==================== block 1
### Gate families picked out, block 1

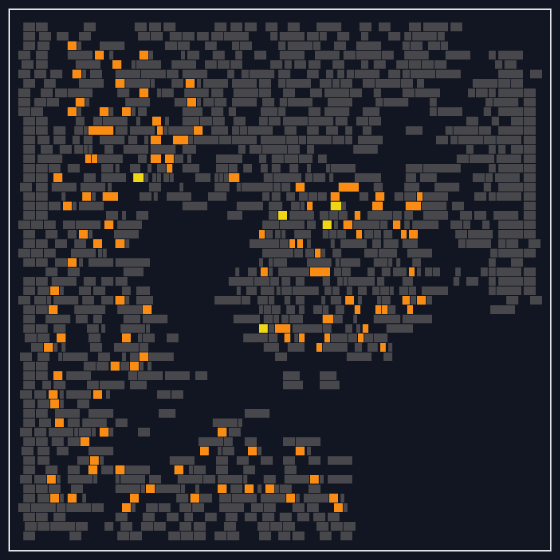
--- src/rtl/uart_arb_pkg.sv ---
// Shared types and constants for the two-requester UART port arbiter.
package uart_arb_pkg;

  localparam int NUM_REQ = 2;
  localparam int DATA_W  = 32;

  typedef enum logic [1:0] {
    IDLE  = 2'd0,
    ISSUE = 2'd1,
    WAIT  = 2'd2,
    DRAIN = 2'd3
  } arb_state_t;

  localparam logic OP_READ  = 1'b0;
  localparam logic OP_WRITE = 1'b1;

endpackage

--- src/rtl/rr_pick2.sv ---
// Combinational 2-way round-robin pick: with both pending, the requester
// that was not granted last wins. Result is one-hot (zero when none pending).
module rr_pick2 (
  input  logic [1:0] i_pending,
  input  logic       i_last_grant,
  output logic [1:0] o_pick
);

  always_comb begin
    o_pick = 2'b00;
    case (i_pending)
      2'b01:   o_pick = 2'b01;
      2'b10:   o_pick = 2'b10;
      2'b11:   o_pick = i_last_grant ? 2'b01 : 2'b10;
      default: o_pick = 2'b00;
    endcase
  end

endmodule

--- src/rtl/uart_port_arbiter.sv ---
// Shares one UART bus-side port between two requesters: serialises transactions,
// issues one-cycle strobes, returns exactly one response per transaction.
module uart_port_arbiter
  import uart_arb_pkg::*;
#(
  parameter int unsigned TIMEOUT_CYCLES = 1000000
) (
  input  logic                            clk,
  input  logic                            reset,
  input  logic [NUM_REQ-1:0]              req_read,
  input  logic [NUM_REQ-1:0]              req_write,
  input  logic [NUM_REQ-1:0][DATA_W-1:0]  req_address,
  input  logic [NUM_REQ-1:0][DATA_W-1:0]  req_write_data,
  output logic [NUM_REQ-1:0]              resp_valid,
  output logic [NUM_REQ-1:0]              resp_error,
  output logic [NUM_REQ-1:0][DATA_W-1:0]  resp_read_data,
  output logic [NUM_REQ-1:0]              grant,
  output logic                            uart_read,
  output logic                            uart_write,
  output logic [DATA_W-1:0]               uart_address,
  output logic [DATA_W-1:0]               uart_write_data,
  input  logic                            uart_read_response,
  input  logic                            uart_write_response,
  input  logic [DATA_W-1:0]               uart_read_data
);

  localparam int CNT_W = (TIMEOUT_CYCLES > 0) ? $clog2(TIMEOUT_CYCLES + 1) : 1;
  localparam logic [CNT_W-1:0] CNT_MAX = CNT_W'(TIMEOUT_CYCLES);

  arb_state_t r_state, w_state_n;
  logic                            r_last_grant;
  logic                            r_owner;
  logic                            r_op;
  logic [NUM_REQ-1:0]              r_grant;
  logic [DATA_W-1:0]               r_addr;
  logic [DATA_W-1:0]               r_wdata;
  logic [CNT_W-1:0]                r_cnt;
  logic [NUM_REQ-1:0]              r_resp_valid;
  logic [NUM_REQ-1:0]              r_resp_error;
  logic [NUM_REQ-1:0][DATA_W-1:0]  r_resp_data;

  logic [NUM_REQ-1:0] w_pending;
  logic [NUM_REQ-1:0] w_pick;
  logic               w_pick_idx;
  logic               w_rsp_match;
  logic               w_rsp_any;
  logic               w_timeout;

  assign w_pending   = req_read | req_write;
  assign w_pick_idx  = w_pick[1];
  assign w_rsp_match = (r_op == OP_WRITE) ? uart_write_response : uart_read_response;
  assign w_rsp_any   = uart_read_response | uart_write_response;
  // Fires on the cycle the counter would reach its terminal count.
  assign w_timeout   = (TIMEOUT_CYCLES != 0) && (r_cnt == CNT_MAX - CNT_W'(1));

  rr_pick2 u_pick (
    .i_pending    (w_pending),
    .i_last_grant (r_last_grant),
    .o_pick       (w_pick)
  );

  always_ff @(posedge clk) begin
    if (reset) r_state <= IDLE;
    else       r_state <= w_state_n;
  end

  always_comb begin
    w_state_n = r_state;
    case (r_state)
      IDLE:    if (|w_pending) w_state_n = ISSUE;
      ISSUE:   w_state_n = WAIT;
      WAIT:    if (w_rsp_match || w_timeout) w_state_n = DRAIN;
      DRAIN:   if (!w_rsp_any) w_state_n = IDLE;
      default: w_state_n = IDLE;
    endcase
  end

  always_ff @(posedge clk) begin
    if (reset) begin
      r_last_grant <= 1'b1;
      r_owner      <= 1'b0;
      r_op         <= OP_READ;
      r_grant      <= '0;
      r_addr       <= '0;
      r_wdata      <= '0;
      r_cnt        <= '0;
      r_resp_valid <= '0;
      r_resp_error <= '0;
      r_resp_data  <= '0;
    end else begin
      r_resp_valid <= '0;
      r_resp_error <= '0;
      r_resp_data  <= '0;
      case (r_state)
        IDLE: if (|w_pending) begin
          r_owner <= w_pick_idx;
          r_grant <= w_pick;
          // A simultaneous read stays pending behind the write.
          r_op    <= req_write[w_pick_idx] ? OP_WRITE : OP_READ;
          r_addr  <= req_address[w_pick_idx];
          r_wdata <= req_write_data[w_pick_idx];
        end
        ISSUE: r_cnt <= '0;
        WAIT: begin
          if (w_rsp_match) begin
            r_resp_valid[r_owner] <= 1'b1;
            if (r_op == OP_READ) r_resp_data[r_owner] <= uart_read_data;
          end else if (w_timeout) begin
            r_resp_valid[r_owner] <= 1'b1;
            r_resp_error[r_owner] <= 1'b1;
          end else if (r_cnt != CNT_MAX) begin
            r_cnt <= r_cnt + CNT_W'(1);
          end
        end
        DRAIN: if (!w_rsp_any) begin
          r_grant      <= '0;
          r_last_grant <= r_owner;
        end
        default: ;
      endcase
    end
  end

  assign grant           = r_grant;
  assign uart_read       = (r_state == ISSUE) && (r_op == OP_READ);
  assign uart_write      = (r_state == ISSUE) && (r_op == OP_WRITE);
  assign uart_address    = r_addr;
  assign uart_write_data = r_wdata;
  assign resp_valid      = r_resp_valid;
  assign resp_error      = r_resp_error;
  assign resp_read_data  = r_resp_data;

endmodule

--- config.mk ---
export PLATFORM = sky130hd
export DESIGN_NAME = uart_port_arbiter
export DESIGN_NICKNAME = d
export VERILOG_FILES = /design/src/rtl/uart_arb_pkg.sv /design/src/rtl/rr_pick2.sv /design/src/rtl/uart_port_arbiter.sv
export SDC_FILE = /design/constraint.sdc
export NUM_CORES = 1
export LEC_CHECK = 0
export CAP_MARGIN = 30
export CELL_PAD_IN_SITES_DETAIL_PLACEMENT = 0
export CELL_PAD_IN_SITES_GLOBAL_PLACEMENT = 1
export CORE_MARGIN = 2
export CORE_UTILIZATION = 27
export CTS_BUF_LIST = sky130_fd_sc_hd__clkbuf_8
export CTS_CLUSTER_DIAMETER = 200
export DETAILED_ROUTE_END_ITERATION = 10
export PLACE_DENSITY = 0.83
export RECOVER_POWER = 25
export SLEW_MARGIN = 20
export SYNTH_ARGS = -nofsm -noshare
export SYNTH_HDL_FRONTEND = slang
export SYNTH_SLANG_ARGS = --single-unit
--- constraint.sdc ---
create_clock -name clk -period 1.7 [get_ports clk]
set_input_delay 0.17 -clock clk [delete_from_list [all_inputs] [get_ports clk]]
set_output_delay 0.17 -clock clk [all_outputs]
set_load 0.02 [all_outputs]
==> run notes <==
Synthesis and place-and-route results.

- The flow ran to the end, but the final reports show violations.
- The final reports fail on setup timing.
- The switching part of the total is 0.373.
- The initial antenna violation count is 0.
- OpenSTA lists the critical path startpoint as r_cnt[11].
- The internal power consumption is 8.44 mW.
- The routed design uses 9990 um of met2 wire.
- The cell at the root of the clock tree is clkbuf_8.
- The power drawn by the sequential cells is 4.77 mW.
- The clock transition at the registers of the reported paths is 0.10 ns.
- The first-pass GRT wire length is 29200 um.
- The die extent in y is between 150 and 200 um.
- The cell count after placement is 1253.
- The overall routing resource usage is 0.155.
- The power report attributes to the sequential group a share of 0.354.
- The count of final setup violators is 10.
- Per the timing report, the most critical flop-to-flop path finishes at r_cnt[2].
- The count of buffering cells on the critical path with inverters included is 1.
- The final worst setup slack is -0.0609 ns.
- Counting buffers and inverters, the worst setup path is 7 cells deep.
- The global routing report lists met1 layer usage as 0.179.
- The largest power group is combinational cells.
- Row generation in the floorplan step produced 55 rows.
- The overall chip area is ~24000 sq um.
## Picture notes: 'Gate families picked out' of block 1
Yellow shows AND-OR and OR-AND gates, cells 5. Orange shows inverting AOI/OAI gates, cells 110.
share of the final layout cell area in multi-input gates: 0.275
Non-Filler Instances: 1294
most numerous logic cell after layout: clkdlybuf4s50_1

==> logic make-up after synthesis <==
kind of cell               share of synthesized area
and+or+nand+nor                                0.189
DFF                                            0.511
AOI/OAI and AO/OA                              0.133
muxes                                          0.110
buffers and inverters                         0.0356
adders and majority gates                     0.0141
xor gates and xnor gates                     0.00704
==> stage by stage <==
step           hold WS [ns]  cell area (sq um)
2_1_floorplan         0.292               6220
3_3_place_gp          0.479              10100
3_5_place_dp          0.480              10100
4_1_cts               0.145              10700
5_1_grt               0.165              10800
6_report              0.170              10800
==> what timing repair did <==
action	CTS	global route
gates cloned	0	1
setup buffers	6	2
gates resized	41	24
pin swaps	10	9
endpoints found under the setup margin	27	75
hold buffers	0	0
==> cell type report <==
type / instances / area (sq um) / share of cell area
Clock buffer: 17 / 234 / 0.0217
Clock inverter: 15 / 196 / 0.0182
Inverter: 10 / 37.5 / 0.00348
Multi-Input combinational cell: 418 / 2970 / 0.275
Sequential cell: 159 / 3210 / 0.297
Tap cell: 285 / 357 / 0.0331
Timing Repair Buffer: 390 / 3790 / 0.351

==================== block 2
## src/rtl/fifo_wr_arbiter.sv

```systemverilog
// fifo_wr_arbiter
//   Round-robin write arbiter in front of a FIFO controller. Once a requester
//   wins with a non-last beat, the arbiter locks onto it until that requester
//   sends its last beat, so packets are never interleaved in the FIFO.
//
// Ports
//   i_clk      clock, all state on rising edge
//   i_rstn     asynchronous active-low reset
//   i_req      [N]    per-requester valid
//   i_last     [N]    per-requester end-of-packet, qualified by i_req
//   i_data     [N*W]  requester k data at [k*W +: W]
//   i_full     FIFO full; blocks every grant
//   o_gnt      [N]    one-hot-or-zero grant (ready back to requester)
//   o_wr       FIFO write strobe
//   o_wdata    [W]    data of the granted requester, zero when no write
//   o_busy     high while a packet is locked to one owner
//   o_owner    [3]    locked owner, else current idle winner, else 0
//   o_wr_cnt   [16]   accepted writes, saturating
module fifo_wr_arbiter #(
    parameter int N = 4,
    parameter int W = 8
) (
    input  logic           i_clk,
    input  logic           i_rstn,
    input  logic [N-1:0]   i_req,
    input  logic [N-1:0]   i_last,
    input  logic [N*W-1:0] i_data,
    input  logic           i_full,
    output logic [N-1:0]   o_gnt,
    output logic           o_wr,
    output logic [W-1:0]   o_wdata,
    output logic           o_busy,
    output logic [2:0]     o_owner,
    output logic [15:0]    o_wr_cnt
);

    localparam logic [0:0] S_IDLE   = 1'b0;
    localparam logic [0:0] S_LOCKED = 1'b1;

    logic [0:0]     r_state;
    logic [2:0]     r_rr_ptr;
    logic [2:0]     r_owner;
    logic [15:0]    r_wr_cnt;

    logic [2*N-1:0] w_dbl;
    logic [2:0]     w_win;
    logic           w_any;
    logic [3:0]     w_sum;
    logic           w_locked;
    logic [2:0]     w_sel;
    logic           w_gnt_en;
    logic [N-1:0]   w_gnt;
    logic [W-1:0]   w_data;
    logic           w_last;
    logic           w_wr;
    logic [2:0]     w_nxt;

    assign w_locked = (r_state == S_LOCKED);

    // Rotate requests so bit 0 is the requester at rr_ptr; the lowest set
    // bit of the rotated vector is then the round-robin winner.
    assign w_dbl = {i_req, i_req} >> r_rr_ptr;

    always_comb begin
        w_win = '0;
        w_any = 1'b0;
        w_sum = '0;
        for (int i = N - 1; i >= 0; i--) begin
            if (w_dbl[i]) begin
                w_any = 1'b1;
                w_sum = {1'b0, r_rr_ptr} + 4'(i);
                if (w_sum >= 4'(N))
                    w_sum = w_sum - 4'(N);
                w_win = w_sum[2:0];
            end
        end
    end

    // Locked: the owner keeps the grant even with its request low, so the
    // grant can be offered but no write happens until it raises i_req again.
    assign w_sel    = w_locked ? r_owner : w_win;
    assign w_gnt_en = i_rstn & ~i_full & (w_locked | w_any);

    always_comb begin
        w_gnt  = '0;
        w_data = '0;
        w_last = 1'b0;
        for (int k = 0; k < N; k++) begin
            if (w_sel == 3'(k)) begin
                w_gnt[k] = w_gnt_en;
                w_data   = i_data[k*W +: W];
                w_last   = i_last[k];
            end
        end
    end

    assign w_wr  = |(w_gnt & i_req);
    assign w_nxt = (w_sel == 3'(N - 1)) ? 3'd0 : w_sel + 3'd1;

    always_ff @(posedge i_clk or negedge i_rstn) begin
        if (!i_rstn) begin
            r_state  <= S_IDLE;
            r_rr_ptr <= '0;
            r_owner  <= '0;
            r_wr_cnt <= '0;
        end else if (w_wr) begin
            if (r_wr_cnt != 16'hFFFF)
                r_wr_cnt <= r_wr_cnt + 16'd1;
            if (w_last) begin
                // Single-beat idle packets and closing beats both hand the
                // pointer to the requester after the one just served.
                r_state  <= S_IDLE;
                r_rr_ptr <= w_nxt;
            end else if (!w_locked) begin
                r_state  <= S_LOCKED;
                r_owner  <= w_sel;
            end
        end
    end

    assign o_gnt    = w_gnt;
    assign o_wr     = w_wr;
    assign o_wdata  = w_wr ? w_data : '0;
    assign o_busy   = w_locked;
    assign o_owner  = !i_rstn ? 3'd0 : (w_locked ? r_owner : (w_any ? w_win : 3'd0));
    assign o_wr_cnt = r_wr_cnt;

endmodule

```

## config.mk

```make
export PLATFORM = sky130hd
export DESIGN_NAME = fifo_wr_arbiter
export DESIGN_NICKNAME = d
export VERILOG_FILES = /design/src/rtl/fifo_wr_arbiter.sv
export SDC_FILE = /design/constraint.sdc
export NUM_CORES = 1
export LEC_CHECK = 0
export CAP_MARGIN = 15
export CELL_PAD_IN_SITES_DETAIL_PLACEMENT = 0
export CELL_PAD_IN_SITES_GLOBAL_PLACEMENT = 2
export CORE_UTILIZATION = 25
export CTS_BUF_LIST = sky130_fd_sc_hd__clkbuf_2
export DETAILED_ROUTE_END_ITERATION = 8
export PLACE_DENSITY = 0.77
export SKIP_CTS_REPAIR_TIMING = 1
export SKIP_LAST_GASP = 1
export SYNTH_ARGS = -nofsm -noshare
export SYNTH_HDL_FRONTEND = slang
export SYNTH_SLANG_ARGS = --single-unit
```

## constraint.sdc

```tcl
create_clock -name i_clk -period 4.5 [get_ports i_clk]
set_clock_uncertainty 0.15 [all_clocks]
set_input_delay 0.9 -clock i_clk [delete_from_list [all_inputs] [get_ports i_clk]]
set_output_delay 0.9 -clock i_clk [all_outputs]
set_load 0.02 [all_outputs]
```

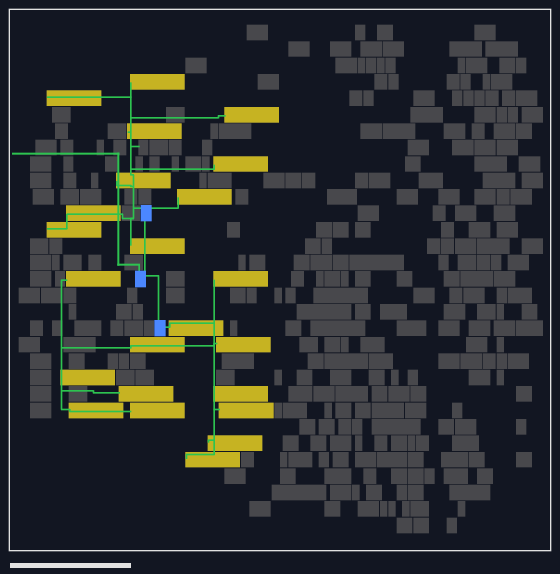
*Clock network drawn from the DEF, block 2*
Scale bar: 20 um.
Yellow shows flip-flops, count 23. Green shows clock wires, length 283 um. Blue shows cells driving clock nets, count 3.
There are 4 routed clock nets.
clock group power: 0.0824 mW
power share of the clock group: 0.049
source-to-sink clock delay at the later pin of the worst-skew pair: 0.32 ns

==> run notes <==
Synthesis and place-and-route results.

- Looking at the global route congestion table, the highest-usage layer is met2.
- The number of flip-flops and latches in the synthesized netlist is 23.
- STA classifies the critical path endpoint as an output pin.
- Of the total synthesized cell area, the portion taken by AND, OR, NAND and NOR gates is 0.274.
- The count of different cell masters after synthesis is 49.
- The worst hold path belongs to the class flop to flop.
- The post-synthesis average cell area is 8.80 sq um.
- Combinational cells consume a total of 1.30 mW.
- The count of non-filler cells in the finished layout is approximately 420.
- The switching part of the total is 0.447.
- The final antenna diode count is 0.
- The flow ran to the end, and the final reports show no timing, DRC or antenna violations.
- The gate count after technology mapping is between 200 and 250.
- For reference, the top cells by count after synthesis are 23 x dfrtp_1, 17 x nor2_1, 14 x xor2_1.
- After floorplanning, the core was sized to cover 7330 sq um.
- The die is just under 90 um tall.
- Per the GRT congestion report, total overflow comes to 0.
- The placed instance area is 2960 sq um.
- The launch point of the worst hold path is o_wr_cnt[8].
- The sequential element share of the synthesized area is 0.301.
- The via count of the first global-routing pass is 1857.
- The analysis reports a worst IR drop on VDD of 0.266 mV.
- The main flop type after synthesis is dfrtp_1.
- The number of placed I/O pins is 76.
- The clock transition at the registers of the reported paths is 0.22 ns.
- The net count entering floorplan is 266.
- The HPWL after detailed placement is about 4500 um.
- Setup total negative slack on the finished layout was measured at 0 ns.
==> layer usage <==
layer  share of wire  routed length, um
met1            0.46               2900
met2            0.45               2820
met3           0.078                490
met4          0.0064                 40
met5               0                  0
==> layout by cell type, fill, tap and decap left out, drive strengths merged, types with 5 or more instances in the layout <==
cell	count
mux2i	7
nand2	12
xor2	14
a21oi	12
ha	6
clkbuf	6
nor2	17
buf	50
nor2b	13
nor3	12
mux2	5
and2	6
dfrtp	23
nor4	7
inv	8
a221oi	9
clkdlybuf4s50	62
nand3	6
==> how the worst max path moves through the flow <==
stage / startpoint / endpoint / slack, ns / depth (start not counted)
floorplan: i_req[2] / o_wdata[0] / 0.17 / 11
global placement: i_req[2] / o_wdata[4] / -0.86 / 13
detailed placement: i_req[2] / o_wdata[6] / -0.88 / 13
CTS: i_req[2] / o_wdata[6] / -0.89 / 13
global route: r_rr_ptr[0] / o_wdata[1] / -0.09 / 14
finish: i_req[1] / o_wdata[4] / 0.09 / 13
==> layout make-up <==
type	instances	area, sq um
clock inverter	1	5.00
timing repair buffer	116	1050
fill	714	4140
sequential	23	576
inverter	8	30.0
clock buffer	3	15.0
tap	99	124
multi-input combinational	171	1390

==================== block 3
**src/rtl/conv3x3_seq_if.sv**
```systemverilog
// Handshake and FIFO bus for the 3x3 window sequencer.
// master = sequencer side, slave = producer/FIFO/consumer environment.
interface conv3x3_seq_if #(
  parameter int WORD_WIDTH = 16
);
  logic                    in_valid;
  logic                    in_ready;
  logic [3*WORD_WIDTH-1:0] in_data;
  logic                    fifo_write_en;
  logic                    fifo_read_en;
  logic [3*WORD_WIDTH-1:0] fifo_wdata;
  logic [3*WORD_WIDTH-1:0] fifo_rdata;
  logic                    win_valid;
  logic                    win_ready;
  logic [9*WORD_WIDTH-1:0] win_data;

  modport master (
    input  in_valid, in_data, fifo_rdata, win_ready,
    output in_ready, fifo_write_en, fifo_read_en, fifo_wdata, win_valid, win_data
  );

  modport slave (
    output in_valid, in_data, fifo_rdata, win_ready,
    input  in_ready, fifo_write_en, fifo_read_en, fifo_wdata, win_valid, win_data
  );
endinterface

```
**src/rtl/conv3x3_seq.sv**
```systemverilog
// 3x3 window sequencer: arbitrates producer writes and window-feeding reads on an external FIFO.
// Defining CONV3X3_SEQ_STALL_CNT_EN adds the stall_cnt output (consumer back-pressure cycles).
//
// state | meaning
// IDLE  | waiting for start; no FIFO traffic
// RUN   | arbitrating writes/reads, building and emitting windows
// DONE  | last window of the frame accepted; frame_done pulses, IDLE next
module conv3x3_seq #(
  parameter int WORD_WIDTH    = 16,
  parameter int DEPTH_TRIPLES = 85,
  parameter int IMG_WIDTH     = 32,
  parameter int IMG_BANDS     = 30,
  parameter int CNT_WIDTH     = 8
) (
  input  logic                 clk,
  input  logic                 reset,
  input  logic                 start,
  conv3x3_seq_if.master        bus,
  output logic [CNT_WIDTH-1:0] occupancy,
  output logic                 busy,
  output logic                 band_done,
  output logic                 frame_done
`ifdef CONV3X3_SEQ_STALL_CNT_EN
  ,
  output logic [15:0]          stall_cnt
`endif
);

  localparam int TW = 3 * WORD_WIDTH;
  localparam int WW = 9 * WORD_WIDTH;
  localparam logic [CNT_WIDTH-1:0] DEPTH_C     = CNT_WIDTH'(DEPTH_TRIPLES);
  localparam logic [CNT_WIDTH-1:0] IMG_W_C     = CNT_WIDTH'(IMG_WIDTH);
  localparam logic [CNT_WIDTH-1:0] LAST_BAND_C = CNT_WIDTH'(IMG_BANDS - 1);
  localparam logic [CNT_WIDTH-1:0] THREE_C     = CNT_WIDTH'(3);
  localparam logic [CNT_WIDTH-1:0] ONE_C       = CNT_WIDTH'(1);

  typedef enum logic [1:0] {
    S_IDLE = 2'd0,
    S_RUN  = 2'd1,
    S_DONE = 2'd2
  } state_t;

  state_t state;
  state_t state_nxt;

  logic [CNT_WIDTH-1:0] col_cnt;
  logic [CNT_WIDTH-1:0] band_cnt;
  logic [CNT_WIDTH-1:0] col_inc;
  logic                 rd_inflight;
  logic                 last_grant_rd;
  logic                 win_valid_q;
  logic                 win_last;
  logic [WW-1:0]        win_data_q;

  logic run;
  logic clr;
  logic accept;
  logic rd_elig;
  logic wr_elig;
  logic rd_grant;
  logic wr_grant;
  logic shift_qual;
  logic last_frame_win;

  assign run            = (state == S_RUN);
  assign clr            = (state == S_IDLE) && start;
  assign accept         = win_valid_q && bus.win_ready;
  assign col_inc        = col_cnt + ONE_C;
  assign shift_qual     = rd_inflight && (col_inc >= THREE_C);
  assign band_done      = run && accept && win_last;
  assign last_frame_win = band_done && (band_cnt == LAST_BAND_C);

  // A read may only launch if the window register will be free when its data lands.
  always_comb begin
    rd_elig  = 1'b0;
    wr_elig  = 1'b0;
    rd_grant = 1'b0;
    wr_grant = 1'b0;
    if (run) begin
      rd_elig = (occupancy != '0) && !rd_inflight && (!win_valid_q || bus.win_ready);
      wr_elig = bus.in_valid && (occupancy < DEPTH_C);
    end
    rd_grant = rd_elig && (!wr_elig || !last_grant_rd);
    wr_grant = wr_elig && !rd_grant;
  end

  assign bus.in_ready      = wr_grant;
  assign bus.fifo_write_en = bus.in_valid & wr_grant;
  assign bus.fifo_read_en  = rd_grant;
  assign bus.fifo_wdata    = bus.in_data;
  assign bus.win_valid     = win_valid_q;
  assign bus.win_data      = win_data_q;

  always_ff @(posedge clk or negedge reset) begin
    if (!reset) state <= S_IDLE;
    else        state <= state_nxt;
  end

  always_comb begin
    state_nxt  = state;
    busy       = 1'b0;
    frame_done = 1'b0;
    case (state)
      S_IDLE: begin
        if (start) state_nxt = S_RUN;
      end
      S_RUN: begin
        busy = 1'b1;
        if (last_frame_win) state_nxt = S_DONE;
      end
      S_DONE: begin
        frame_done = 1'b1;
        state_nxt  = S_IDLE;
      end
      default: state_nxt = S_IDLE;
    endcase
  end

  always_ff @(posedge clk or negedge reset) begin
    if (!reset) begin
      occupancy     <= '0;
      rd_inflight   <= 1'b0;
      last_grant_rd <= 1'b0;
    end else begin
      rd_inflight <= rd_grant;
      if (wr_grant)      occupancy <= occupancy + ONE_C;
      else if (rd_grant) occupancy <= occupancy - ONE_C;
      if (clr)           last_grant_rd <= 1'b0;
      else if (rd_grant) last_grant_rd <= 1'b1;
      else if (wr_grant) last_grant_rd <= 1'b0;
    end
  end

  // New column enters at the top; the oldest column sits in the low bits.
  always_ff @(posedge clk or negedge reset) begin
    if (!reset) begin
      col_cnt     <= '0;
      band_cnt    <= '0;
      win_valid_q <= 1'b0;
      win_last    <= 1'b0;
      win_data_q  <= '0;
    end else if (clr) begin
      col_cnt     <= '0;
      band_cnt    <= '0;
      win_valid_q <= 1'b0;
      win_last    <= 1'b0;
      win_data_q  <= '0;
    end else begin
      if (rd_inflight) begin
        win_data_q <= {bus.fifo_rdata, win_data_q[WW-1:TW]};
        col_cnt    <= (col_inc == IMG_W_C) ? '0 : col_inc;
      end
      if (shift_qual) begin
        win_valid_q <= 1'b1;
        win_last    <= (col_inc == IMG_W_C);
      end else if (accept) begin
        win_valid_q <= 1'b0;
      end
      if (band_done) begin
        band_cnt <= (band_cnt == LAST_BAND_C) ? '0 : band_cnt + ONE_C;
      end
    end
  end

`ifdef CONV3X3_SEQ_STALL_CNT_EN
  always_ff @(posedge clk or negedge reset) begin
    if (!reset)                                                    stall_cnt <= '0;
    else if (clr)                                                  stall_cnt <= '0;
    else if (win_valid_q && !bus.win_ready && stall_cnt != 16'hFFFF) stall_cnt <= stall_cnt + 16'd1;
  end
`endif

endmodule

```
**src/flat_wrapper.sv**
```systemverilog
// flat-port wrapper written by rule: the top's interface ports become plain ports
module conv3x3_seq_flat 
#(
  parameter int WORD_WIDTH    = 16,
  parameter int DEPTH_TRIPLES = 85,
  parameter int IMG_WIDTH     = 32,
  parameter int IMG_BANDS     = 30,
  parameter int CNT_WIDTH     = 8
)
  (clk, reset, start, occupancy, busy, band_done, frame_done, bus_in_valid, bus_in_data, bus_fifo_rdata, bus_win_ready, bus_in_ready, bus_fifo_write_en, bus_fifo_read_en, bus_fifo_wdata, bus_win_valid, bus_win_data);
  conv3x3_seq_if #(.WORD_WIDTH(WORD_WIDTH)) bus_i ();
  input  logic clk;
  input  logic reset;
  input  logic start;
  output logic [CNT_WIDTH-1:0] occupancy;
  output logic busy;
  output logic band_done;
  output logic frame_done;
  input wire logic [$bits(bus_i.in_valid)-1:0] bus_in_valid;
  input wire logic [$bits(bus_i.in_data)-1:0] bus_in_data;
  input wire logic [$bits(bus_i.fifo_rdata)-1:0] bus_fifo_rdata;
  input wire logic [$bits(bus_i.win_ready)-1:0] bus_win_ready;
  output wire logic [$bits(bus_i.in_ready)-1:0] bus_in_ready;
  output wire logic [$bits(bus_i.fifo_write_en)-1:0] bus_fifo_write_en;
  output wire logic [$bits(bus_i.fifo_read_en)-1:0] bus_fifo_read_en;
  output wire logic [$bits(bus_i.fifo_wdata)-1:0] bus_fifo_wdata;
  output wire logic [$bits(bus_i.win_valid)-1:0] bus_win_valid;
  output wire logic [$bits(bus_i.win_data)-1:0] bus_win_data;
  assign bus_i.in_valid = bus_in_valid;
  assign bus_i.in_data = bus_in_data;
  assign bus_i.fifo_rdata = bus_fifo_rdata;
  assign bus_i.win_ready = bus_win_ready;
  assign bus_in_ready = bus_i.in_ready;
  assign bus_fifo_write_en = bus_i.fifo_write_en;
  assign bus_fifo_read_en = bus_i.fifo_read_en;
  assign bus_fifo_wdata = bus_i.fifo_wdata;
  assign bus_win_valid = bus_i.win_valid;
  assign bus_win_data = bus_i.win_data;
  conv3x3_seq #(.WORD_WIDTH(WORD_WIDTH), .DEPTH_TRIPLES(DEPTH_TRIPLES), .IMG_WIDTH(IMG_WIDTH), .IMG_BANDS(IMG_BANDS), .CNT_WIDTH(CNT_WIDTH)) u_core (.clk(clk), .reset(reset), .start(start), .bus(bus_i), .occupancy(occupancy), .busy(busy), .band_done(band_done), .frame_done(frame_done));
endmodule
```
**config.mk**
```make
export PLATFORM = sky130hd
export DESIGN_NAME = conv3x3_seq_flat
export DESIGN_NICKNAME = d
export VERILOG_FILES = /design/src/rtl/conv3x3_seq_if.sv /design/src/rtl/conv3x3_seq.sv /design/src/flat_wrapper.sv
export SDC_FILE = /design/constraint.sdc
export NUM_CORES = 1
export LEC_CHECK = 0
export CORE_MARGIN = 5
export CORE_UTILIZATION = 55
export DETAILED_ROUTE_END_ITERATION = 8
export DONT_BUFFER_PORTS = 1
export PLACE_DENSITY = 0.72
export SYNTH_ARGS = -nofsm -noshare
export SYNTH_HDL_FRONTEND = slang
export SYNTH_SLANG_ARGS = --single-unit
```
**constraint.sdc**
```tcl
create_clock -name clk -period 9.4 [get_ports clk]
set_input_delay 1.41 -clock clk [delete_from_list [all_inputs] [get_ports clk]]
set_output_delay 1.41 -clock clk [all_outputs]
set_load 0.01 [all_outputs]
```
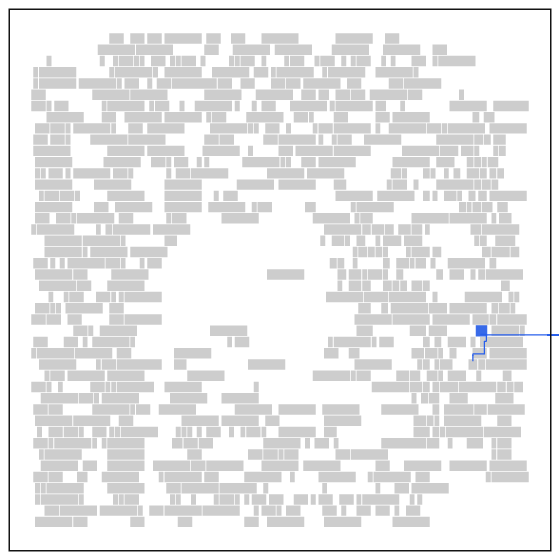
*I/O nets highlighted, block 3*
Blue shows bus_fifo_read_en, bits 1, direction output, edge right, end cells 1, wire 26.0 um.
top-level port count: 308
IO buf count: 0

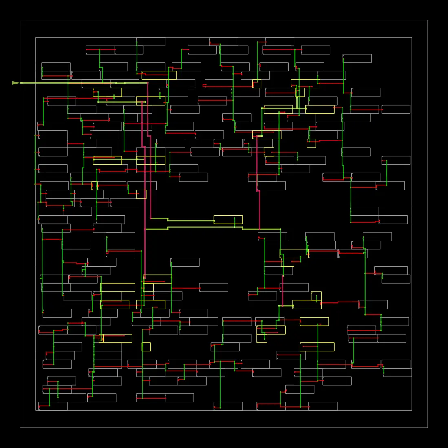
*Clock routing, block 3*
source-to-sink clock delay at the later pin of the worst-skew pair: 0.41 ns
sequential cell count: 174
clock group power: 0.726 mW

-- cell usage after synthesis, types with 3 or more instances --
| library cell | instances | area share |
|---|---|---|
| a21oi_1 | 15 | 0.0094 |
| buf_1 | 7 | 0.0033 |
| buf_2 | 14 | 0.0088 |
| buf_4 | 50 | 0.047 |
| clkbuf_1 | 16 | 0.0075 |
| dfrtp_1 | 174 | 0.54 |
| ha_1 | 11 | 0.017 |
| inv_1 | 10 | 0.0047 |
| mux2_1 | 3 | 0.0042 |
| mux2i_1 | 146 | 0.18 |
| nand2_1 | 12 | 0.0056 |
| nand2b_1 | 4 | 0.0031 |
| nand3_1 | 12 | 0.0075 |
| nand4_1 | 4 | 0.0031 |
| nor2_1 | 164 | 0.077 |
| nor3_1 | 3 | 0.0019 |
| nor4_1 | 3 | 0.0023 |
| o211ai_1 | 3 | 0.0028 |
| o21ai_0 | 9 | 0.0056 |
| o21ai_1 | 4 | 0.0025 |
| xnor2_1 | 8 | 0.0088 |
| xor2_1 | 5 | 0.0055 |
==> run notes <==
Synthesis and place-and-route results.

- Non-clock inverters in the final layout number 12.
- Per the timing report, the most critical flop-to-flop path originates at u_core.occupancy[0].
- In this run the worst setup path terminates at bus_fifo_read_en.
- The run finished with clean final reports.
- Per the OpenROAD floorplan log, the height of the die is 131 um.
- Per the CTS log, the buffer count on the longest clock path is 2.
- The layout report gives the register share of total cell area as 0.522.
- For this run, the detailed router reports a per-instance via density of 5.73.
- The worst-case reg-to-reg setup slack stands at 5.99 ns.
- The hold-critical path endpoint is u_core.band_cnt[4].
- Wire segments on met3 add up to 1430 um in the final route.
- Measured along the x axis, the die boundary spans 131 um.
- The final timing report derives a shortest allowable period of 3.85 ns.
- The first global-routing pass estimated 26300 um of wire.
- The cell at the root of the clock tree is clkbuf_16.
- The pin count of the biggest net entering global routing is 175.
- For reference, the placement row count at floorplan is 44.
- The final setup skew is 0.0108 ns.
- Looking at the worst setup and hold paths, the clock pins of their registers show a slew of approximately 0.070 ns.
- The finished layout reports a core utilization of 0.579.

==================== block 4
### I/O nets highlighted, block 4

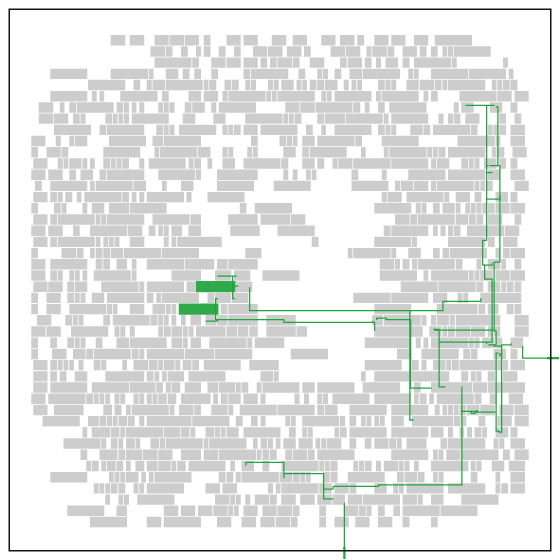
### Gate families picked out, block 4

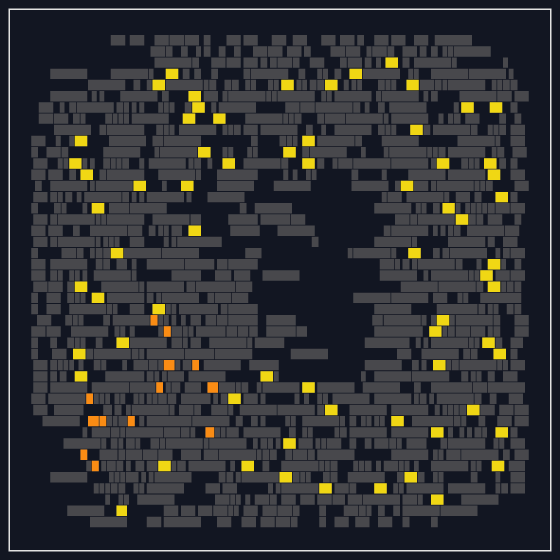
**config.mk**
```make
export PLATFORM = sky130hd
export DESIGN_NAME = request_unit_mc_flat
export DESIGN_NICKNAME = d
export VERILOG_FILES = /design/src/rtl/request_unit_mc_if.sv /design/src/rtl/request_unit_mc.sv /design/src/flat_wrapper.sv
export SDC_FILE = /design/constraint.sdc
export NUM_CORES = 1
export LEC_CHECK = 0
export ABC_AREA = 1
export CORE_MARGIN = 5
export CORE_UTILIZATION = 47
export CTS_CLUSTER_SIZE = 40
export DETAILED_ROUTE_END_ITERATION = 8
export MAX_ROUTING_LAYER = met4
export PLACE_DENSITY = 0.88
export SLEW_MARGIN = 0
export SYNTH_ARGS = -nofsm -noshare
export SYNTH_HDL_FRONTEND = slang
export SYNTH_HIERARCHICAL = 1
export SYNTH_SLANG_ARGS = --single-unit
```
**constraint.sdc**
```tcl
create_clock -name CLK -period 1.8 [get_ports CLK]
set_input_delay 0.18 -clock CLK [delete_from_list [all_inputs] [get_ports CLK]]
set_output_delay 0.18 -clock CLK [all_outputs]
set_load 0.005 [all_outputs]
```
**src/rtl/request_unit_mc_if.sv**
```systemverilog
// request_unit_mc_if
//  Bundle between the datapath/control side (master) and the multi-channel
//  data-memory request unit (slave).
//  master drives: ihit, dhit, halt, ch_ren, ch_wen, ch_addr, ch_wdata
//  slave drives : dMemREN, dMemWEN, dMemAddr, dMemStore, grant, ch_done,
//                 busy, timeout_err, overrun_err
interface request_unit_mc_if #(
   parameter int NCH = 2,
   parameter int AW  = 32,
   parameter int DW  = 32
);
   logic              ihit;
   logic              dhit;
   logic              halt;
   logic [NCH-1:0]    ch_ren;
   logic [NCH-1:0]    ch_wen;
   logic [NCH*AW-1:0] ch_addr;
   logic [NCH*DW-1:0] ch_wdata;
   logic              dMemREN;
   logic              dMemWEN;
   logic [AW-1:0]     dMemAddr;
   logic [DW-1:0]     dMemStore;
   logic [NCH-1:0]    grant;
   logic [NCH-1:0]    ch_done;
   logic              busy;
   logic              timeout_err;
   logic              overrun_err;

   modport master (
      output ihit, dhit, halt, ch_ren, ch_wen, ch_addr, ch_wdata,
      input  dMemREN, dMemWEN, dMemAddr, dMemStore, grant, ch_done,
             busy, timeout_err, overrun_err
   );

   modport slave (
      input  ihit, dhit, halt, ch_ren, ch_wen, ch_addr, ch_wdata,
      output dMemREN, dMemWEN, dMemAddr, dMemStore, grant, ch_done,
             busy, timeout_err, overrun_err
   );
endinterface

```
**src/rtl/request_unit_mc.sv**
```systemverilog
// request_unit_mc
//  Multi-channel data-memory request unit. Each channel latches a REN/WEN
//  request on ihit and holds it until served; one request at a time is
//  granted onto the dMem port and held until dhit. halt flushes everything
//  except the sticky error flags; a watchdog aborts a grant that never
//  sees dhit.
//  Ports: CLK, nRST (async, active low), bus (request_unit_mc_if.slave).

// Per-channel request holder: pending flag plus latched payload.
module request_unit_mc_ch #(
   parameter int AW = 32,
   parameter int DW = 32
) (
   input  logic          CLK,
   input  logic          nRST,
   input  logic          halt,
   input  logic          req,       // ihit with REN or WEN on this channel
   input  logic          wen,
   input  logic          done_now,  // granted and dhit this cycle
   input  logic          abort,     // watchdog expiry on this channel
   input  logic [AW-1:0] addr,
   input  logic [DW-1:0] wdata,
   output logic          pending,
   output logic          wr,
   output logic [AW-1:0] addr_q,
   output logic [DW-1:0] wdata_q,
   output logic          overrun
);
   // A request that lands on a still-pending slot is dropped; completing
   // this cycle frees the slot so the new request is taken instead.
   assign overrun = req & pending & ~done_now & ~halt;

   always_ff @(posedge CLK or negedge nRST) begin
      if (!nRST) begin
         pending <= 1'b0;
         wr      <= 1'b0;
         addr_q  <= '0;
         wdata_q <= '0;
      end else if (halt) begin
         pending <= 1'b0;
      end else if (req && (!pending || done_now)) begin
         pending <= 1'b1;
         wr      <= wen;
         addr_q  <= addr;
         wdata_q <= wdata;
      end else if (done_now || abort) begin
         pending <= 1'b0;
      end
   end
endmodule

module request_unit_mc #(
   parameter int NCH     = 2,
   parameter int AW      = 32,
   parameter int DW      = 32,
   parameter int TIMEOUT = 255,
   parameter int RR      = 1
) (
   input logic              CLK,
   input logic              nRST,
   request_unit_mc_if.slave bus
);
   localparam int PW = (NCH > 1) ? $clog2(NCH) : 1;
   localparam int TW = $clog2(TIMEOUT + 1);

   typedef enum logic {IDLE, ACTIVE} state_t;

   state_t         state;
   logic [NCH-1:0] grant_q, done_q;
   logic [NCH-1:0] pending, wr, ovr, arb;
   logic [PW-1:0]  ptr, arb_idx, ptr_nxt;
   logic [TW-1:0]  wdog;
   logic           tmo_q, ovr_q;
   logic           active, wdog_max;
   logic [AW-1:0]  addr_q  [NCH];
   logic [DW-1:0]  wdata_q [NCH];
   logic [AW-1:0]  addr_mux;
   logic [DW-1:0]  wdata_mux;

   assign active   = (state == ACTIVE);
   assign wdog_max = (wdog == TW'(TIMEOUT - 1));

   for (genvar i = 0; i < NCH; i++) begin : g_ch
      request_unit_mc_ch #(.AW(AW), .DW(DW)) u_ch (
         .CLK      (CLK),
         .nRST     (nRST),
         .halt     (bus.halt),
         .req      (bus.ihit & (bus.ch_ren[i] | bus.ch_wen[i])),
         .wen      (bus.ch_wen[i]),
         .done_now (active & bus.dhit & grant_q[i]),
         .abort    (active & ~bus.dhit & wdog_max & grant_q[i]),
         .addr     (bus.ch_addr[i*AW +: AW]),
         .wdata    (bus.ch_wdata[i*DW +: DW]),
         .pending  (pending[i]),
         .wr       (wr[i]),
         .addr_q   (addr_q[i]),
         .wdata_q  (wdata_q[i]),
         .overrun  (ovr[i])
      );
   end

   // Arbiter: scan starting at ptr (round-robin) or at 0 (fixed priority).
   always_comb begin
      int  idx;
      logic found;
      arb     = '0;
      arb_idx = '0;
      found   = 1'b0;
      idx     = 0;
      for (int k = 0; k < NCH; k++) begin
         idx = (RR != 0) ? int'(ptr) + k : k;
         if (idx >= NCH) idx = idx - NCH;
         if (!found && pending[idx]) begin
            found       = 1'b1;
            arb[idx]    = 1'b1;
            arb_idx     = PW'(idx);
         end
      end
   end

   assign ptr_nxt = (arb_idx == PW'(NCH - 1)) ? '0 : arb_idx + PW'(1);

   // grant_q is zero outside ACTIVE, so the OR-mux yields 0 when idle.
   always_comb begin
      addr_mux  = '0;
      wdata_mux = '0;
      for (int i = 0; i < NCH; i++) begin
         if (grant_q[i]) begin
            addr_mux  = addr_mux  | addr_q[i];
            wdata_mux = wdata_mux | wdata_q[i];
         end
      end
   end

   always_ff @(posedge CLK or negedge nRST) begin
      if (!nRST) begin
         state   <= IDLE;
         grant_q <= '0;
         done_q  <= '0;
         wdog    <= '0;
         ptr     <= '0;
         tmo_q   <= 1'b0;
         ovr_q   <= 1'b0;
      end else if (bus.halt) begin
         state   <= IDLE;
         grant_q <= '0;
         done_q  <= '0;
         wdog    <= '0;
      end else begin
         done_q <= '0;
         if (|ovr) ovr_q <= 1'b1;
         case (state)
            IDLE: begin
               if (|pending) begin
                  state   <= ACTIVE;
                  grant_q <= arb;
                  wdog    <= '0;
                  if (RR != 0) ptr <= ptr_nxt;
               end
            end
            ACTIVE: begin
               if (bus.dhit) begin
                  done_q  <= grant_q;
                  grant_q <= '0;
                  state   <= IDLE;
               end else if (wdog_max) begin
                  tmo_q   <= 1'b1;
                  grant_q <= '0;
                  state   <= IDLE;
               end else begin
                  wdog <= wdog + TW'(1);
               end
            end
            default: state <= IDLE;
         endcase
      end
   end

   assign bus.dMemREN     = |(grant_q & ~wr);
   assign bus.dMemWEN     = |(grant_q & wr);
   assign bus.dMemAddr    = addr_mux;
   assign bus.dMemStore   = wdata_mux;
   assign bus.grant       = grant_q;
   assign bus.ch_done     = done_q;
   assign bus.busy        = (|pending) | active;
   assign bus.timeout_err = tmo_q;
   assign bus.overrun_err = ovr_q;
endmodule

```
**src/flat_wrapper.sv**
```systemverilog
// flat-port wrapper written by rule: the top's interface ports become plain ports
module request_unit_mc_flat 
#(
   parameter int NCH     = 2,
   parameter int AW      = 32,
   parameter int DW      = 32,
   parameter int TIMEOUT = 255,
   parameter int RR      = 1
)
  (CLK, nRST, bus_ihit, bus_dhit, bus_halt, bus_ch_ren, bus_ch_wen, bus_ch_addr, bus_ch_wdata, bus_dMemREN, bus_dMemWEN, bus_dMemAddr, bus_dMemStore, bus_grant, bus_ch_done, bus_busy, bus_timeout_err, bus_overrun_err);
  request_unit_mc_if #(.NCH(NCH), .AW(AW), .DW(DW)) bus_i ();
  input logic CLK;
  input logic nRST;
  input wire logic [$bits(bus_i.ihit)-1:0] bus_ihit;
  input wire logic [$bits(bus_i.dhit)-1:0] bus_dhit;
  input wire logic [$bits(bus_i.halt)-1:0] bus_halt;
  input wire logic [$bits(bus_i.ch_ren)-1:0] bus_ch_ren;
  input wire logic [$bits(bus_i.ch_wen)-1:0] bus_ch_wen;
  input wire logic [$bits(bus_i.ch_addr)-1:0] bus_ch_addr;
  input wire logic [$bits(bus_i.ch_wdata)-1:0] bus_ch_wdata;
  output wire logic [$bits(bus_i.dMemREN)-1:0] bus_dMemREN;
  output wire logic [$bits(bus_i.dMemWEN)-1:0] bus_dMemWEN;
  output wire logic [$bits(bus_i.dMemAddr)-1:0] bus_dMemAddr;
  output wire logic [$bits(bus_i.dMemStore)-1:0] bus_dMemStore;
  output wire logic [$bits(bus_i.grant)-1:0] bus_grant;
  output wire logic [$bits(bus_i.ch_done)-1:0] bus_ch_done;
  output wire logic [$bits(bus_i.busy)-1:0] bus_busy;
  output wire logic [$bits(bus_i.timeout_err)-1:0] bus_timeout_err;
  output wire logic [$bits(bus_i.overrun_err)-1:0] bus_overrun_err;
  assign bus_i.ihit = bus_ihit;
  assign bus_i.dhit = bus_dhit;
  assign bus_i.halt = bus_halt;
  assign bus_i.ch_ren = bus_ch_ren;
  assign bus_i.ch_wen = bus_ch_wen;
  assign bus_i.ch_addr = bus_ch_addr;
  assign bus_i.ch_wdata = bus_ch_wdata;
  assign bus_dMemREN = bus_i.dMemREN;
  assign bus_dMemWEN = bus_i.dMemWEN;
  assign bus_dMemAddr = bus_i.dMemAddr;
  assign bus_dMemStore = bus_i.dMemStore;
  assign bus_grant = bus_i.grant;
  assign bus_ch_done = bus_i.ch_done;
  assign bus_busy = bus_i.busy;
  assign bus_timeout_err = bus_i.timeout_err;
  assign bus_overrun_err = bus_i.overrun_err;
  request_unit_mc #(.NCH(NCH), .AW(AW), .DW(DW), .TIMEOUT(TIMEOUT), .RR(RR)) u_core (.CLK(CLK), .nRST(nRST), .bus(bus_i));
endmodule
```
==> run notes <==
Synthesis and place-and-route results.

- The run finished with clean final reports.
- The power report attributes to the combinational group a share of 0.222.
- The count of buffering cells on the critical path with inverters included is 4.
- The commonest register cell is dfrtp_1.
- In the finished design, the share of the clock period the worst path needs comes to 0.972.
- The cell class contributing the biggest share of worst-path delay is buffers and inverters.
- The number of cells traversed by the worst register-to-register path is 10.
- The via count of the first global-routing pass is approximately 6.6k.
- The count of library flops with an enable pin is 0.
- The share of the Yosys chip area taken by registers is 0.537.
- Measured against the total synthesized area, the mux share comes to 0.
- Setup repair after global routing could not meet its margin everywhere.
- The sort of element at the end of the critical path is an output pin.
- The gate count after technology mapping is 774.
- The floorplan-stage core utilization is 0.476.
- The worst hold margin is 0.265 ns.
- The final antenna diode count is 0.
- The static leakage is roughly 5 nW.
Notes on 'I/O nets highlighted' of block 4 above:
Green shows bus_grant, bits 2, direction output, edge 1 right, 1 bottom, end cells 2, wire 540 um.
top-level port count: 210
IO buf count: 209

Notes on 'Gate families picked out' of block 4 above:
Yellow shows AND-OR and OR-AND gates, cells 67, where spread over the die. Orange shows inverting AOI/OAI gates, cells 13, where lower left.
Non-Filler Instances: 1188
most numerous logic cell after layout: nand2_1
share of the final layout cell area in multi-input gates: 0.278

layout make-up:
| type | instances | area, sq um | share of cell area |
|---|---|---|---|
| well taps | 184 | 230 | 0.0234 |
| repair buffers | 254 | 2490 | 0.253 |
| clock inverters | 9 | 125 | 0.0127 |
| multi-input cells | 551 | 2740 | 0.278 |
| inverters | 19 | 73.8 | 0.00749 |
| clock buffers | 23 | 488 | 0.0495 |
| flip-flops and latches | 148 | 3710 | 0.376 |
metal layers:
metal | wire, um | vias up
met3 | 1810 | 40
met2 | 10800 | 315
li1 | - | 3013
met5 | 0 | -
met4 | 522 | 0
met1 | 8520 | 3154
worst max-delay path by stage:
stage,slack [ns],cells after the start,to
final,0.05,5,bus_dMemAddr[15]
after detailed placement,0.05,9,u_core/g_ch[0].u_ch/wdata_q[0]
after global routing,-0.02,5,bus_dMemREN
after floorplan,0.20,10,u_core/bus.overrun_err
after global placement,0.08,8,u_core/g_ch[1].u_ch/addr_q[26]
after CTS,-0.07,5,bus_dMemAddr[23]
what timing repair did:
item	in CTS	in global routing
setup endpoints to repair	68	110
pin swaps	15	11
hold buffers	1	0
resized	218	43
setup buffers	13	0
endpoints found under the hold margin	40	0
cloned	7	2

==================== block 5
### Clock routing, block 5

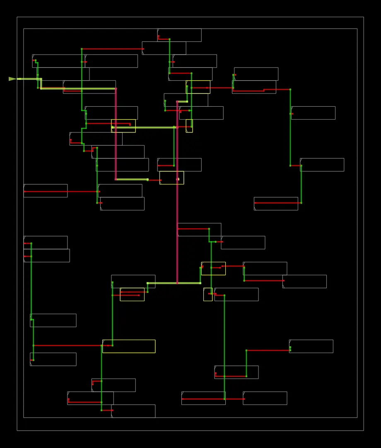
File: src/rtl/move_scheduler.sv
// Purpose : queues debounced button presses and replays them as one-cycle move pulses spaced by a settle gap.
// Latency : press sampled at edge k from idle/empty -> move pulse high from edge k+1 to k+2.
// Backpressure: presses arriving at a full FIFO are dropped and counted, unless a pop frees a slot in that same cycle.
module move_scheduler #(
    parameter int SETTLE_CYCLES = 80,
    parameter int QUEUE_DEPTH   = 4
) (
    input  logic       clk,
    input  logic       rst_n,
    input  logic       ena,
    input  logic       btn_up,
    input  logic       btn_right,
    input  logic       btn_down,
    input  logic       btn_left,
    output logic       move_up,
    output logic       move_right,
    output logic       move_down,
    output logic       move_left,
    output logic       busy,
    output logic       queue_full,
    output logic [7:0] drop_count
);

    localparam int PTR_W = (QUEUE_DEPTH > 1) ? $clog2(QUEUE_DEPTH) : 1;
    localparam int CNT_W = $clog2(QUEUE_DEPTH + 1);
    localparam int SC_W  = (SETTLE_CYCLES > 1) ? $clog2(SETTLE_CYCLES) : 1;
    localparam logic [SC_W-1:0]  SETTLE_LOAD = SC_W'(SETTLE_CYCLES - 1);
    localparam logic [CNT_W-1:0] DEPTH_CNT   = CNT_W'(QUEUE_DEPTH);

    typedef enum logic [1:0] {
        ST_IDLE   = 2'd0,
        ST_ISSUE  = 2'd1,
        ST_SETTLE = 2'd2
    } state_t;

    // Bit order everywhere: [0]=up, [1]=right, [2]=down, [3]=left (matches the 2-bit code).
    logic [3:0]       btn_lvl;
    logic [3:0]       btn_prev_q;
    logic [3:0]       rise;
    logic             acc_vld;
    logic [1:0]       acc_code;
    logic [2:0]       n_rise;
    logic [2:0]       drop_inc;
    logic [8:0]       drop_sum;
    logic [7:0]       drop_d, drop_q;

    logic [1:0]       mem_q [QUEUE_DEPTH];
    logic [PTR_W-1:0] wr_ptr_q, rd_ptr_q;
    logic [CNT_W-1:0] cnt_q, cnt_d;
    logic             fifo_empty, fifo_full;
    logic             push, pop;
    logic [1:0]       head_code;

    state_t           state_q, state_d;
    logic [SC_W-1:0]  settle_q, settle_d;
    logic [3:0]       move_d, move_q;

    assign btn_lvl    = {btn_left, btn_down, btn_right, btn_up};
    assign rise       = btn_lvl & ~btn_prev_q;
    assign fifo_empty = (cnt_q == '0);
    assign fifo_full  = (cnt_q == DEPTH_CNT);
    assign head_code  = mem_q[rd_ptr_q];

    // Previous button levels; reset to 1 so a button held through reset is not a press.
    always_ff @(posedge clk or negedge rst_n) begin
        if (!rst_n) begin
            btn_prev_q <= 4'b1111;
        end else begin
            btn_prev_q <= btn_lvl;
        end
    end

    // Fixed-priority pick among simultaneous rising edges: up > right > down > left.
    always_comb begin
        acc_vld  = 1'b1;
        acc_code = 2'd0;
        if (rise[0]) begin
            acc_code = 2'd0;
        end else if (rise[1]) begin
            acc_code = 2'd1;
        end else if (rise[2]) begin
            acc_code = 2'd2;
        end else if (rise[3]) begin
            acc_code = 2'd3;
        end else begin
            acc_vld = 1'b0;
        end
    end

    assign n_rise = 3'(rise[0]) + 3'(rise[1]) + 3'(rise[2]) + 3'(rise[3]);
    // A pop in the same cycle frees a slot, so a full FIFO only rejects when nothing leaves.
    assign push   = ena && acc_vld && (!fifo_full || pop);

    // Discarded presses: losers of the priority pick plus a winner rejected by a full FIFO.
    always_comb begin
        drop_inc = n_rise - 3'(acc_vld) + 3'(acc_vld && fifo_full && !pop);
        drop_sum = {1'b0, drop_q} + {6'b0, drop_inc};
        drop_d   = drop_q;
        if (ena) begin
            drop_d = drop_sum[8] ? 8'hFF : drop_sum[7:0];
        end
    end

    // Saturating drop counter.
    always_ff @(posedge clk or negedge rst_n) begin
        if (!rst_n) begin
            drop_q <= 8'd0;
        end else begin
            drop_q <= drop_d;
        end
    end

    // Occupancy next-state from simultaneous push/pop.
    always_comb begin
        cnt_d = cnt_q;
        case ({push, pop})
            2'b10:   cnt_d = cnt_q + 1'b1;
            2'b01:   cnt_d = cnt_q - 1'b1;
            default: cnt_d = cnt_q;
        endcase
    end

    // FIFO pointers and occupancy; disabling the scheduler flushes the queue.
    always_ff @(posedge clk or negedge rst_n) begin
        if (!rst_n) begin
            wr_ptr_q <= '0;
            rd_ptr_q <= '0;
            cnt_q    <= '0;
        end else if (!ena) begin
            wr_ptr_q <= '0;
            rd_ptr_q <= '0;
            cnt_q    <= '0;
        end else begin
            if (push) wr_ptr_q <= wr_ptr_q + 1'b1;
            if (pop)  rd_ptr_q <= rd_ptr_q + 1'b1;
            cnt_q <= cnt_d;
        end
    end

    // FIFO storage; contents are only meaningful between the pointers, so no reset.
    always_ff @(posedge clk) begin
        if (push) begin
            mem_q[wr_ptr_q] <= acc_code;
        end
    end

    // FSM state and settle counter registers.
    always_ff @(posedge clk or negedge rst_n) begin
        if (!rst_n) begin
            state_q  <= ST_IDLE;
            settle_q <= '0;
        end else begin
            state_q  <= state_d;
            settle_q <= settle_d;
        end
    end

    // FSM next state: IDLE waits for work, ISSUE lasts one cycle, SETTLE counts down to 0.
    always_comb begin
        state_d  = state_q;
        settle_d = settle_q;
        case (state_q)
            ST_IDLE: begin
                if (ena && !fifo_empty) state_d = ST_ISSUE;
            end
            ST_ISSUE: begin
                state_d  = ST_SETTLE;
                settle_d = SETTLE_LOAD;
            end
            ST_SETTLE: begin
                if (settle_q == '0) begin
                    state_d = ST_IDLE;
                end else begin
                    settle_d = settle_q - 1'b1;
                end
            end
            default: begin
                state_d  = ST_IDLE;
                settle_d = '0;
            end
        endcase
    end

    // FSM outputs: pop the head on leaving IDLE and stage its one-hot move for the ISSUE cycle.
    always_comb begin
        pop    = (state_q == ST_IDLE) && ena && !fifo_empty;
        move_d = pop ? 4'(4'b0001 << head_code) : 4'b0000;
        busy   = (state_q != ST_IDLE) || !fifo_empty;
    end

    // Registered move pulses, high exactly during the ISSUE cycle.
    always_ff @(posedge clk or negedge rst_n) begin
        if (!rst_n) begin
            move_q <= 4'b0000;
        end else begin
            move_q <= move_d;
        end
    end

    assign move_up    = move_q[0];
    assign move_right = move_q[1];
    assign move_down  = move_q[2];
    assign move_left  = move_q[3];
    assign queue_full = fifo_full;
    assign drop_count = drop_q;

endmodule

File: config.mk
export PLATFORM = sky130hd
export DESIGN_NAME = move_scheduler
export DESIGN_NICKNAME = d
export VERILOG_FILES = /design/src/rtl/move_scheduler.sv
export SDC_FILE = /design/constraint.sdc
export NUM_CORES = 1
export LEC_CHECK = 0
export CORE_ASPECT_RATIO = 1.2
export CORE_UTILIZATION = 38
export DETAILED_ROUTE_END_ITERATION = 16
export SLEW_MARGIN = 30
export SYNTH_ARGS = -nofsm -noshare
export SYNTH_HDL_FRONTEND = slang
export SYNTH_SLANG_ARGS = --single-unit
File: constraint.sdc
create_clock -name clk -period 4 [get_ports clk]
set_input_delay 1.2 -clock clk [delete_from_list [all_inputs] [get_ports clk]]
set_output_delay 1.2 -clock clk [all_outputs]
set_load 0.02 [all_outputs]
==> run notes <==
Synthesis and place-and-route results.

- Per the slew report, the remaining headroom to the max-slew limit stands at 0.645.
- For reference, the final report shows the max-slew violation count at 0.
- The synthesized-area fraction occupied by ao, oa, aoi and oai cells is 0.0984.
- The die extent in y is 86.8 um.
- The power drawn by the sequential cells is 0.639 mW.
- The cell count after placement is around 320.
- The most critical min-delay path falls under flop to flop.
- The chip occupies 6300 sq um.
- According to the timing report, the arrival time at the worst endpoint equals 4.09 ns.
- The clock tree from TritonCTS is built.
- The count of cells resized by post-cts repair is 18.
- The logic gate fraction of the total cell area is 0.424.
- The adder and majority gate portion of the synthesized area is 0.121.
- The run finished with clean final reports.
- Based on the critical path, the design can be clocked at up to 256 MHz.
- The main flop type after synthesis is dfrtp_1.
- Summing all multi-input logic gate instances after layout gives approximately 1200 sq um.
- The net switching power is 0.789 mW.
- Before CTS, the worst setup slack after placement is -0.625 ns.
- The signed area change from the synthesized netlist to the final layout is 27.5%.
- The final sequential cell count is 40.
- Data on the critical path is required at its endpoint by between 4 and 5 ns.
- Among the non-sequential cells, simple AND/OR/NAND/NOR gates take the most area.
- The pin count of the biggest net entering global routing is 33.
Notes on 'Clock routing' of block 5 above:
clk sinks: 40
clock group power: 0.323 mW
number of clock buffers in the layout: 6
number of buffers created by CTS: 5
worst setup skew after layout: 0.00522 ns

## through the flow
step                      TNS, ns  cell area (sq um)
after CTS                       0               2880
after global routing      -0.0314               2900
after global placement      -3.68               2740
after floorplan           -0.0857               2340
final                           0               2900
after detailed placement    -4.03               2740
## registers in the layout, indices dropped and copies added, names as in the netlist, 3 cells and up
register and cells:
settle_q 7, cnt_q 3, move_q 4, drop_count 8
btn_prev_q 4, mem_q 8
## path summary, 6_finish.rpt
check,end,slack [ns],cells after the start
worst max-delay path,drop_count[5],0.09,14
worst max register to register,drop_count[5],0.53,13
max in group asynchronous,btn_prev_q[3],2.35,2
worst min-delay path,drop_count[0],0.53,2
min in group asynchronous,drop_count[5],1.32,2
worst min register to register,drop_count[0],0.53,2
## worst max-delay path: cells and delay by family
kind,cells,cell delay (ns)
adder cells (fa/ha/maj),5,1.65
AND/OR/NAND/NOR,4,0.45
multiplexers,1,0.26
AND-OR/OR-AND,1,0.22
XOR/XNOR,1,0.17
buffers and inverters,2,0.14
## layer usage
layer | track usage | vias up | routed length, um
met3 | 0.0349 | 6 | 123
met2 | 0.267 | 23 | 2110
met4 | 0.0481 | 0 | 57
met1 | 0.192 | 783 | 1970
met5 | 0 | - | 0
li1 | - | 829 | -

==================== block 6
$ cat config.mk
export PLATFORM = sky130hd
export DESIGN_NAME = demux1to16_capture
export DESIGN_NICKNAME = d
export VERILOG_FILES = /design/src/rtl/demux1to16_capture.sv
export SDC_FILE = /design/constraint.sdc
export NUM_CORES = 1
export LEC_CHECK = 0
export CORE_ASPECT_RATIO = 0.75
export CORE_MARGIN = 3
export CORE_UTILIZATION = 56
export DETAILED_ROUTE_END_ITERATION = 8
export GPL_ROUTABILITY_DRIVEN = 0
export PLACE_DENSITY = 0.85
export SETUP_SLACK_MARGIN = 0.05
export SYNTH_ARGS = -nofsm -noshare
export SYNTH_HDL_FRONTEND = slang
export SYNTH_SLANG_ARGS = --single-unit
$ cat constraint.sdc
create_clock -name clk -period 2.6 [get_ports clk]
set_clock_uncertainty 0.05 [all_clocks]
set_input_delay 0.52 -clock clk [delete_from_list [all_inputs] [get_ports clk]]
set_output_delay 0.52 -clock clk [all_outputs]
set_load 0.03 [all_outputs]
$ cat src/rtl/demux1to16_capture.sv
// demux1to16_capture
// Rebuilds a 16-bit word from a serial bit stream, or writes single bits directly.
//   clk, rst_n   : rising-edge clock, asynchronous active-low reset
//   in_bit       : data bit to route
//   sel          : target bit position for direct writes (ignored while capturing)
//   wr_en        : direct-write strobe, honoured only in IDLE without start
//   start        : begins (or restarts) a sequential LSB-first capture
//   in_valid     : in_bit is valid this cycle during a capture
//   out          : assembled word register
//   en           : one-hot marker of the position written on the previous edge
//   word_valid   : one-cycle pulse after a full capture completes
//   busy         : high while capturing
module demux1to16_capture #(
  parameter int unsigned SEL_W = 4,
  parameter int unsigned WIDTH = 1 << SEL_W
) (
  input  logic             clk,
  input  logic             rst_n,
  input  logic             in_bit,
  input  logic [SEL_W-1:0] sel,
  input  logic             wr_en,
  input  logic             start,
  input  logic             in_valid,
  output logic [WIDTH-1:0] out,
  output logic [WIDTH-1:0] en,
  output logic             word_valid,
  output logic             busy
);

  typedef enum logic [0:0] {StIdle, StCapture} state_e;

  state_e             state_q, state_d;
  logic [SEL_W-1:0]   cnt_q, cnt_d;
  logic [WIDTH-1:0]   shadow_q, shadow_d;
  logic [WIDTH-1:0]   out_q, out_d;
  logic [WIDTH-1:0]   en_q, en_d;
  logic               word_valid_q, word_valid_d;

  always_comb begin
    state_d      = state_q;
    cnt_d        = cnt_q;
    shadow_d     = shadow_q;
    out_d        = out_q;
    en_d         = '0;
    word_valid_d = 1'b0;

    unique case (state_q)
      StIdle: begin
        // start has priority over a simultaneous direct write
        if (start) begin
          state_d  = StCapture;
          cnt_d    = '0;
          shadow_d = '0;
        end else if (wr_en) begin
          out_d[sel] = in_bit;
          en_d       = WIDTH'(1) << sel;
        end
      end
      StCapture: begin
        if (start) begin
          // Restart: discard the partial word
          cnt_d    = '0;
          shadow_d = '0;
        end else if (in_valid) begin
          shadow_d[cnt_q] = in_bit;
          en_d            = WIDTH'(1) << cnt_q;
          cnt_d           = cnt_q + 1'b1;
          if (cnt_q == SEL_W'(WIDTH - 1)) begin
            // Final bit bypasses shadow so out updates as one whole word
            out_d        = {in_bit, shadow_q[WIDTH-2:0]};
            word_valid_d = 1'b1;
            state_d      = StIdle;
          end
        end
      end
      default: state_d = StIdle;
    endcase
  end

  always_ff @(posedge clk or negedge rst_n) begin
    if (!rst_n) begin
      state_q      <= StIdle;
      cnt_q        <= '0;
      shadow_q     <= '0;
      out_q        <= '0;
      en_q         <= '0;
      word_valid_q <= 1'b0;
    end else begin
      state_q      <= state_d;
      cnt_q        <= cnt_d;
      shadow_q     <= shadow_d;
      out_q        <= out_d;
      en_q         <= en_d;
      word_valid_q <= word_valid_d;
    end
  end

  assign out        = out_q;
  assign en         = en_q;
  assign word_valid = word_valid_q;
  assign busy       = (state_q == StCapture);

endmodule
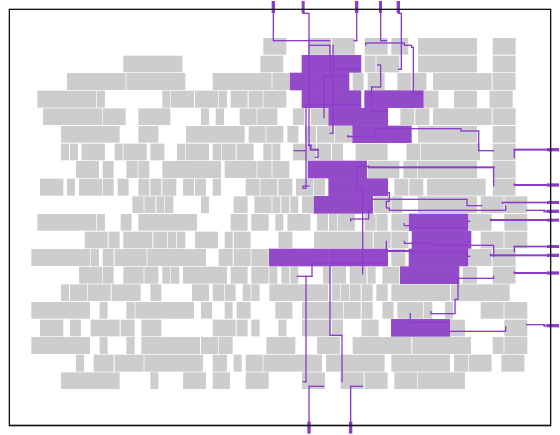
*I/O nets highlighted, block 6*
Purple shows out, bits 16, direction output, edge 9 right, 5 top, 2 bottom, end cells 16, wire 462 um.
IO buf count: 43
top-level port count: 44

==> run notes <==
Synthesis and place-and-route results.

- The HPWL after detailed placement is 4600 um.
- Buffers inserted to repair hold after CTS numbered 0.
- The layout report lists the non-clock buffer share of cell area as 0.157.
- The combinational logic power is roughly 0.16 mW.
- The detailed-route wire length on metal 1 is 2760 um.
- Counting the clock-network buffers in the layout gives 5.
- The peak ir drop on the vdd network is around 0.41 mV.
- After synthesis, the design contains 248 cells according to Yosys.
- The initial utilization of the core area, before any placement, comes to 0.603.
- The die extent in y is approximately 64 um.
- The run finished with clean final reports.
- The main flop type after synthesis is dfrtp_1.
- Power attributed to the clock group is 0.473 mW.
- For this run, global-route usage on met3 was measured as 0.0644.
- The logic gate fraction of the total cell area is 0.354.
## cell usage in the layout (no fill, tap or decap), types with 2 or more instances in the layout
| cell | Yosys | routed |
|---|---|---|
| mux2i_1 | 11 | 11 |
| o211ai_1 | 12 | 12 |
| or2_2 | 2 | 2 |
| nand2b_1 | 4 | 4 |
| clkinv_4 | 0 | 2 |
| a22oi_1 | 14 | 14 |
| buf_4 | 1 | 5 |
| inv_1 | 3 | 3 |
| o22ai_1 | 12 | 12 |
| nor2_1 | 24 | 24 |
| o21ai_0 | 9 | 9 |
| clkbuf_8 | 0 | 5 |
| ha_1 | 6 | 6 |
| a21oi_1 | 5 | 5 |
| clkdlybuf4s50_1 | 0 | 42 |
| nor2b_1 | 4 | 4 |
| nand3_1 | 15 | 15 |
| and2_1 | 4 | 4 |
| nand2_1 | 23 | 23 |
| a21o_1 | 4 | 4 |
| nand4_1 | 2 | 2 |
| dfrtp_1 | 53 | 53 |
| o21ai_1 | 8 | 8 |
## cells by family after synthesis
family,Yosys count,synth area share
AOI/OAI and AO/OA,66,0.169
xor gates and xnor gates,2,0.00695
adders and majority gates,6,0.0298
buffers and inverters,21,0.0412
DFF,53,0.526
muxes,12,0.0482
and+or+nand+nor,88,0.178

==================== block 7
**src/rtl/conv_result_streamer.sv**
```systemverilog
// Captures a CH x ROWS x COLS conv result frame on the rising edge of conv_vld and streams
// it out one byte per valid/ready handshake. Define CONV_STREAM_RELU_EN to zero negative bytes.
module conv_result_streamer #(
    parameter int CH   = 3,
    parameter int ROWS = 6,
    parameter int COLS = 6,
    parameter int DW   = 8,
    localparam int N    = CH * ROWS * COLS,
    localparam int CHW  = (CH   > 1) ? $clog2(CH)   : 1,
    localparam int RW   = (ROWS > 1) ? $clog2(ROWS) : 1,
    localparam int CLW  = (COLS > 1) ? $clog2(COLS) : 1,
    localparam int IDXW = (N    > 1) ? $clog2(N)    : 1
) (
    input  logic            clk,
    input  logic            rst_n,
    input  logic            conv_vld,
    input  logic [N*DW-1:0] conv_lin,
    output logic            in_rdy,
    output logic [DW-1:0]   out_data,
    output logic            out_vld,
    input  logic            out_rdy,
    output logic [CHW-1:0]  out_ch,
    output logic [RW-1:0]   out_row,
    output logic [CLW-1:0]  out_col,
    output logic            out_last,
    output logic            frame_done,
    output logic            ovf
);
    typedef enum logic {ST_IDLE = 1'b0, ST_SEND = 1'b1} state_t;

    state_t          r_state;
    state_t          w_state_next;
    logic            r_conv_vld_q;
    logic [DW-1:0]   r_buf [N];
    logic [DW-1:0]   w_lin_elem [N];
    logic [IDXW-1:0] r_idx;
    logic [CHW-1:0]  r_ch;
    logic [RW-1:0]   r_row;
    logic [CLW-1:0]  r_col;
    logic            r_last;
    logic            r_frame_done;
    logic            r_ovf;
    logic [DW-1:0]   r_out_data;

    logic            w_start;
    logic            w_capture;
    logic            w_xfer;
    logic            w_last_xfer;
    logic [IDXW-1:0] w_idx_next;
    logic [CHW-1:0]  w_ch_next;
    logic [RW-1:0]   w_row_next;
    logic [CLW-1:0]  w_col_next;
    logic            w_last_next;

    function automatic logic [DW-1:0] f_shape(input logic [DW-1:0] b);
`ifdef CONV_STREAM_RELU_EN
        return b[DW-1] ? '0 : b;
`else
        return b;
`endif
    endfunction

    genvar gi;
    generate
        for (gi = 0; gi < N; gi++) begin : g_unpack
            assign w_lin_elem[gi] = conv_lin[gi*DW +: DW];
        end
    endgenerate

    assign w_start     = conv_vld & ~r_conv_vld_q;
    assign w_capture   = (r_state == ST_IDLE) & w_start;
    assign w_xfer      = (r_state == ST_SEND) & out_rdy;
    assign w_last_xfer = w_xfer & r_last;

    always_comb begin
        w_idx_next = r_idx + IDXW'(1);
        w_col_next = r_col + CLW'(1);
        w_row_next = r_row;
        w_ch_next  = r_ch;
        if (r_col == CLW'(COLS - 1)) begin
            w_col_next = '0;
            w_row_next = r_row + RW'(1);
            if (r_row == RW'(ROWS - 1)) begin
                w_row_next = '0;
                w_ch_next  = r_ch + CHW'(1);
            end
        end
        w_last_next = (w_idx_next == IDXW'(N - 1));
    end

    always_ff @(posedge clk) begin
        if (!rst_n) begin
            r_state <= ST_IDLE;
        end else begin
            r_state <= w_state_next;
        end
    end

    always_comb begin
        w_state_next = r_state;
        case (r_state)
            ST_IDLE: if (w_start)     w_state_next = ST_SEND;
            ST_SEND: if (w_last_xfer) w_state_next = ST_IDLE;
            default:                  w_state_next = ST_IDLE;
        endcase
    end

    // The buffer is only written while idle, so a frame arriving mid-stream cannot corrupt it.
    always_ff @(posedge clk) begin
        if (!rst_n) begin
            for (int i = 0; i < N; i++) r_buf[i] <= '0;
        end else if (w_capture) begin
            for (int i = 0; i < N; i++) r_buf[i] <= w_lin_elem[i];
        end
    end

    always_ff @(posedge clk) begin
        if (!rst_n) begin
            r_conv_vld_q <= 1'b0;
            r_idx        <= '0;
            r_ch         <= '0;
            r_row        <= '0;
            r_col        <= '0;
            r_last       <= 1'b0;
            r_frame_done <= 1'b0;
            r_ovf        <= 1'b0;
            r_out_data   <= '0;
        end else begin
            r_conv_vld_q <= conv_vld;
            r_frame_done <= w_last_xfer;
            if (w_start && (r_state == ST_SEND)) begin
                r_ovf <= 1'b1;
            end
            // Element 0 comes straight from the input bus since the buffer is loading this edge.
            if (w_capture) begin
                r_idx      <= '0;
                r_ch       <= '0;
                r_row      <= '0;
                r_col      <= '0;
                r_last     <= (N == 1);
                r_out_data <= f_shape(w_lin_elem[0]);
            end else if (w_last_xfer) begin
                r_idx      <= '0;
                r_ch       <= '0;
                r_row      <= '0;
                r_col      <= '0;
                r_last     <= 1'b0;
                r_out_data <= '0;
            end else if (w_xfer) begin
                r_idx      <= w_idx_next;
                r_ch       <= w_ch_next;
                r_row      <= w_row_next;
                r_col      <= w_col_next;
                r_last     <= w_last_next;
                r_out_data <= f_shape(r_buf[w_idx_next]);
            end
        end
    end

    assign in_rdy     = (r_state == ST_IDLE);
    assign out_vld    = (r_state == ST_SEND);
    assign out_data   = r_out_data;
    assign out_ch     = r_ch;
    assign out_row    = r_row;
    assign out_col    = r_col;
    assign out_last   = r_last;
    assign frame_done = r_frame_done;
    assign ovf        = r_ovf;
endmodule
```
**config.mk**
```make
export PLATFORM = sky130hd
export DESIGN_NAME = conv_result_streamer
export DESIGN_NICKNAME = d
export VERILOG_FILES = /design/src/rtl/conv_result_streamer.sv
export SDC_FILE = /design/constraint.sdc
export NUM_CORES = 1
export LEC_CHECK = 0
export ABC_AREA = 1
export CORE_AREA = 2 2 345 347
export DETAILED_ROUTE_END_ITERATION = 10
export DIE_AREA = 0 0 347 349
export GPL_ROUTABILITY_DRIVEN = 1
export GPL_TIMING_DRIVEN = 0
export PLACE_DENSITY = 0.67
export SYNTH_ARGS = -nofsm -noshare
export SYNTH_HDL_FRONTEND = slang
export SYNTH_SLANG_ARGS = --single-unit
```
**constraint.sdc**
```tcl
create_clock -name clk -period 56.6 [get_ports clk]
set_input_delay 11.32 -clock clk [delete_from_list [all_inputs] [get_ports clk]]
set_output_delay 11.32 -clock clk [all_outputs]
set_load 0.005 [all_outputs]
```
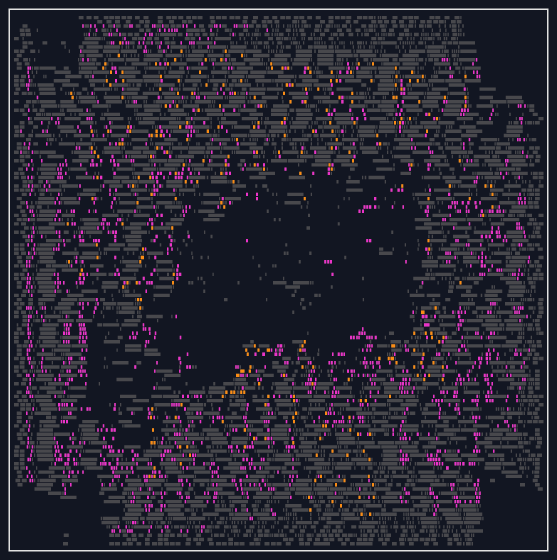
*Gate families picked out, block 7*
Magenta shows NAND gates, cells 1561, where spread over the die. Orange shows inverting AOI/OAI gates, cells 285.
share of the final layout cell area in multi-input gates: 0.203
Non-Filler Instances: 7687
most numerous logic cell after layout: nand2_1

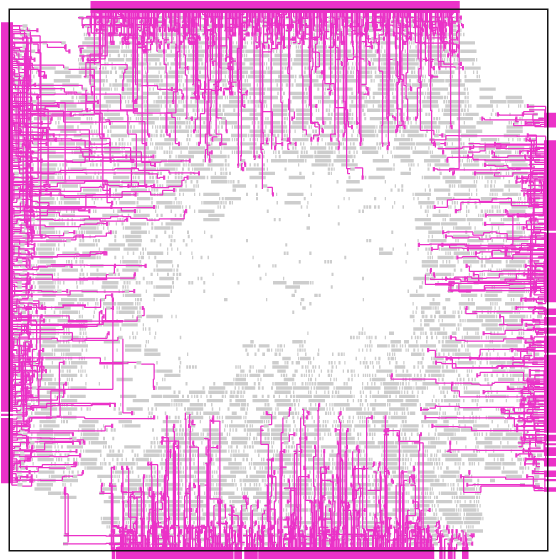
*I/O nets highlighted, block 7*
Magenta shows conv_lin, bits 864, direction input, edge 259 top, 232 bottom, 217 left, 156 right, end cells 864, wire 34.7 mm.
IO buf count: 887
top-level port count: 889

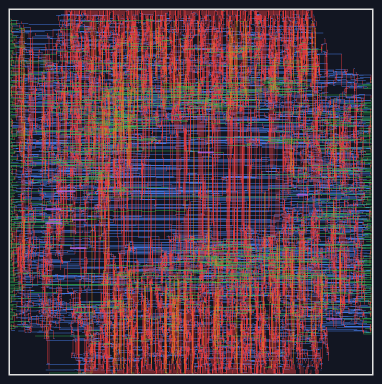
*Metal layers overlaid, block 7*
Orange shows met4, wire length 8380 um. Blue shows met1, wire length 74.6 mm. Red shows met2, wire length 91.4 mm. Green shows met3, wire length 15900 um. Purple shows met5, wire length 119 um.
average routed wire per standard cell: 24.8 um
all-layer global routing usage: 0.305
via count: 38.2k

==> run notes <==
Synthesis and place-and-route results.

- Per the TritonCTS log, the buffer count is 96.
- Looking at the group totals, the largest power group turns out to be sequential cells.
- The critical path arrival is 14.71 ns.
- The clock passes through at most 3 buffers.
- Across the placement rows, the number of tap cells is around 1.5k.
- The script parses the final routing iteration and logs DRC violations as 0.
- The clock tree has to reach 892 sinks.
- In this run the critical path is formed by clkdlybuf4s50_1 -> nand3_1 -> nand2_4 -> buf_16 -> buf_16 -> buf_16 -> buf_16 -> buf_16.
- The combinational logic power is 0.249 mW.
- After clock tree synthesis, the repair step resized 0 gates.
- The synthesized chip area reported by yosys is approximately 43000 sq um.
- The number of flip-flops and latches in the synthesized netlist is 892.
- The signed area change from the synthesized netlist to the final layout is 33.0%.
- The synthesized-area fraction occupied by ao, oa, aoi and oai cells is 0.0334.
- By area, sequential cells come first.
- The total grt overflow is 0.
- Per STA, the library cell used most along the worst path is buf_16.
- The initial antenna violation count is approximately 40.
- The report lists the power per cell area as 29.2 nW/um^2.
- The run finished with clean final reports.
- The number of cells on the worst hold path is listed as 2.
- The maximum fanout along the worst path is a little under 70.
- Looking at the reg2reg group, the worst path starts from r_idx[0].
- The die extent in y is between 300 and 400 um.
- The number of cells traversed by the worst register-to-register path is 16.
- Per the detail_route report, vias per standard cell equal 4.96.
- The net count entering floorplan is 5918.
- In the final layout, the multi-input gates occupy 11700 sq um.
## worst register-to-register path, delay by kind of cell (launching register included)
family	cells	cell delay, ns
simple gates	7	1.29
fa+ha+maj	1	0.35
buf+inv	7	2.70
flops	1	0.36
compound gates	1	0.17
## per-stage QoR
stage               std cells  worst slack (ns)  cell area (sq um)  hold slack (ns)
global route             7685             42.05              57600            0.474
finish                   7687             42.25              57600            0.455
CTS                      7663             42.30              57500            0.456
global placement         7471              9.13              54100            0.441
floorplan                5048             23.75              43300            0.446
detailed placement       7485             41.61              54500            0.447
## synth_stat cells
cell type	instances
nor4_1	1
nand3_1	435
xnor2_2	1
buf_2	104
o21ai_0	233
xnor2_1	1
nand4_1	3
inv_1	1015
o21bai_1	1
nor3b_1	1
buf_6	2
nand2_1	1121
a211oi_1	2
a21oi_1	45
nor2_1	1000
clkinv_1	1
buf_1	23
o31ai_1	1
xor2_2	1
inv_2	4
dfxtp_1	28
o211ai_1	1
nand2_2	2
buf_4	11
ha_1	2
edfxtp_1	864
nor3_1	2
clkbuf_1	141
o32ai_1	2
## routing by layer
metal | track usage | wire length [um]
met1 | 0.390 | 74600
met2 | 0.512 | 91400
met3 | 0.0494 | 15900
met4 | 0.131 | 8380
met5 | 0 | 118

==================== block 8
==> config.mk <==
export PLATFORM = sky130hd
export DESIGN_NAME = run_controller
export DESIGN_NICKNAME = d
export VERILOG_FILES = /design/src/rtl/run_ctrl_pkg.sv /design/src/rtl/run_controller_halt_detector.sv /design/src/rtl/run_controller.sv
export SDC_FILE = /design/constraint.sdc
export NUM_CORES = 1
export LEC_CHECK = 0
export ABC_AREA = 1
export CAP_MARGIN = 0
export CORE_ASPECT_RATIO = 2
export CORE_MARGIN = 2
export CORE_UTILIZATION = 28
export CTS_CLUSTER_SIZE = 25
export DETAILED_ROUTE_END_ITERATION = 6
export GPL_ROUTABILITY_DRIVEN = 0
export PLACE_DENSITY = 0.65
export SYNTH_ARGS = -nofsm -noshare
export SYNTH_HDL_FRONTEND = slang
export SYNTH_HIERARCHICAL = 1
export SYNTH_SLANG_ARGS = --single-unit
==> constraint.sdc <==
create_clock -name clock -period 4 [get_ports clock]
set_clock_uncertainty 0.15 [all_clocks]
set_input_delay 0.8 -clock clock [delete_from_list [all_inputs] [get_ports clock]]
set_output_delay 0.8 -clock clock [all_outputs]
set_load 0.01 [all_outputs]
==> src/rtl/run_ctrl_pkg.sv <==
// Shared types and constants for the run controller: state encoding,
// regfile port geometry and the checksum rotate helper.
package run_ctrl_pkg;

    typedef enum logic [1:0] {
        HOLD    = 2'd0,
        RUN     = 2'd1,
        HALT    = 2'd2,
        TIMEOUT = 2'd3
    } run_state_t;

    localparam int CSUM_ROT   = 5;
    localparam int REG_IDX_W  = 5;
    localparam int REG_DATA_W = 32;

    function automatic logic [REG_DATA_W-1:0] rotl_csum(input logic [REG_DATA_W-1:0] v);
        return {v[REG_DATA_W-1-CSUM_ROT:0], v[REG_DATA_W-1:REG_DATA_W-CSUM_ROT]};
    endfunction

endpackage

==> src/rtl/run_controller_halt_detector.sv <==
// Branch-to-self detector: counts consecutive cycles with an unchanged fetch
// address and flags the cycle on which the run of equal addresses completes.
module halt_detector
    import run_ctrl_pkg::*;
#(
    parameter int ADDR_WIDTH  = 12,
    parameter int HALT_STABLE = 4
) (
    input  logic                  clock,
    input  logic                  reset,
    input  logic                  clear,
    input  logic                  enable,
    input  logic [ADDR_WIDTH-1:0] address,
    output logic                  stable
);

    localparam int SW = $clog2(HALT_STABLE);

    logic [ADDR_WIDTH-1:0] prev_addr;
    logic                  prev_valid;
    logic [SW-1:0]         stab_cnt;
    logic [SW-1:0]         stab_next;
    logic                  same;

    // The first enabled cycle has no previous address and counts as a change.
    assign same = prev_valid && (address == prev_addr);

    always_comb begin
        stab_next = '0;
        if (same) begin
            stab_next = (stab_cnt == SW'(HALT_STABLE - 1)) ? stab_cnt : stab_cnt + 1'b1;
        end
    end

    assign stable = enable && (stab_next == SW'(HALT_STABLE - 1));

    always_ff @(posedge clock or posedge reset) begin
        if (reset) begin
            prev_addr  <= '0;
            prev_valid <= 1'b0;
            stab_cnt   <= '0;
        end else if (clear) begin
            prev_addr  <= '0;
            prev_valid <= 1'b0;
            stab_cnt   <= '0;
        end else if (enable) begin
            prev_addr  <= address;
            prev_valid <= 1'b1;
            stab_cnt   <= stab_next;
        end
    end

endmodule

==> src/rtl/run_controller.sv <==
// Run controller: sequences processor reset, runs to halt or cycle budget, then
// freezes the processor. Define RUN_CTRL_CHECKSUM_EN to build the write checksum.
module run_controller
    import run_ctrl_pkg::*;
#(
    parameter int ADDR_WIDTH   = 12,
    parameter int CNT_WIDTH    = 16,
    parameter int RESET_CYCLES = 1,
    parameter int MAX_CYCLES   = 200,
    parameter int HALT_STABLE  = 4,
    parameter int EXIT_REG     = 31
) (
    input  logic                  clock,
    input  logic                  reset,
    input  logic                  start,
    input  logic [ADDR_WIDTH-1:0] address_imem,
    input  logic                  ctrl_writeEnable,
    input  logic [REG_IDX_W-1:0]  ctrl_writeReg,
    input  logic [REG_DATA_W-1:0] data_writeReg,
    output logic                  proc_reset,
    output logic                  running,
    output logic                  done,
    output logic                  halted,
    output logic                  timeout,
    output logic [CNT_WIDTH-1:0]  cycle_count,
    output logic [CNT_WIDTH-1:0]  write_count,
    output logic [ADDR_WIDTH-1:0] halt_pc,
    output logic [REG_DATA_W-1:0] exit_code,
    output logic [REG_DATA_W-1:0] checksum
);

    localparam int HOLD_W = $clog2(RESET_CYCLES + 1);

    function automatic logic [CNT_WIDTH-1:0] sat_inc(input logic [CNT_WIDTH-1:0] v);
        return (&v) ? v : v + 1'b1;
    endfunction

    run_state_t           state, state_next;
    logic [HOLD_W-1:0]    hold_cnt;
    logic                 hold_done;
    logic                 in_run;
    logic                 rearm;
    logic                 wr_ok;
    logic                 exit_hit;
    logic                 stable;
    logic                 halt_hit;
    logic                 budget_hit;
    logic [CNT_WIDTH-1:0] cycle_next;

    assign hold_done  = (hold_cnt == HOLD_W'(RESET_CYCLES - 1));
    assign in_run     = (state == RUN);
    assign rearm      = start && ((state == HALT) || (state == TIMEOUT));
    assign wr_ok      = ctrl_writeEnable && (ctrl_writeReg != '0);
    assign exit_hit   = wr_ok && (ctrl_writeReg == REG_IDX_W'(EXIT_REG)) && (data_writeReg != '0);
    assign halt_hit   = stable || exit_hit;
    assign cycle_next = cycle_count + 1'b1;
    assign budget_hit = (cycle_next == CNT_WIDTH'(MAX_CYCLES));

    halt_detector #(
        .ADDR_WIDTH  (ADDR_WIDTH),
        .HALT_STABLE (HALT_STABLE)
    ) u_halt_detector (
        .clock   (clock),
        .reset   (reset),
        .clear   (state == HOLD),
        .enable  (in_run),
        .address (address_imem),
        .stable  (stable)
    );

    always_comb begin
        state_next = state;
        case (state)
            HOLD:    if (hold_done) state_next = RUN;
            // Halt takes priority when it coincides with the last budgeted cycle.
            RUN:     if (halt_hit) state_next = HALT;
                     else if (budget_hit) state_next = TIMEOUT;
            HALT,
            TIMEOUT: if (start) state_next = HOLD;
            default: state_next = HOLD;
        endcase
    end

    always_ff @(posedge clock or posedge reset) begin
        if (reset) state <= HOLD;
        else       state <= state_next;
    end

    always_ff @(posedge clock or posedge reset) begin
        if (reset) begin
            proc_reset <= 1'b1;
            running    <= 1'b0;
            done       <= 1'b0;
            halted     <= 1'b0;
            timeout    <= 1'b0;
        end else begin
            proc_reset <= (state_next != RUN);
            running    <= (state_next == RUN);
            done       <= (state_next == HALT) || (state_next == TIMEOUT);
            halted     <= (state_next == HALT);
            timeout    <= (state_next == TIMEOUT);
        end
    end

    always_ff @(posedge clock or posedge reset) begin
        if (reset) begin
            hold_cnt    <= '0;
            cycle_count <= '0;
            write_count <= '0;
            halt_pc     <= '0;
            exit_code   <= '0;
        end else if (state == HOLD) begin
            hold_cnt <= hold_done ? '0 : hold_cnt + 1'b1;
        end else if (in_run) begin
            cycle_count <= cycle_next;
            if (wr_ok) write_count <= sat_inc(write_count);
            if (halt_hit) begin
                halt_pc <= address_imem;
                if (exit_hit) exit_code <= data_writeReg;
            end
        end else if (rearm) begin
            hold_cnt    <= '0;
            cycle_count <= '0;
            write_count <= '0;
            halt_pc     <= '0;
            exit_code   <= '0;
        end
    end

`ifdef RUN_CTRL_CHECKSUM_EN
    logic [REG_DATA_W-1:0] csum;

    always_ff @(posedge clock or posedge reset) begin
        if (reset) begin
            csum <= '0;
        end else if (in_run && wr_ok) begin
            csum <= rotl_csum(csum) ^ data_writeReg ^ {{(REG_DATA_W-REG_IDX_W){1'b0}}, ctrl_writeReg};
        end else if (rearm) begin
            csum <= '0;
        end
    end

    assign checksum = csum;
`else
    assign checksum = '0;
`endif

endmodule

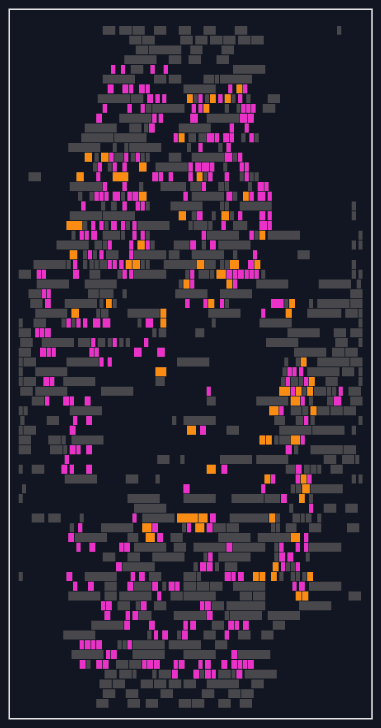
*Gate families picked out, block 8*
Magenta shows NAND gates, cells 288. Orange shows inverting AOI/OAI gates, cells 67.
share of the final layout cell area in multi-input gates: 0.330
most numerous logic cell after layout: nand2_1
Non-Filler Instances: 1027

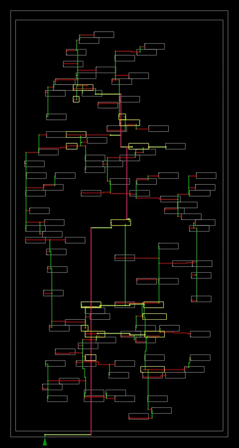
*Clock routing, block 8*
sequential cell count: 97
number of clock buffers in the layout: 11

[Yosys cell counts, types with 2 or more instances]
| library cell | number |
|---|---|
| o22ai_1 | 12 |
| a22o_1 | 2 |
| buf_2 | 4 |
| buf_4 | 33 |
| nor2_2 | 6 |
| nor3_2 | 2 |
| dfrtp_1 | 96 |
| nor2_4 | 3 |
| nand2_2 | 5 |
| inv_2 | 5 |
| o21ai_0 | 19 |
| nand2_1 | 179 |
| o31ai_1 | 10 |
| o21ai_1 | 5 |
| or2_2 | 2 |
| buf_6 | 2 |
| o21bai_1 | 2 |
| buf_1 | 3 |
| nand3_1 | 94 |
| xnor2_1 | 3 |
| clkbuf_1 | 11 |
| a21oi_1 | 13 |
| nor3_1 | 8 |
| nor2_1 | 68 |
| inv_1 | 65 |
| xor2_1 | 5 |
| o22ai_2 | 2 |
| ha_1 | 2 |
| nand4_1 | 9 |
| nor4_1 | 2 |
[power groups by stage]
stage,Sequential [mW],Clock [mW],Combinational (mW)
floorplan,1.54,0,0.762
global placement,1.51,0,1.48
detailed placement,1.51,0,1.50
CTS,1.49,1.01,1.51
global route,1.53,1.04,1.66
finish,1.50,0.979,1.49
==> run notes <==
Synthesis and place-and-route results.

- In this run the most used layer during global routing was met2.
- The flip-flop count of the largest register after layout is 32.
- The final layout reports a setup TNS of 0 ns.
- In this run, placement finished with an instance count of 1011.
- The run finished with clean final reports.
- According to the tapcell log, the count of inserted taps is 216.
- The share of power burned in registers is 0.377.
- The total number of warnings across the stage logs is 26.
- Per the synth stats, the flop cell with the highest instance count is dfrtp_1.
- The average vias per placed instance is around 4.7.
- Following the worst setup path forward leads to its endpoint at write_count[10].
- Yosys attributes the largest share of cell area to dfrtp_1 46%, nand2_1 13%, nand3_1 9.0%.
- The critical path arrival is roughly 3.1 ns.
- The static leakage is 3.27 nW.
- Of the total power, the clock network draws 0.247.
- The switching portion of total power comes to 0.371.
- The filler cells instantiated in the layout total 1866.
- Per the area breakdown, the dominant cell category is sequential cells.
- The number of cells traversed by the worst register-to-register path is 9.
- The count of buffering cells on the critical path with inverters included is 3.
- The starting DRC count in detailed routing is about 220.
- The register with the most flip-flops is exit_code.
- The main combinational cell family by area after synthesis is simple AND/OR/NAND/NOR gates.
- The worst hold margin is 0.320 ns.
- The pre-CTS setup slack is 0.620 ns.

==================== block 9
### Clock network drawn from the DEF, block 9

Scale bar: 20 um.
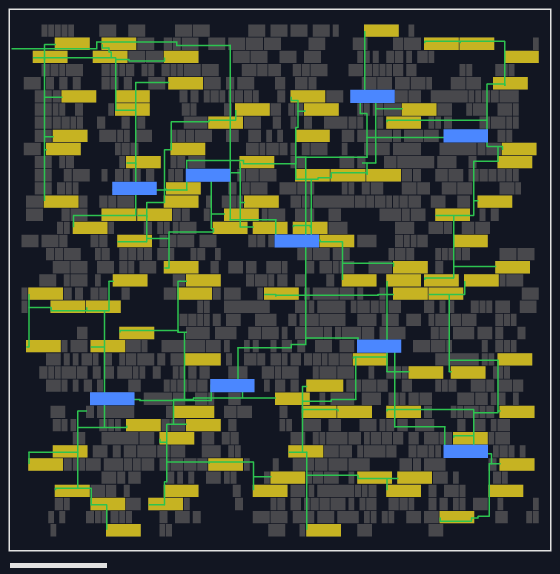
### Metal layers overlaid, block 9

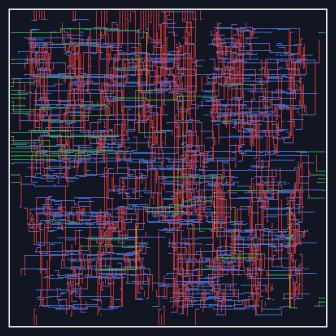
[src/rtl/cam_cfg_pkg.sv]
// cam_cfg_pkg: state encoding, microcontroller bus bit positions and chip-ID register addresses.
package cam_cfg_pkg;
  typedef enum logic [3:0] {
    IDLE, PWRUP, SETTLE, GO, WAIT_DONE, WAIT_RELEASE, CHECK, NEXT, FIN
  } state_t;
  localparam int IN_GO    = 0;
  localparam int IN_CAM   = 1;
  localparam int OUT_DONE = 0;
  localparam int OUT_NACK = 1;
  localparam logic [4:0] ADDR_ID_HI = 5'd0;
  localparam logic [4:0] ADDR_ID_LO = 5'd1;
  // a timer loaded with n-1 expires after n cycles; 0 behaves like 1
  function automatic logic [23:0] load_of(input logic [23:0] n);
    return (n == 24'd0) ? 24'd0 : n - 24'd1;
  endfunction
endpackage

[src/rtl/cam_cfg_if.sv]
// cam_cfg_if: sequencer <-> I2C microcontroller bus (go/camera inputs, done/nack outputs, error flag, register read-back).
interface cam_cfg_if;
  logic [15:0] cpu_inputs;
  logic [15:0] cpu_outputs;
  logic        cpu_error;
  logic [4:0]  reg_addr;
  logic [7:0]  reg_data;
  logic        reg_write;
  modport master (output cpu_inputs, input cpu_outputs, cpu_error, reg_addr, reg_data, reg_write);
  modport slave  (input cpu_inputs, output cpu_outputs, cpu_error, reg_addr, reg_data, reg_write);
endinterface

[src/rtl/cam_cfg_timer.sv]
// cam_cfg_timer: loadable down-counter that stops at zero; expired while the count is zero.
module cam_cfg_timer #(
  parameter int W = 16
) (
  input  logic         clk,
  input  logic         rst,
  input  logic         load,
  input  logic [W-1:0] value,
  output logic         expired
);
  logic [W-1:0] cnt;
  always_ff @(posedge clk) begin
    if (rst) cnt <= '0;
    else if (load) cnt <= value;
    else if (cnt != '0) cnt <= cnt - W'(1);
  end
  assign expired = (cnt == '0);
endmodule

[src/rtl/cam_cfg_sequencer.sv]
// cam_cfg_sequencer: powers up two cameras, then runs a go/done handshake with the I2C microcontroller per camera, with timeout and retry.
// Define CAM_CFG_ID_CHECK_EN to also reject a camera whose read-back chip ID differs from EXPECTED_ID.
module cam_cfg_sequencer
  import cam_cfg_pkg::*;
#(
  parameter logic [15:0] RST_CYCLES     = 16'd1024,
  parameter logic [15:0] SETTLE_CYCLES  = 16'd4096,
  parameter logic [23:0] TIMEOUT_CYCLES = 24'd1048576,
  parameter logic [1:0]  MAX_RETRY      = 2'd2,
  parameter logic [15:0] EXPECTED_ID    = 16'h7670
) (
  input  logic        clk,
  input  logic        rst,
  input  logic        start,
  cam_cfg_if.master   bus,
  output logic        i2c_sel,
  output logic [1:0]  cam_pwdn,
  output logic [1:0]  cam_rst_n,
  output logic        busy,
  output logic        done,
  output logic [1:0]  fail,
  output logic [15:0] chip_id0,
  output logic [15:0] chip_id1
);
  localparam logic [15:0] RST_LD    = 16'(load_of(24'(RST_CYCLES)));
  localparam logic [15:0] SETTLE_LD = 16'(load_of(24'(SETTLE_CYCLES)));
  localparam logic [23:0] TO_LD     = load_of(TIMEOUT_CYCLES);
  state_t      state, nxt;
  logic        cam, sel_q, nack, err, abort, pass, id_ok;
  logic        rst_exp, settle_exp, to_exp;
  logic [1:0]  retry;
  logic [15:0] cur_id, wr_id;
  logic        unused_bits;
  assign unused_bits = ^{bus.cpu_outputs[15:2], EXPECTED_ID};
  // each timer is loaded on the edge that enters the state it times
  cam_cfg_timer #(.W(16)) u_rst_tmr (.clk(clk), .rst(rst), .load(nxt == PWRUP && state != PWRUP),
                                     .value(RST_LD), .expired(rst_exp));
  cam_cfg_timer #(.W(16)) u_settle_tmr (.clk(clk), .rst(rst), .load(nxt == SETTLE && state != SETTLE),
                                        .value(SETTLE_LD), .expired(settle_exp));
  cam_cfg_timer #(.W(24)) u_to_tmr (.clk(clk), .rst(rst), .load(nxt == GO && state != GO),
                                    .value(TO_LD), .expired(to_exp));
  assign cur_id = cam ? chip_id1 : chip_id0;
  assign wr_id  = (bus.reg_addr == ADDR_ID_HI) ? {bus.reg_data, cur_id[7:0]} : {cur_id[15:8], bus.reg_data};
`ifdef CAM_CFG_ID_CHECK_EN
  assign id_ok = (cur_id == EXPECTED_ID);
`else
  assign id_ok = 1'b1;
`endif
  assign pass      = !err && !nack && id_ok;
  assign busy      = !(state == IDLE || state == FIN);
  assign done      = (state == FIN);
  assign cam_pwdn  = (state == IDLE || state == PWRUP) ? 2'b11 : 2'b00;
  assign cam_rst_n = ~cam_pwdn;
  assign i2c_sel   = (state == GO) ? cam : sel_q;
  always_comb begin
    bus.cpu_inputs         = '0;
    bus.cpu_inputs[IN_GO]  = (state == GO || state == WAIT_DONE);
    bus.cpu_inputs[IN_CAM] = cam;
  end
  always_comb begin
    nxt   = state;
    abort = 1'b0;
    case (state)
      IDLE, FIN:    nxt = start ? PWRUP : state;
      PWRUP:        nxt = rst_exp ? SETTLE : PWRUP;
      SETTLE:       nxt = settle_exp ? GO : SETTLE;
      GO:           nxt = WAIT_DONE;
      WAIT_DONE: begin
        nxt   = bus.cpu_outputs[OUT_DONE] ? WAIT_RELEASE : (to_exp ? CHECK : WAIT_DONE);
        abort = !bus.cpu_outputs[OUT_DONE] && to_exp;
      end
      WAIT_RELEASE: begin
        nxt   = (!bus.cpu_outputs[OUT_DONE] || to_exp) ? CHECK : WAIT_RELEASE;
        abort = bus.cpu_outputs[OUT_DONE] && to_exp;
      end
      CHECK:        nxt = (pass || retry >= MAX_RETRY) ? NEXT : GO;
      NEXT:         nxt = cam ? FIN : GO;
      default:      nxt = IDLE;
    endcase
    if (bus.cpu_error && state inside {PWRUP, SETTLE, GO, WAIT_DONE, WAIT_RELEASE}) begin
      nxt   = CHECK;
      abort = 1'b1;
    end
  end
  always_ff @(posedge clk) begin
    if (rst) begin
      state    <= IDLE;
      cam      <= 1'b0;
      sel_q    <= 1'b0;
      nack     <= 1'b0;
      err      <= 1'b0;
      retry    <= 2'd0;
      fail     <= 2'b00;
      chip_id0 <= 16'd0;
      chip_id1 <= 16'd0;
    end else begin
      state <= nxt;
      if (!busy && start) begin
        cam      <= 1'b0;
        retry    <= 2'd0;
        fail     <= 2'b00;
        chip_id0 <= 16'd0;
        chip_id1 <= 16'd0;
      end
      if (nxt == GO) begin
        nack <= 1'b0;
        err  <= 1'b0;
      end
      if (abort) err <= 1'b1;
      if (state == WAIT_DONE && nxt == WAIT_RELEASE) nack <= bus.cpu_outputs[OUT_NACK];
      if (state == GO) sel_q <= cam;
      if (state == CHECK && nxt == GO) retry <= retry + 2'd1;
      if (state == CHECK && nxt == NEXT && !pass) fail[cam] <= 1'b1;
      if (state == NEXT && !cam) begin
        cam   <= 1'b1;
        retry <= 2'd0;
      end
      if (busy && bus.reg_write && (bus.reg_addr == ADDR_ID_HI || bus.reg_addr == ADDR_ID_LO)) begin
        if (cam) chip_id1 <= wr_id;
        else chip_id0 <= wr_id;
      end
    end
  end
endmodule

[src/flat_wrapper.sv]
// flat-port wrapper written by rule: the top's interface ports become plain ports
module cam_cfg_sequencer_flat import cam_cfg_pkg::*;
#(
  parameter logic [15:0] RST_CYCLES     = 16'd1024,
  parameter logic [15:0] SETTLE_CYCLES  = 16'd4096,
  parameter logic [23:0] TIMEOUT_CYCLES = 24'd1048576,
  parameter logic [1:0]  MAX_RETRY      = 2'd2,
  parameter logic [15:0] EXPECTED_ID    = 16'h7670
)
  (clk, rst, start, i2c_sel, cam_pwdn, cam_rst_n, busy, done, fail, chip_id0, chip_id1, bus_cpu_inputs, bus_cpu_outputs, bus_cpu_error, bus_reg_addr, bus_reg_data, bus_reg_write);
  cam_cfg_if bus_i ();
  input  logic clk;
  input  logic rst;
  input  logic start;
  output logic i2c_sel;
  output logic [1:0] cam_pwdn;
  output logic [1:0] cam_rst_n;
  output logic busy;
  output logic done;
  output logic [1:0] fail;
  output logic [15:0] chip_id0;
  output logic [15:0] chip_id1;
  output wire logic [$bits(bus_i.cpu_inputs)-1:0] bus_cpu_inputs;
  input wire logic [$bits(bus_i.cpu_outputs)-1:0] bus_cpu_outputs;
  input wire logic [$bits(bus_i.cpu_error)-1:0] bus_cpu_error;
  input wire logic [$bits(bus_i.reg_addr)-1:0] bus_reg_addr;
  input wire logic [$bits(bus_i.reg_data)-1:0] bus_reg_data;
  input wire logic [$bits(bus_i.reg_write)-1:0] bus_reg_write;
  assign bus_cpu_inputs = bus_i.cpu_inputs;
  assign bus_i.cpu_outputs = bus_cpu_outputs;
  assign bus_i.cpu_error = bus_cpu_error;
  assign bus_i.reg_addr = bus_reg_addr;
  assign bus_i.reg_data = bus_reg_data;
  assign bus_i.reg_write = bus_reg_write;
  cam_cfg_sequencer #(.RST_CYCLES(RST_CYCLES), .SETTLE_CYCLES(SETTLE_CYCLES), .TIMEOUT_CYCLES(TIMEOUT_CYCLES), .MAX_RETRY(MAX_RETRY), .EXPECTED_ID(EXPECTED_ID)) u_core (.clk(clk), .rst(rst), .start(start), .bus(bus_i), .i2c_sel(i2c_sel), .cam_pwdn(cam_pwdn), .cam_rst_n(cam_rst_n), .busy(busy), .done(done), .fail(fail), .chip_id0(chip_id0), .chip_id1(chip_id1));
endmodule
[config.mk]
export PLATFORM = sky130hd
export DESIGN_NAME = cam_cfg_sequencer_flat
export DESIGN_NICKNAME = d
export VERILOG_FILES = /design/src/rtl/cam_cfg_pkg.sv /design/src/rtl/cam_cfg_if.sv /design/src/rtl/cam_cfg_timer.sv /design/src/rtl/cam_cfg_sequencer.sv /design/src/flat_wrapper.sv
export SDC_FILE = /design/constraint.sdc
export NUM_CORES = 1
export LEC_CHECK = 0
export CAP_MARGIN = 30
export CORE_MARGIN = 2
export CORE_UTILIZATION = 49
export DETAILED_ROUTE_END_ITERATION = 10
export PLACE_DENSITY_LB_ADDON = 0.08
export SETUP_SLACK_MARGIN = 0.4
export SLEW_MARGIN = 20
export SYNTH_ARGS = -nofsm -noshare
export SYNTH_HDL_FRONTEND = slang
export SYNTH_HIERARCHICAL = 1
export SYNTH_SLANG_ARGS = --single-unit
[constraint.sdc]
create_clock -name clk -period 3.73 [get_ports clk]
set_clock_uncertainty 0.1 [all_clocks]
set_input_delay 0.746 -clock clk [delete_from_list [all_inputs] [get_ports clk]]
set_output_delay 0.746 -clock clk [all_outputs]
set_load 0.01 [all_outputs]
==> run notes <==
Synthesis and place-and-route results.

- The design has 100 sequential cells.
- The post-layout utilization of the core is 0.647.
- The post-synthesis instance area is 5680 sq um.
- The overall chip area is 12500 sq um.
- Per the post-route antenna check, the number of violating nets is 0.
- In the synthesized netlist the dominant register cell turns out to be dfxtp_1.
- Pin placement for this block handled 91 I/O pins.
- Summing all placed instances gives a cell area of ~6600 sq um.
- The register with the most flip-flops in the layout has 24 of them.
- The clock tree has to reach ~100 sinks.
- The total grt overflow is 0.
- The pre-CTS setup slack is between 0.1 and 0.15 ns.
- Of the total power, the share spent switching nets is 0.427.
- The top cell type by total area after synthesis is dfxtp_1.
- The share of synthesized area in the top cell type comes to 0.352.
- The pin count of the biggest net entering global routing is 38.
- The deepest clock path buffer count is 2.
- The final max-slew violation count recorded for this run is 0.
- The upper clock frequency limit is 292 MHz.
- The share of total power dissipated in combinational logic is 0.554.
- The dominant cell by count in the synthesized netlist is nand2_1.
- The first-pass GRT wire length is between 20000 and 25000 um.
- Once synthesis finished, the tally of register bits stood at around 100.
- The run finished with clean final reports.
- The detailed-routed wire length on met3 is 729 um.
- In the layout the commonest cells are 101 x nand2_1, 97 x dfxtp_1, 80 x conb_1.
- The DRC violation count after routing is 0.
## Picture notes: 'Clock network drawn from the DEF' of block 9
Green shows clock wires, length 1340 um. Blue shows cells driving clock nets, count 9. Yellow shows flip-flops, count 100.
Position of the flops: spread over the die.
power share of the clock group: 0.154
clock group power: 0.917 mW
source-to-sink clock delay at the later pin of the worst-skew pair: 0.35 ns

## Picture notes: 'Metal layers overlaid' of block 9
Red shows met2, wire length 7170 um. Orange shows met4, wire length 174 um. Blue shows met1, wire length 6250 um. Green shows met3, wire length 730 um.
routed wire length: 14300 um
via count: 5425

-- logic make-up (layout without fill, tap and decap cells) --
logic type      after synthesis  after routing  synth area share
other cells                   2             80           0.00132
flops                       100            100             0.352
compound gates              165            165             0.182
simple gates                309            309             0.287
fa+ha+maj                     6              6            0.0128
buf+inv                      77            144            0.0691
xor+xnor                     39             39            0.0601
mux                          20             20            0.0357
-- critical path, cell delays in order (launching register included) --
cell       delay, ns
dfxtp_4         0.36
inv_4           0.06
ha_4            0.14
or3b_4          0.39
or4_4           0.53
nor2_4          0.15
nand2_2         0.07
nor3_2          0.19
a221oi_2        0.07
or3b_4          0.44
nor3_4          0.31
nor2b_4         0.27
clkbuf_16       0.18
a22o_1          0.13
-- final timing paths --
path	from	end	slack, ns	cells after the start
setup / recovery	u_core/u_rst_tmr/cnt[1]	u_core/u_to_tmr/cnt[0]	0.30	13
hold / removal	u_core/fail[0]	u_core/fail[0]	0.36	2
setup reg to reg	u_core/u_rst_tmr/cnt[1]	u_core/u_to_tmr/cnt[0]	0.30	13
hold reg to reg	u_core/fail[0]	u_core/fail[0]	0.36	2

==================== block 10
### Clock network drawn from the DEF, block 10

Scale bar: 20 um.
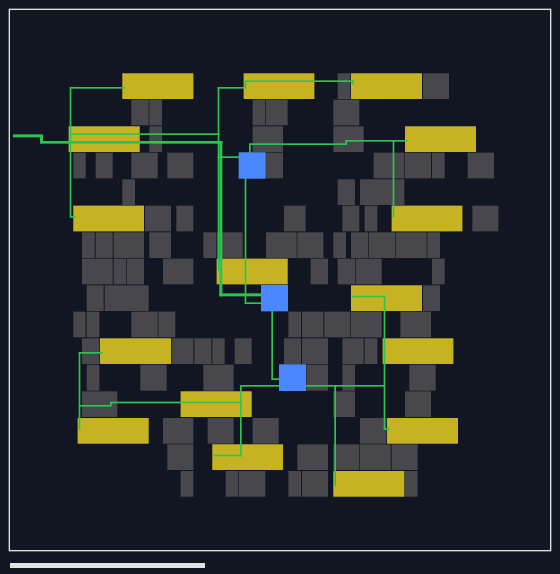
### Metal layers overlaid, block 10

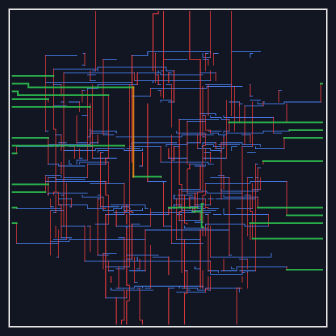
### I/O nets highlighted, block 10

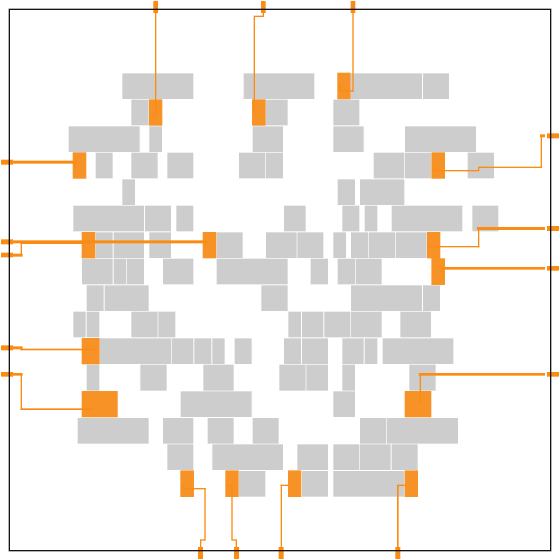
File: src/rtl/program_counter.sv
// Instruction-address register for the CPU datapath. It advances by STEP every
// clock, takes a jump/branch target on load, and returns to RESET_VALUE on reset.
module program_counter #(
    parameter int               WIDTH       = 16,
    parameter logic [WIDTH-1:0] RESET_VALUE = '0,
    parameter logic [WIDTH-1:0] STEP        = WIDTH'(1)
) (
    input  logic             clk,
    input  logic             reset,
    input  logic [WIDTH-1:0] pc_in,
    input  logic             load,
    output logic [WIDTH-1:0] pc_out
);

    // Priority order is reset, then load, then increment. The increment wraps
    // modulo 2^WIDTH because the sum is truncated to WIDTH bits.
    always_ff @(posedge clk) begin
        // NOTE: non-blocking, so every other reader of pc_out on this edge sees the pre-edge value.
        if (reset)
            pc_out <= RESET_VALUE;
        else if (load)
            pc_out <= pc_in;
        else
            pc_out <= pc_out + STEP;
    end

endmodule

File: config.mk
export PLATFORM = sky130hd
export DESIGN_NAME = program_counter
export DESIGN_NICKNAME = d
export VERILOG_FILES = /design/src/rtl/program_counter.sv
export SDC_FILE = /design/constraint.sdc
export NUM_CORES = 1
export LEC_CHECK = 0
export CAP_MARGIN = 20
export CORE_MARGIN = 5
export CORE_UTILIZATION = 40
export CTS_CLUSTER_DIAMETER = 80
export CTS_CLUSTER_SIZE = 24
export DETAILED_ROUTE_END_ITERATION = 8
export DONT_BUFFER_PORTS = 1
export GPL_ROUTABILITY_DRIVEN = 0
export PLACE_DENSITY = 0.52
export SYNTH_ARGS = -nofsm -noshare
export SYNTH_HDL_FRONTEND = slang
export SYNTH_SLANG_ARGS = --single-unit
File: constraint.sdc
create_clock -name clk -period 2.6 [get_ports clk]
set_input_delay 0.65 -clock clk [delete_from_list [all_inputs] [get_ports clk]]
set_output_delay 0.65 -clock clk [all_outputs]
set_load 0.05 [all_outputs]
==> run notes <==
Synthesis and place-and-route results.

- The cell row count is 16.
- In this run the layout overhead on the synthesized area is reported as 16.8%.
- The instance count along the most critical hold path is 1.
- Of the total power, the share spent switching nets is 0.342.
- pc_out holds more flip-flops than any other register.
- The fraction of cell area in multi-input combinational cells is reported as 0.481.
- The tool flagged a number of max-cap violations equal to 0.
- Per the final layout report, the fraction of cells sized above drive strength 1 comes to 0.177.
- Per STA, the worst path is made up of buf_4 -> nand4_2 -> or3_1 -> or4_1 -> a311oi_1.
- The flow ran to the end, and the final reports show no timing, DRC or antenna violations.
- The number of hold violations in the final report is 0.
- The combinational cell area excluding buffers and inverters is 463 sq um.
- The count of different cell masters after synthesis is 28.
- The number of non-clock inverters is 3.
- The number of cells traversed by the worst register-to-register path is 5.
- Setup repair after global routing left no endpoint under its margin.
- Among all stages on the critical path, the largest delay is contributed by or3_1.
- The count of antenna-violating nets left after detailed routing is 0.
- The area of the core is 1960 sq um.
- The layer carrying the most global-route usage is met2.
- After layout, the worst setup slack is between 0.7 and 0.8 ns.
- The biggest slice of the area belongs to multi-input combinational cells.
- TritonCTS built the clock tree.
- In this run the VDD rail shows a maximum IR drop of 0.306 mV.
- The number of buffers added to fix hold violations after cts is 0.
Notes on 'Clock network drawn from the DEF' of block 10 above:
Yellow shows flip-flops, count 16. Blue shows cells driving clock nets, count 3. Green shows clock wires, length 244 um.
There are 4 routed clock nets.
source-to-sink clock delay at the later pin of the worst-skew pair: 0.28 ns
worst setup skew after layout: 0.00458 ns

Notes on 'Metal layers overlaid' of block 10 above:
Red shows met2, wire length 950 um. Orange shows met4, wire length 15.6 um. Blue shows met1, wire length 858 um. Green shows met3, wire length 210 um.
routed wire length: 2030 um
average routed wire per standard cell: 14.5 um
all-layer global routing usage: 0.139
via count: 769

Notes on 'I/O nets highlighted' of block 10 above:
Orange shows pc_in, bits 16, direction input, edge 5 left, 4 bottom, 4 right, 3 top, end cells 16, wire 174 um.
top-level port count: 35
IO buf count: 0

-- worst reg2reg max path, delay by kind of cell (launching register included) --
family,cells,cell delay [ns]
compound gates,1,0.25
buf+inv,1,0.21
flops,1,0.32
simple gates,3,0.99
-- worst max path at each step --
stage,from,end
2_1_floorplan,pc_out[7],pc_out[14]
3_3_place_gp,pc_out[9],pc_out[14]
3_5_place_dp,pc_out[10],pc_out[14]
4_1_cts,pc_out[10],pc_out[14]
5_1_grt,pc_out[4],pc_out[15]
6_report,pc_out[10],pc_out[14]
-- synth_stat cells --
library cell and n:
a2111oi_0 1, clkbuf_1 3, nand4_1 2, or4_1 1
ha_1 1, xnor2_1 8, nor2b_1 1, and3_1 1
o31ai_1 1, dfxtp_1 16, nand2_1 9, buf_4 1
nor2_1 13, or3_2 1, a211oi_1 7, a311oi_1 2
o21ai_0 1, nor4_1 3, or3_1 1, mux2i_1 1
o21bai_1 1, buf_6 1, nand4_2 1, nor3_1 5
xor2_1 3, inv_1 3, a21oi_1 5, nand3_1 7
-- metal layers --
metal,wire [um],part of all wire,vias up
met5,0,0,-
met4,15,0.0074,0
met3,209,0.10,2
met2,949,0.47,29
met1,857,0.42,355
li1,-,-,383

==================== block 11
### Gate families picked out, block 11

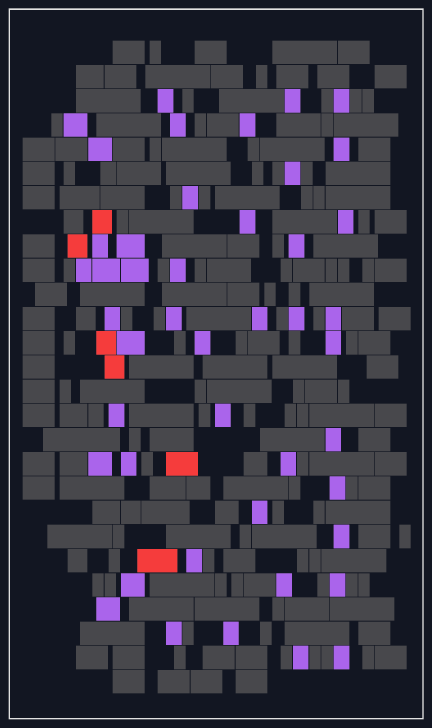
### Metal layers overlaid, block 11

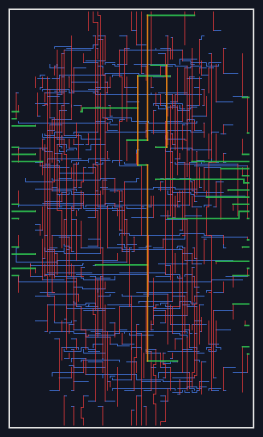
### I/O nets highlighted, block 11

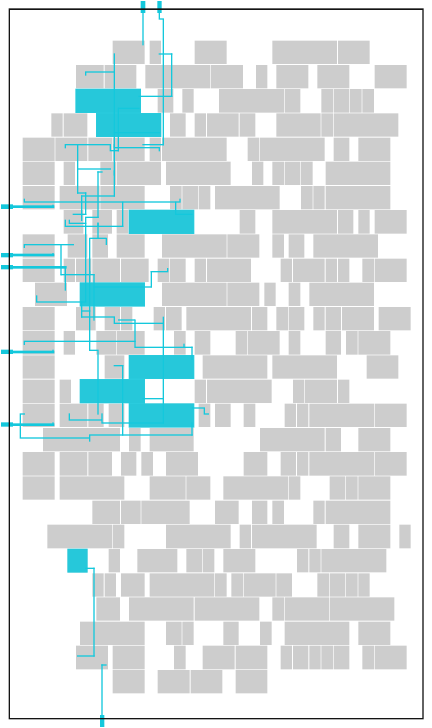
$ cat src/rtl/fetch_unit.sv
// Instruction fetch stage: assembles a 16-bit instruction from two byte reads
// (high byte at pc, low byte at pc+1) and hands it to the decoder via valid/ready.
module fetch_unit #(
    parameter logic [7:0] RESET_PC = 8'h00
) (
    input  logic        clk,
    input  logic        rst,
    output logic        mem_req,
    output logic [7:0]  mem_addr,
    input  logic        mem_ack,
    input  logic [7:0]  mem_rdata,
    input  logic        redirect_en,
    input  logic [7:0]  redirect_addr,
    output logic [15:0] inst,
    output logic [7:0]  inst_pc,
    output logic        inst_valid,
    input  logic        inst_ready
);

    typedef enum logic [1:0] {
        S_HI  = 2'd0,
        S_LO  = 2'd1,
        S_OUT = 2'd2
    } state_t;

    state_t      state_q;
    logic [7:0]  pc_q;
    logic [7:0]  hi_q;
    logic [15:0] inst_q;
    logic [7:0]  inst_pc_q;
    logic        valid_q;

    always_ff @(posedge clk) begin
        if (rst) begin
            state_q   <= S_HI;
            pc_q      <= RESET_PC & 8'hFE;
            hi_q      <= 8'h00;
            inst_q    <= 16'h0000;
            inst_pc_q <= 8'h00;
            valid_q   <= 1'b0;
        end else if (redirect_en) begin
            // Redirect wins over any ack or consume landing in the same cycle.
            pc_q    <= redirect_addr & 8'hFE;
            valid_q <= 1'b0;
            state_q <= S_HI;
        end else begin
            case (state_q)
                S_HI: begin
                    if (mem_ack) begin
                        hi_q    <= mem_rdata;
                        state_q <= S_LO;
                    end
                end
                S_LO: begin
                    if (mem_ack) begin
                        inst_q    <= {hi_q, mem_rdata};
                        inst_pc_q <= pc_q;
                        valid_q   <= 1'b1;
                        state_q   <= S_OUT;
                    end
                end
                S_OUT: begin
                    if (inst_ready) begin
                        valid_q <= 1'b0;
                        pc_q    <= pc_q + 8'd2;
                        state_q <= S_HI;
                    end
                end
                default: state_q <= S_HI;
            endcase
        end
    end

    // Request is held off while reset is asserted so the reset cycle never issues a read.
    assign mem_req    = !rst && (state_q != S_OUT);
    assign mem_addr   = (state_q == S_LO) ? (pc_q + 8'd1) : pc_q;
    assign inst       = inst_q;
    assign inst_pc    = inst_pc_q;
    assign inst_valid = valid_q;

endmodule

$ cat config.mk
export PLATFORM = sky130hd
export DESIGN_NAME = fetch_unit
export DESIGN_NICKNAME = d
export VERILOG_FILES = /design/src/rtl/fetch_unit.sv
export SDC_FILE = /design/constraint.sdc
export NUM_CORES = 1
export LEC_CHECK = 0
export CORE_ASPECT_RATIO = 1.75
export CORE_UTILIZATION = 48
export DETAILED_ROUTE_END_ITERATION = 12
export PLACE_DENSITY = 0.81
export SETUP_SLACK_MARGIN = 0.02
export SKIP_LAST_GASP = 1
export SLEW_MARGIN = 20
export SYNTH_ARGS = -nofsm -noshare
export SYNTH_HDL_FRONTEND = slang
export SYNTH_SLANG_ARGS = --single-unit
$ cat constraint.sdc
create_clock -name clk -period 2.6 [get_ports clk]
set_input_delay 0.39 -clock clk [delete_from_list [all_inputs] [get_ports clk]]
set_output_delay 0.39 -clock clk [all_outputs]
set_load 0.01 [all_outputs]
==> run notes <==
Synthesis and place-and-route results.

- Per the OpenROAD power report, switching power amounts to approximately 0.27 mW.
- Leaving out fill and tap cells, the most frequent cells in the layout are 65 x nand2_1, 52 x clkdlybuf4s50_1, 41 x dfxtp_1.
- The flow ran to the end, and the final reports show no timing, DRC or antenna violations.
- Power attributed to sequential cells is roughly 0.67 mW.
- The topmost layer with routed signal wires is met4.
- The count of different cell masters after synthesis is 29.
- The clock transition at the registers of the reported paths is ~0.07 ns.
- The routability-driven placement congestion ratio is 0.775.
- Per report_power, the Combinational row totals 0.124 mW.
- Data on the critical path is required at its endpoint by 2.21 ns.
- Per the Yosys statistics, synthesis produced 199 cells.
- The reg-to-reg critical path startpoint is state_q[1].
- Setup repair after global routing left no endpoint under its margin.
- The routed design shows a via density per instance of 5.11.
- The total number of cells along the worst setup path is 3.
- The cell count after placement is approximately 280.
- The net count entering floorplan is 221.
- Post-CTS repair changed the size of 0 cells.
- The cell sequence reported for the critical path is inv_1 -> a21oi_1 -> clkdlybuf4s50_1.
- The final setup skew is 0.00344 ns.
- The area of the core is 3210 sq um.
- The final antenna diode count is 0.
- The endpoint identified for the worst register-to-register timing path is hi_q[2].
- Of the total synthesized cell area, the portion taken by AND-OR and OR-AND cells is 0.153.
- Per the TritonCTS log, the buffer count is 5.
- The count of antenna-violating nets left after detailed routing is 0.
## Picture notes: 'Gate families picked out' of block 11
Red shows AND and OR gates, cells 6, where middle left. Purple shows inverting AOI/OAI gates, cells 45.
Non-Filler Instances: 289
share of the final layout cell area in multi-input gates: 0.329
most numerous logic cell after layout: nand2_1

## Picture notes: 'Metal layers overlaid' of block 11
Orange shows met4, wire length 93.8 um. Blue shows met1, wire length 1370 um. Red shows met2, wire length 1840 um. Green shows met3, wire length 174 um.
average routed wire per standard cell: 12.0 um
via count: 1476
routed wire length: 3480 um
all-layer global routing usage: 0.204

## Picture notes: 'I/O nets highlighted' of block 11
Cyan shows mem_addr, bits 8, direction output, edge 5 left, 2 top, 1 bottom, end cells 8, wire 352 um.
IO buf count: 52
top-level port count: 55

-- final cells by class --
type / instances / area [sq um] / share of cell area
clock buffer: 7 / 86.3 / 0.0383
timing repair buffer: 55 / 543 / 0.241
inverter: 2 / 7.51 / 0.00333
multi-input combinational: 141 / 741 / 0.329
tap: 43 / 53.8 / 0.0239
sequential: 41 / 821 / 0.364
-- synth_stat cells --
master	n	area, sq um
a21oi_1	32	160
nor2_1	8	30.0
nand4_1	2	12.5
nand3_1	2	10.0
ha_1	1	12.5
conb_1	1	3.75
xor2_1	2	17.5
nor2b_1	1	6.26
nand4b_4	1	23.8
nor4b_2	1	15.0
inv_1	2	7.51
or3_1	4	25.0
xnor2_1	1	8.76
mux2i_1	1	10.0
nand4b_1	1	8.76
and4bb_2	1	12.5
o21ai_0	4	20.0
nor4_1	1	6.26
buf_6	2	22.5
clkbuf_1	7	26.3
buf_2	5	25.0
a311oi_1	4	35.0
or4b_1	1	10.0
dfxtp_1	41	821
nand3b_4	1	20.0
nand2_1	65	244
buf_4	1	7.51
a211oi_1	5	37.5
nand4bb_1	1	11.3


==> layout pictures side by side <==
Metal layers overlaid.
Plate I
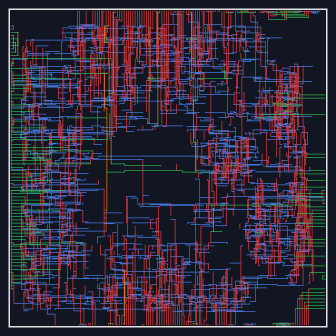
Plate II
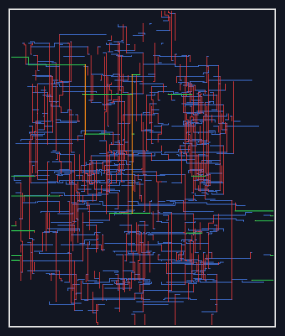
Plate III
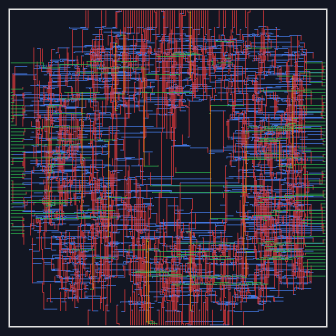
Plate IV
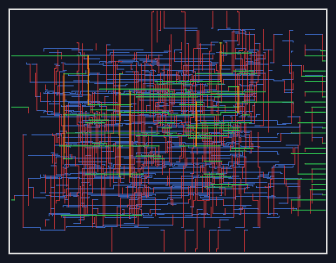
Plate V
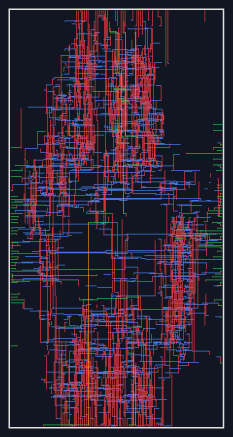
Plate VI
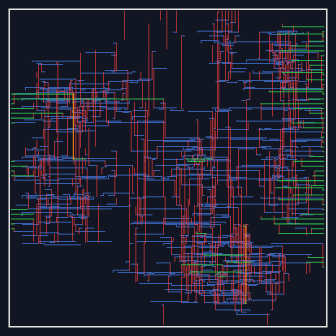
block 8 -> Plate V
block 2 -> Plate VI
block 4 -> Plate III
block 3 -> Plate I
block 6 -> Plate IV
block 5 -> Plate II
- most wire: Plate III


==> layout pictures side by side <==
Clock network drawn from the DEF.
shot_01.png
Scale bar: 50 um.
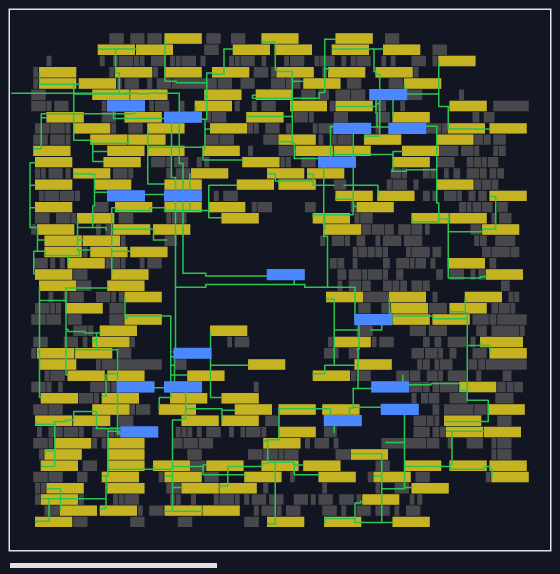
shot_02.png
Scale bar: 10 um.
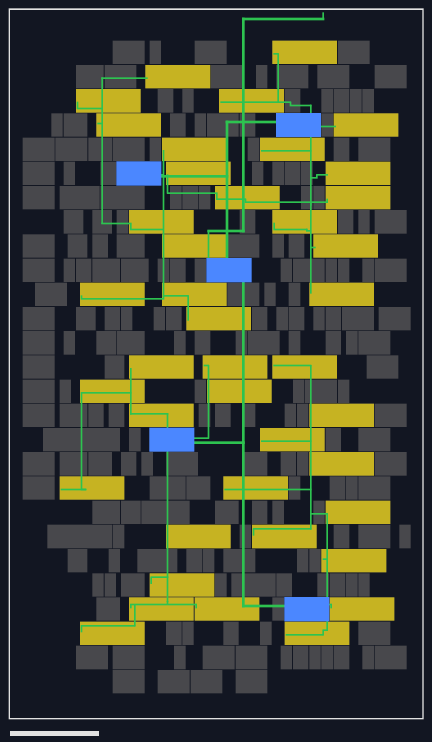
shot_03.png
Scale bar: 20 um.
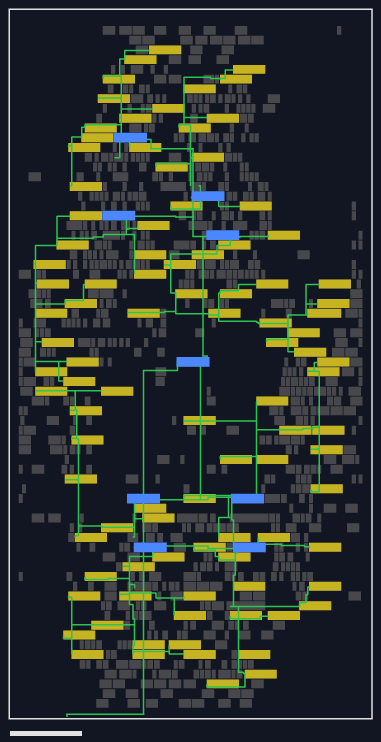
shot_04.png
Scale bar: 100 um.
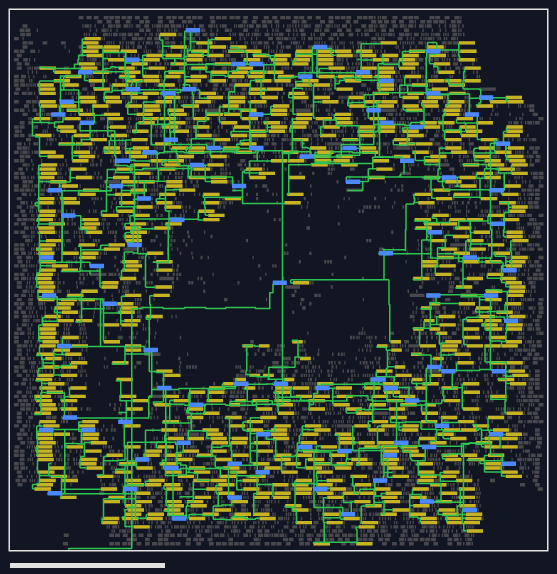
shot_05.png
Scale bar: 20 um.
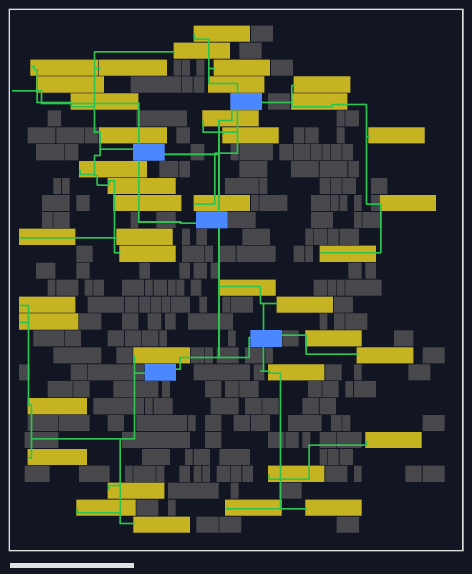
shot_06.png
Scale bar: 20 um.
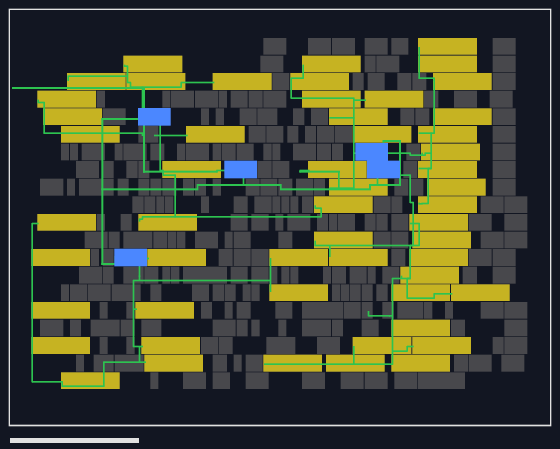
- shot_04.png = block 7
- shot_05.png = block 5
- shot_02.png = block 11
- shot_01.png = block 3
- shot_06.png = block 6
- shot_03.png = block 8
The one with the largest die is shot_04.png.
The one with the smallest die is shot_02.png.

Key to shot_04.png:
Green shows clock wires, length 12000 um. Yellow shows flip-flops, count 892. Blue shows cells driving clock nets, count 96.
Position of the flops: spread over the die. There are 97 routed clock nets.

Power and IR drop assume default switching activity.
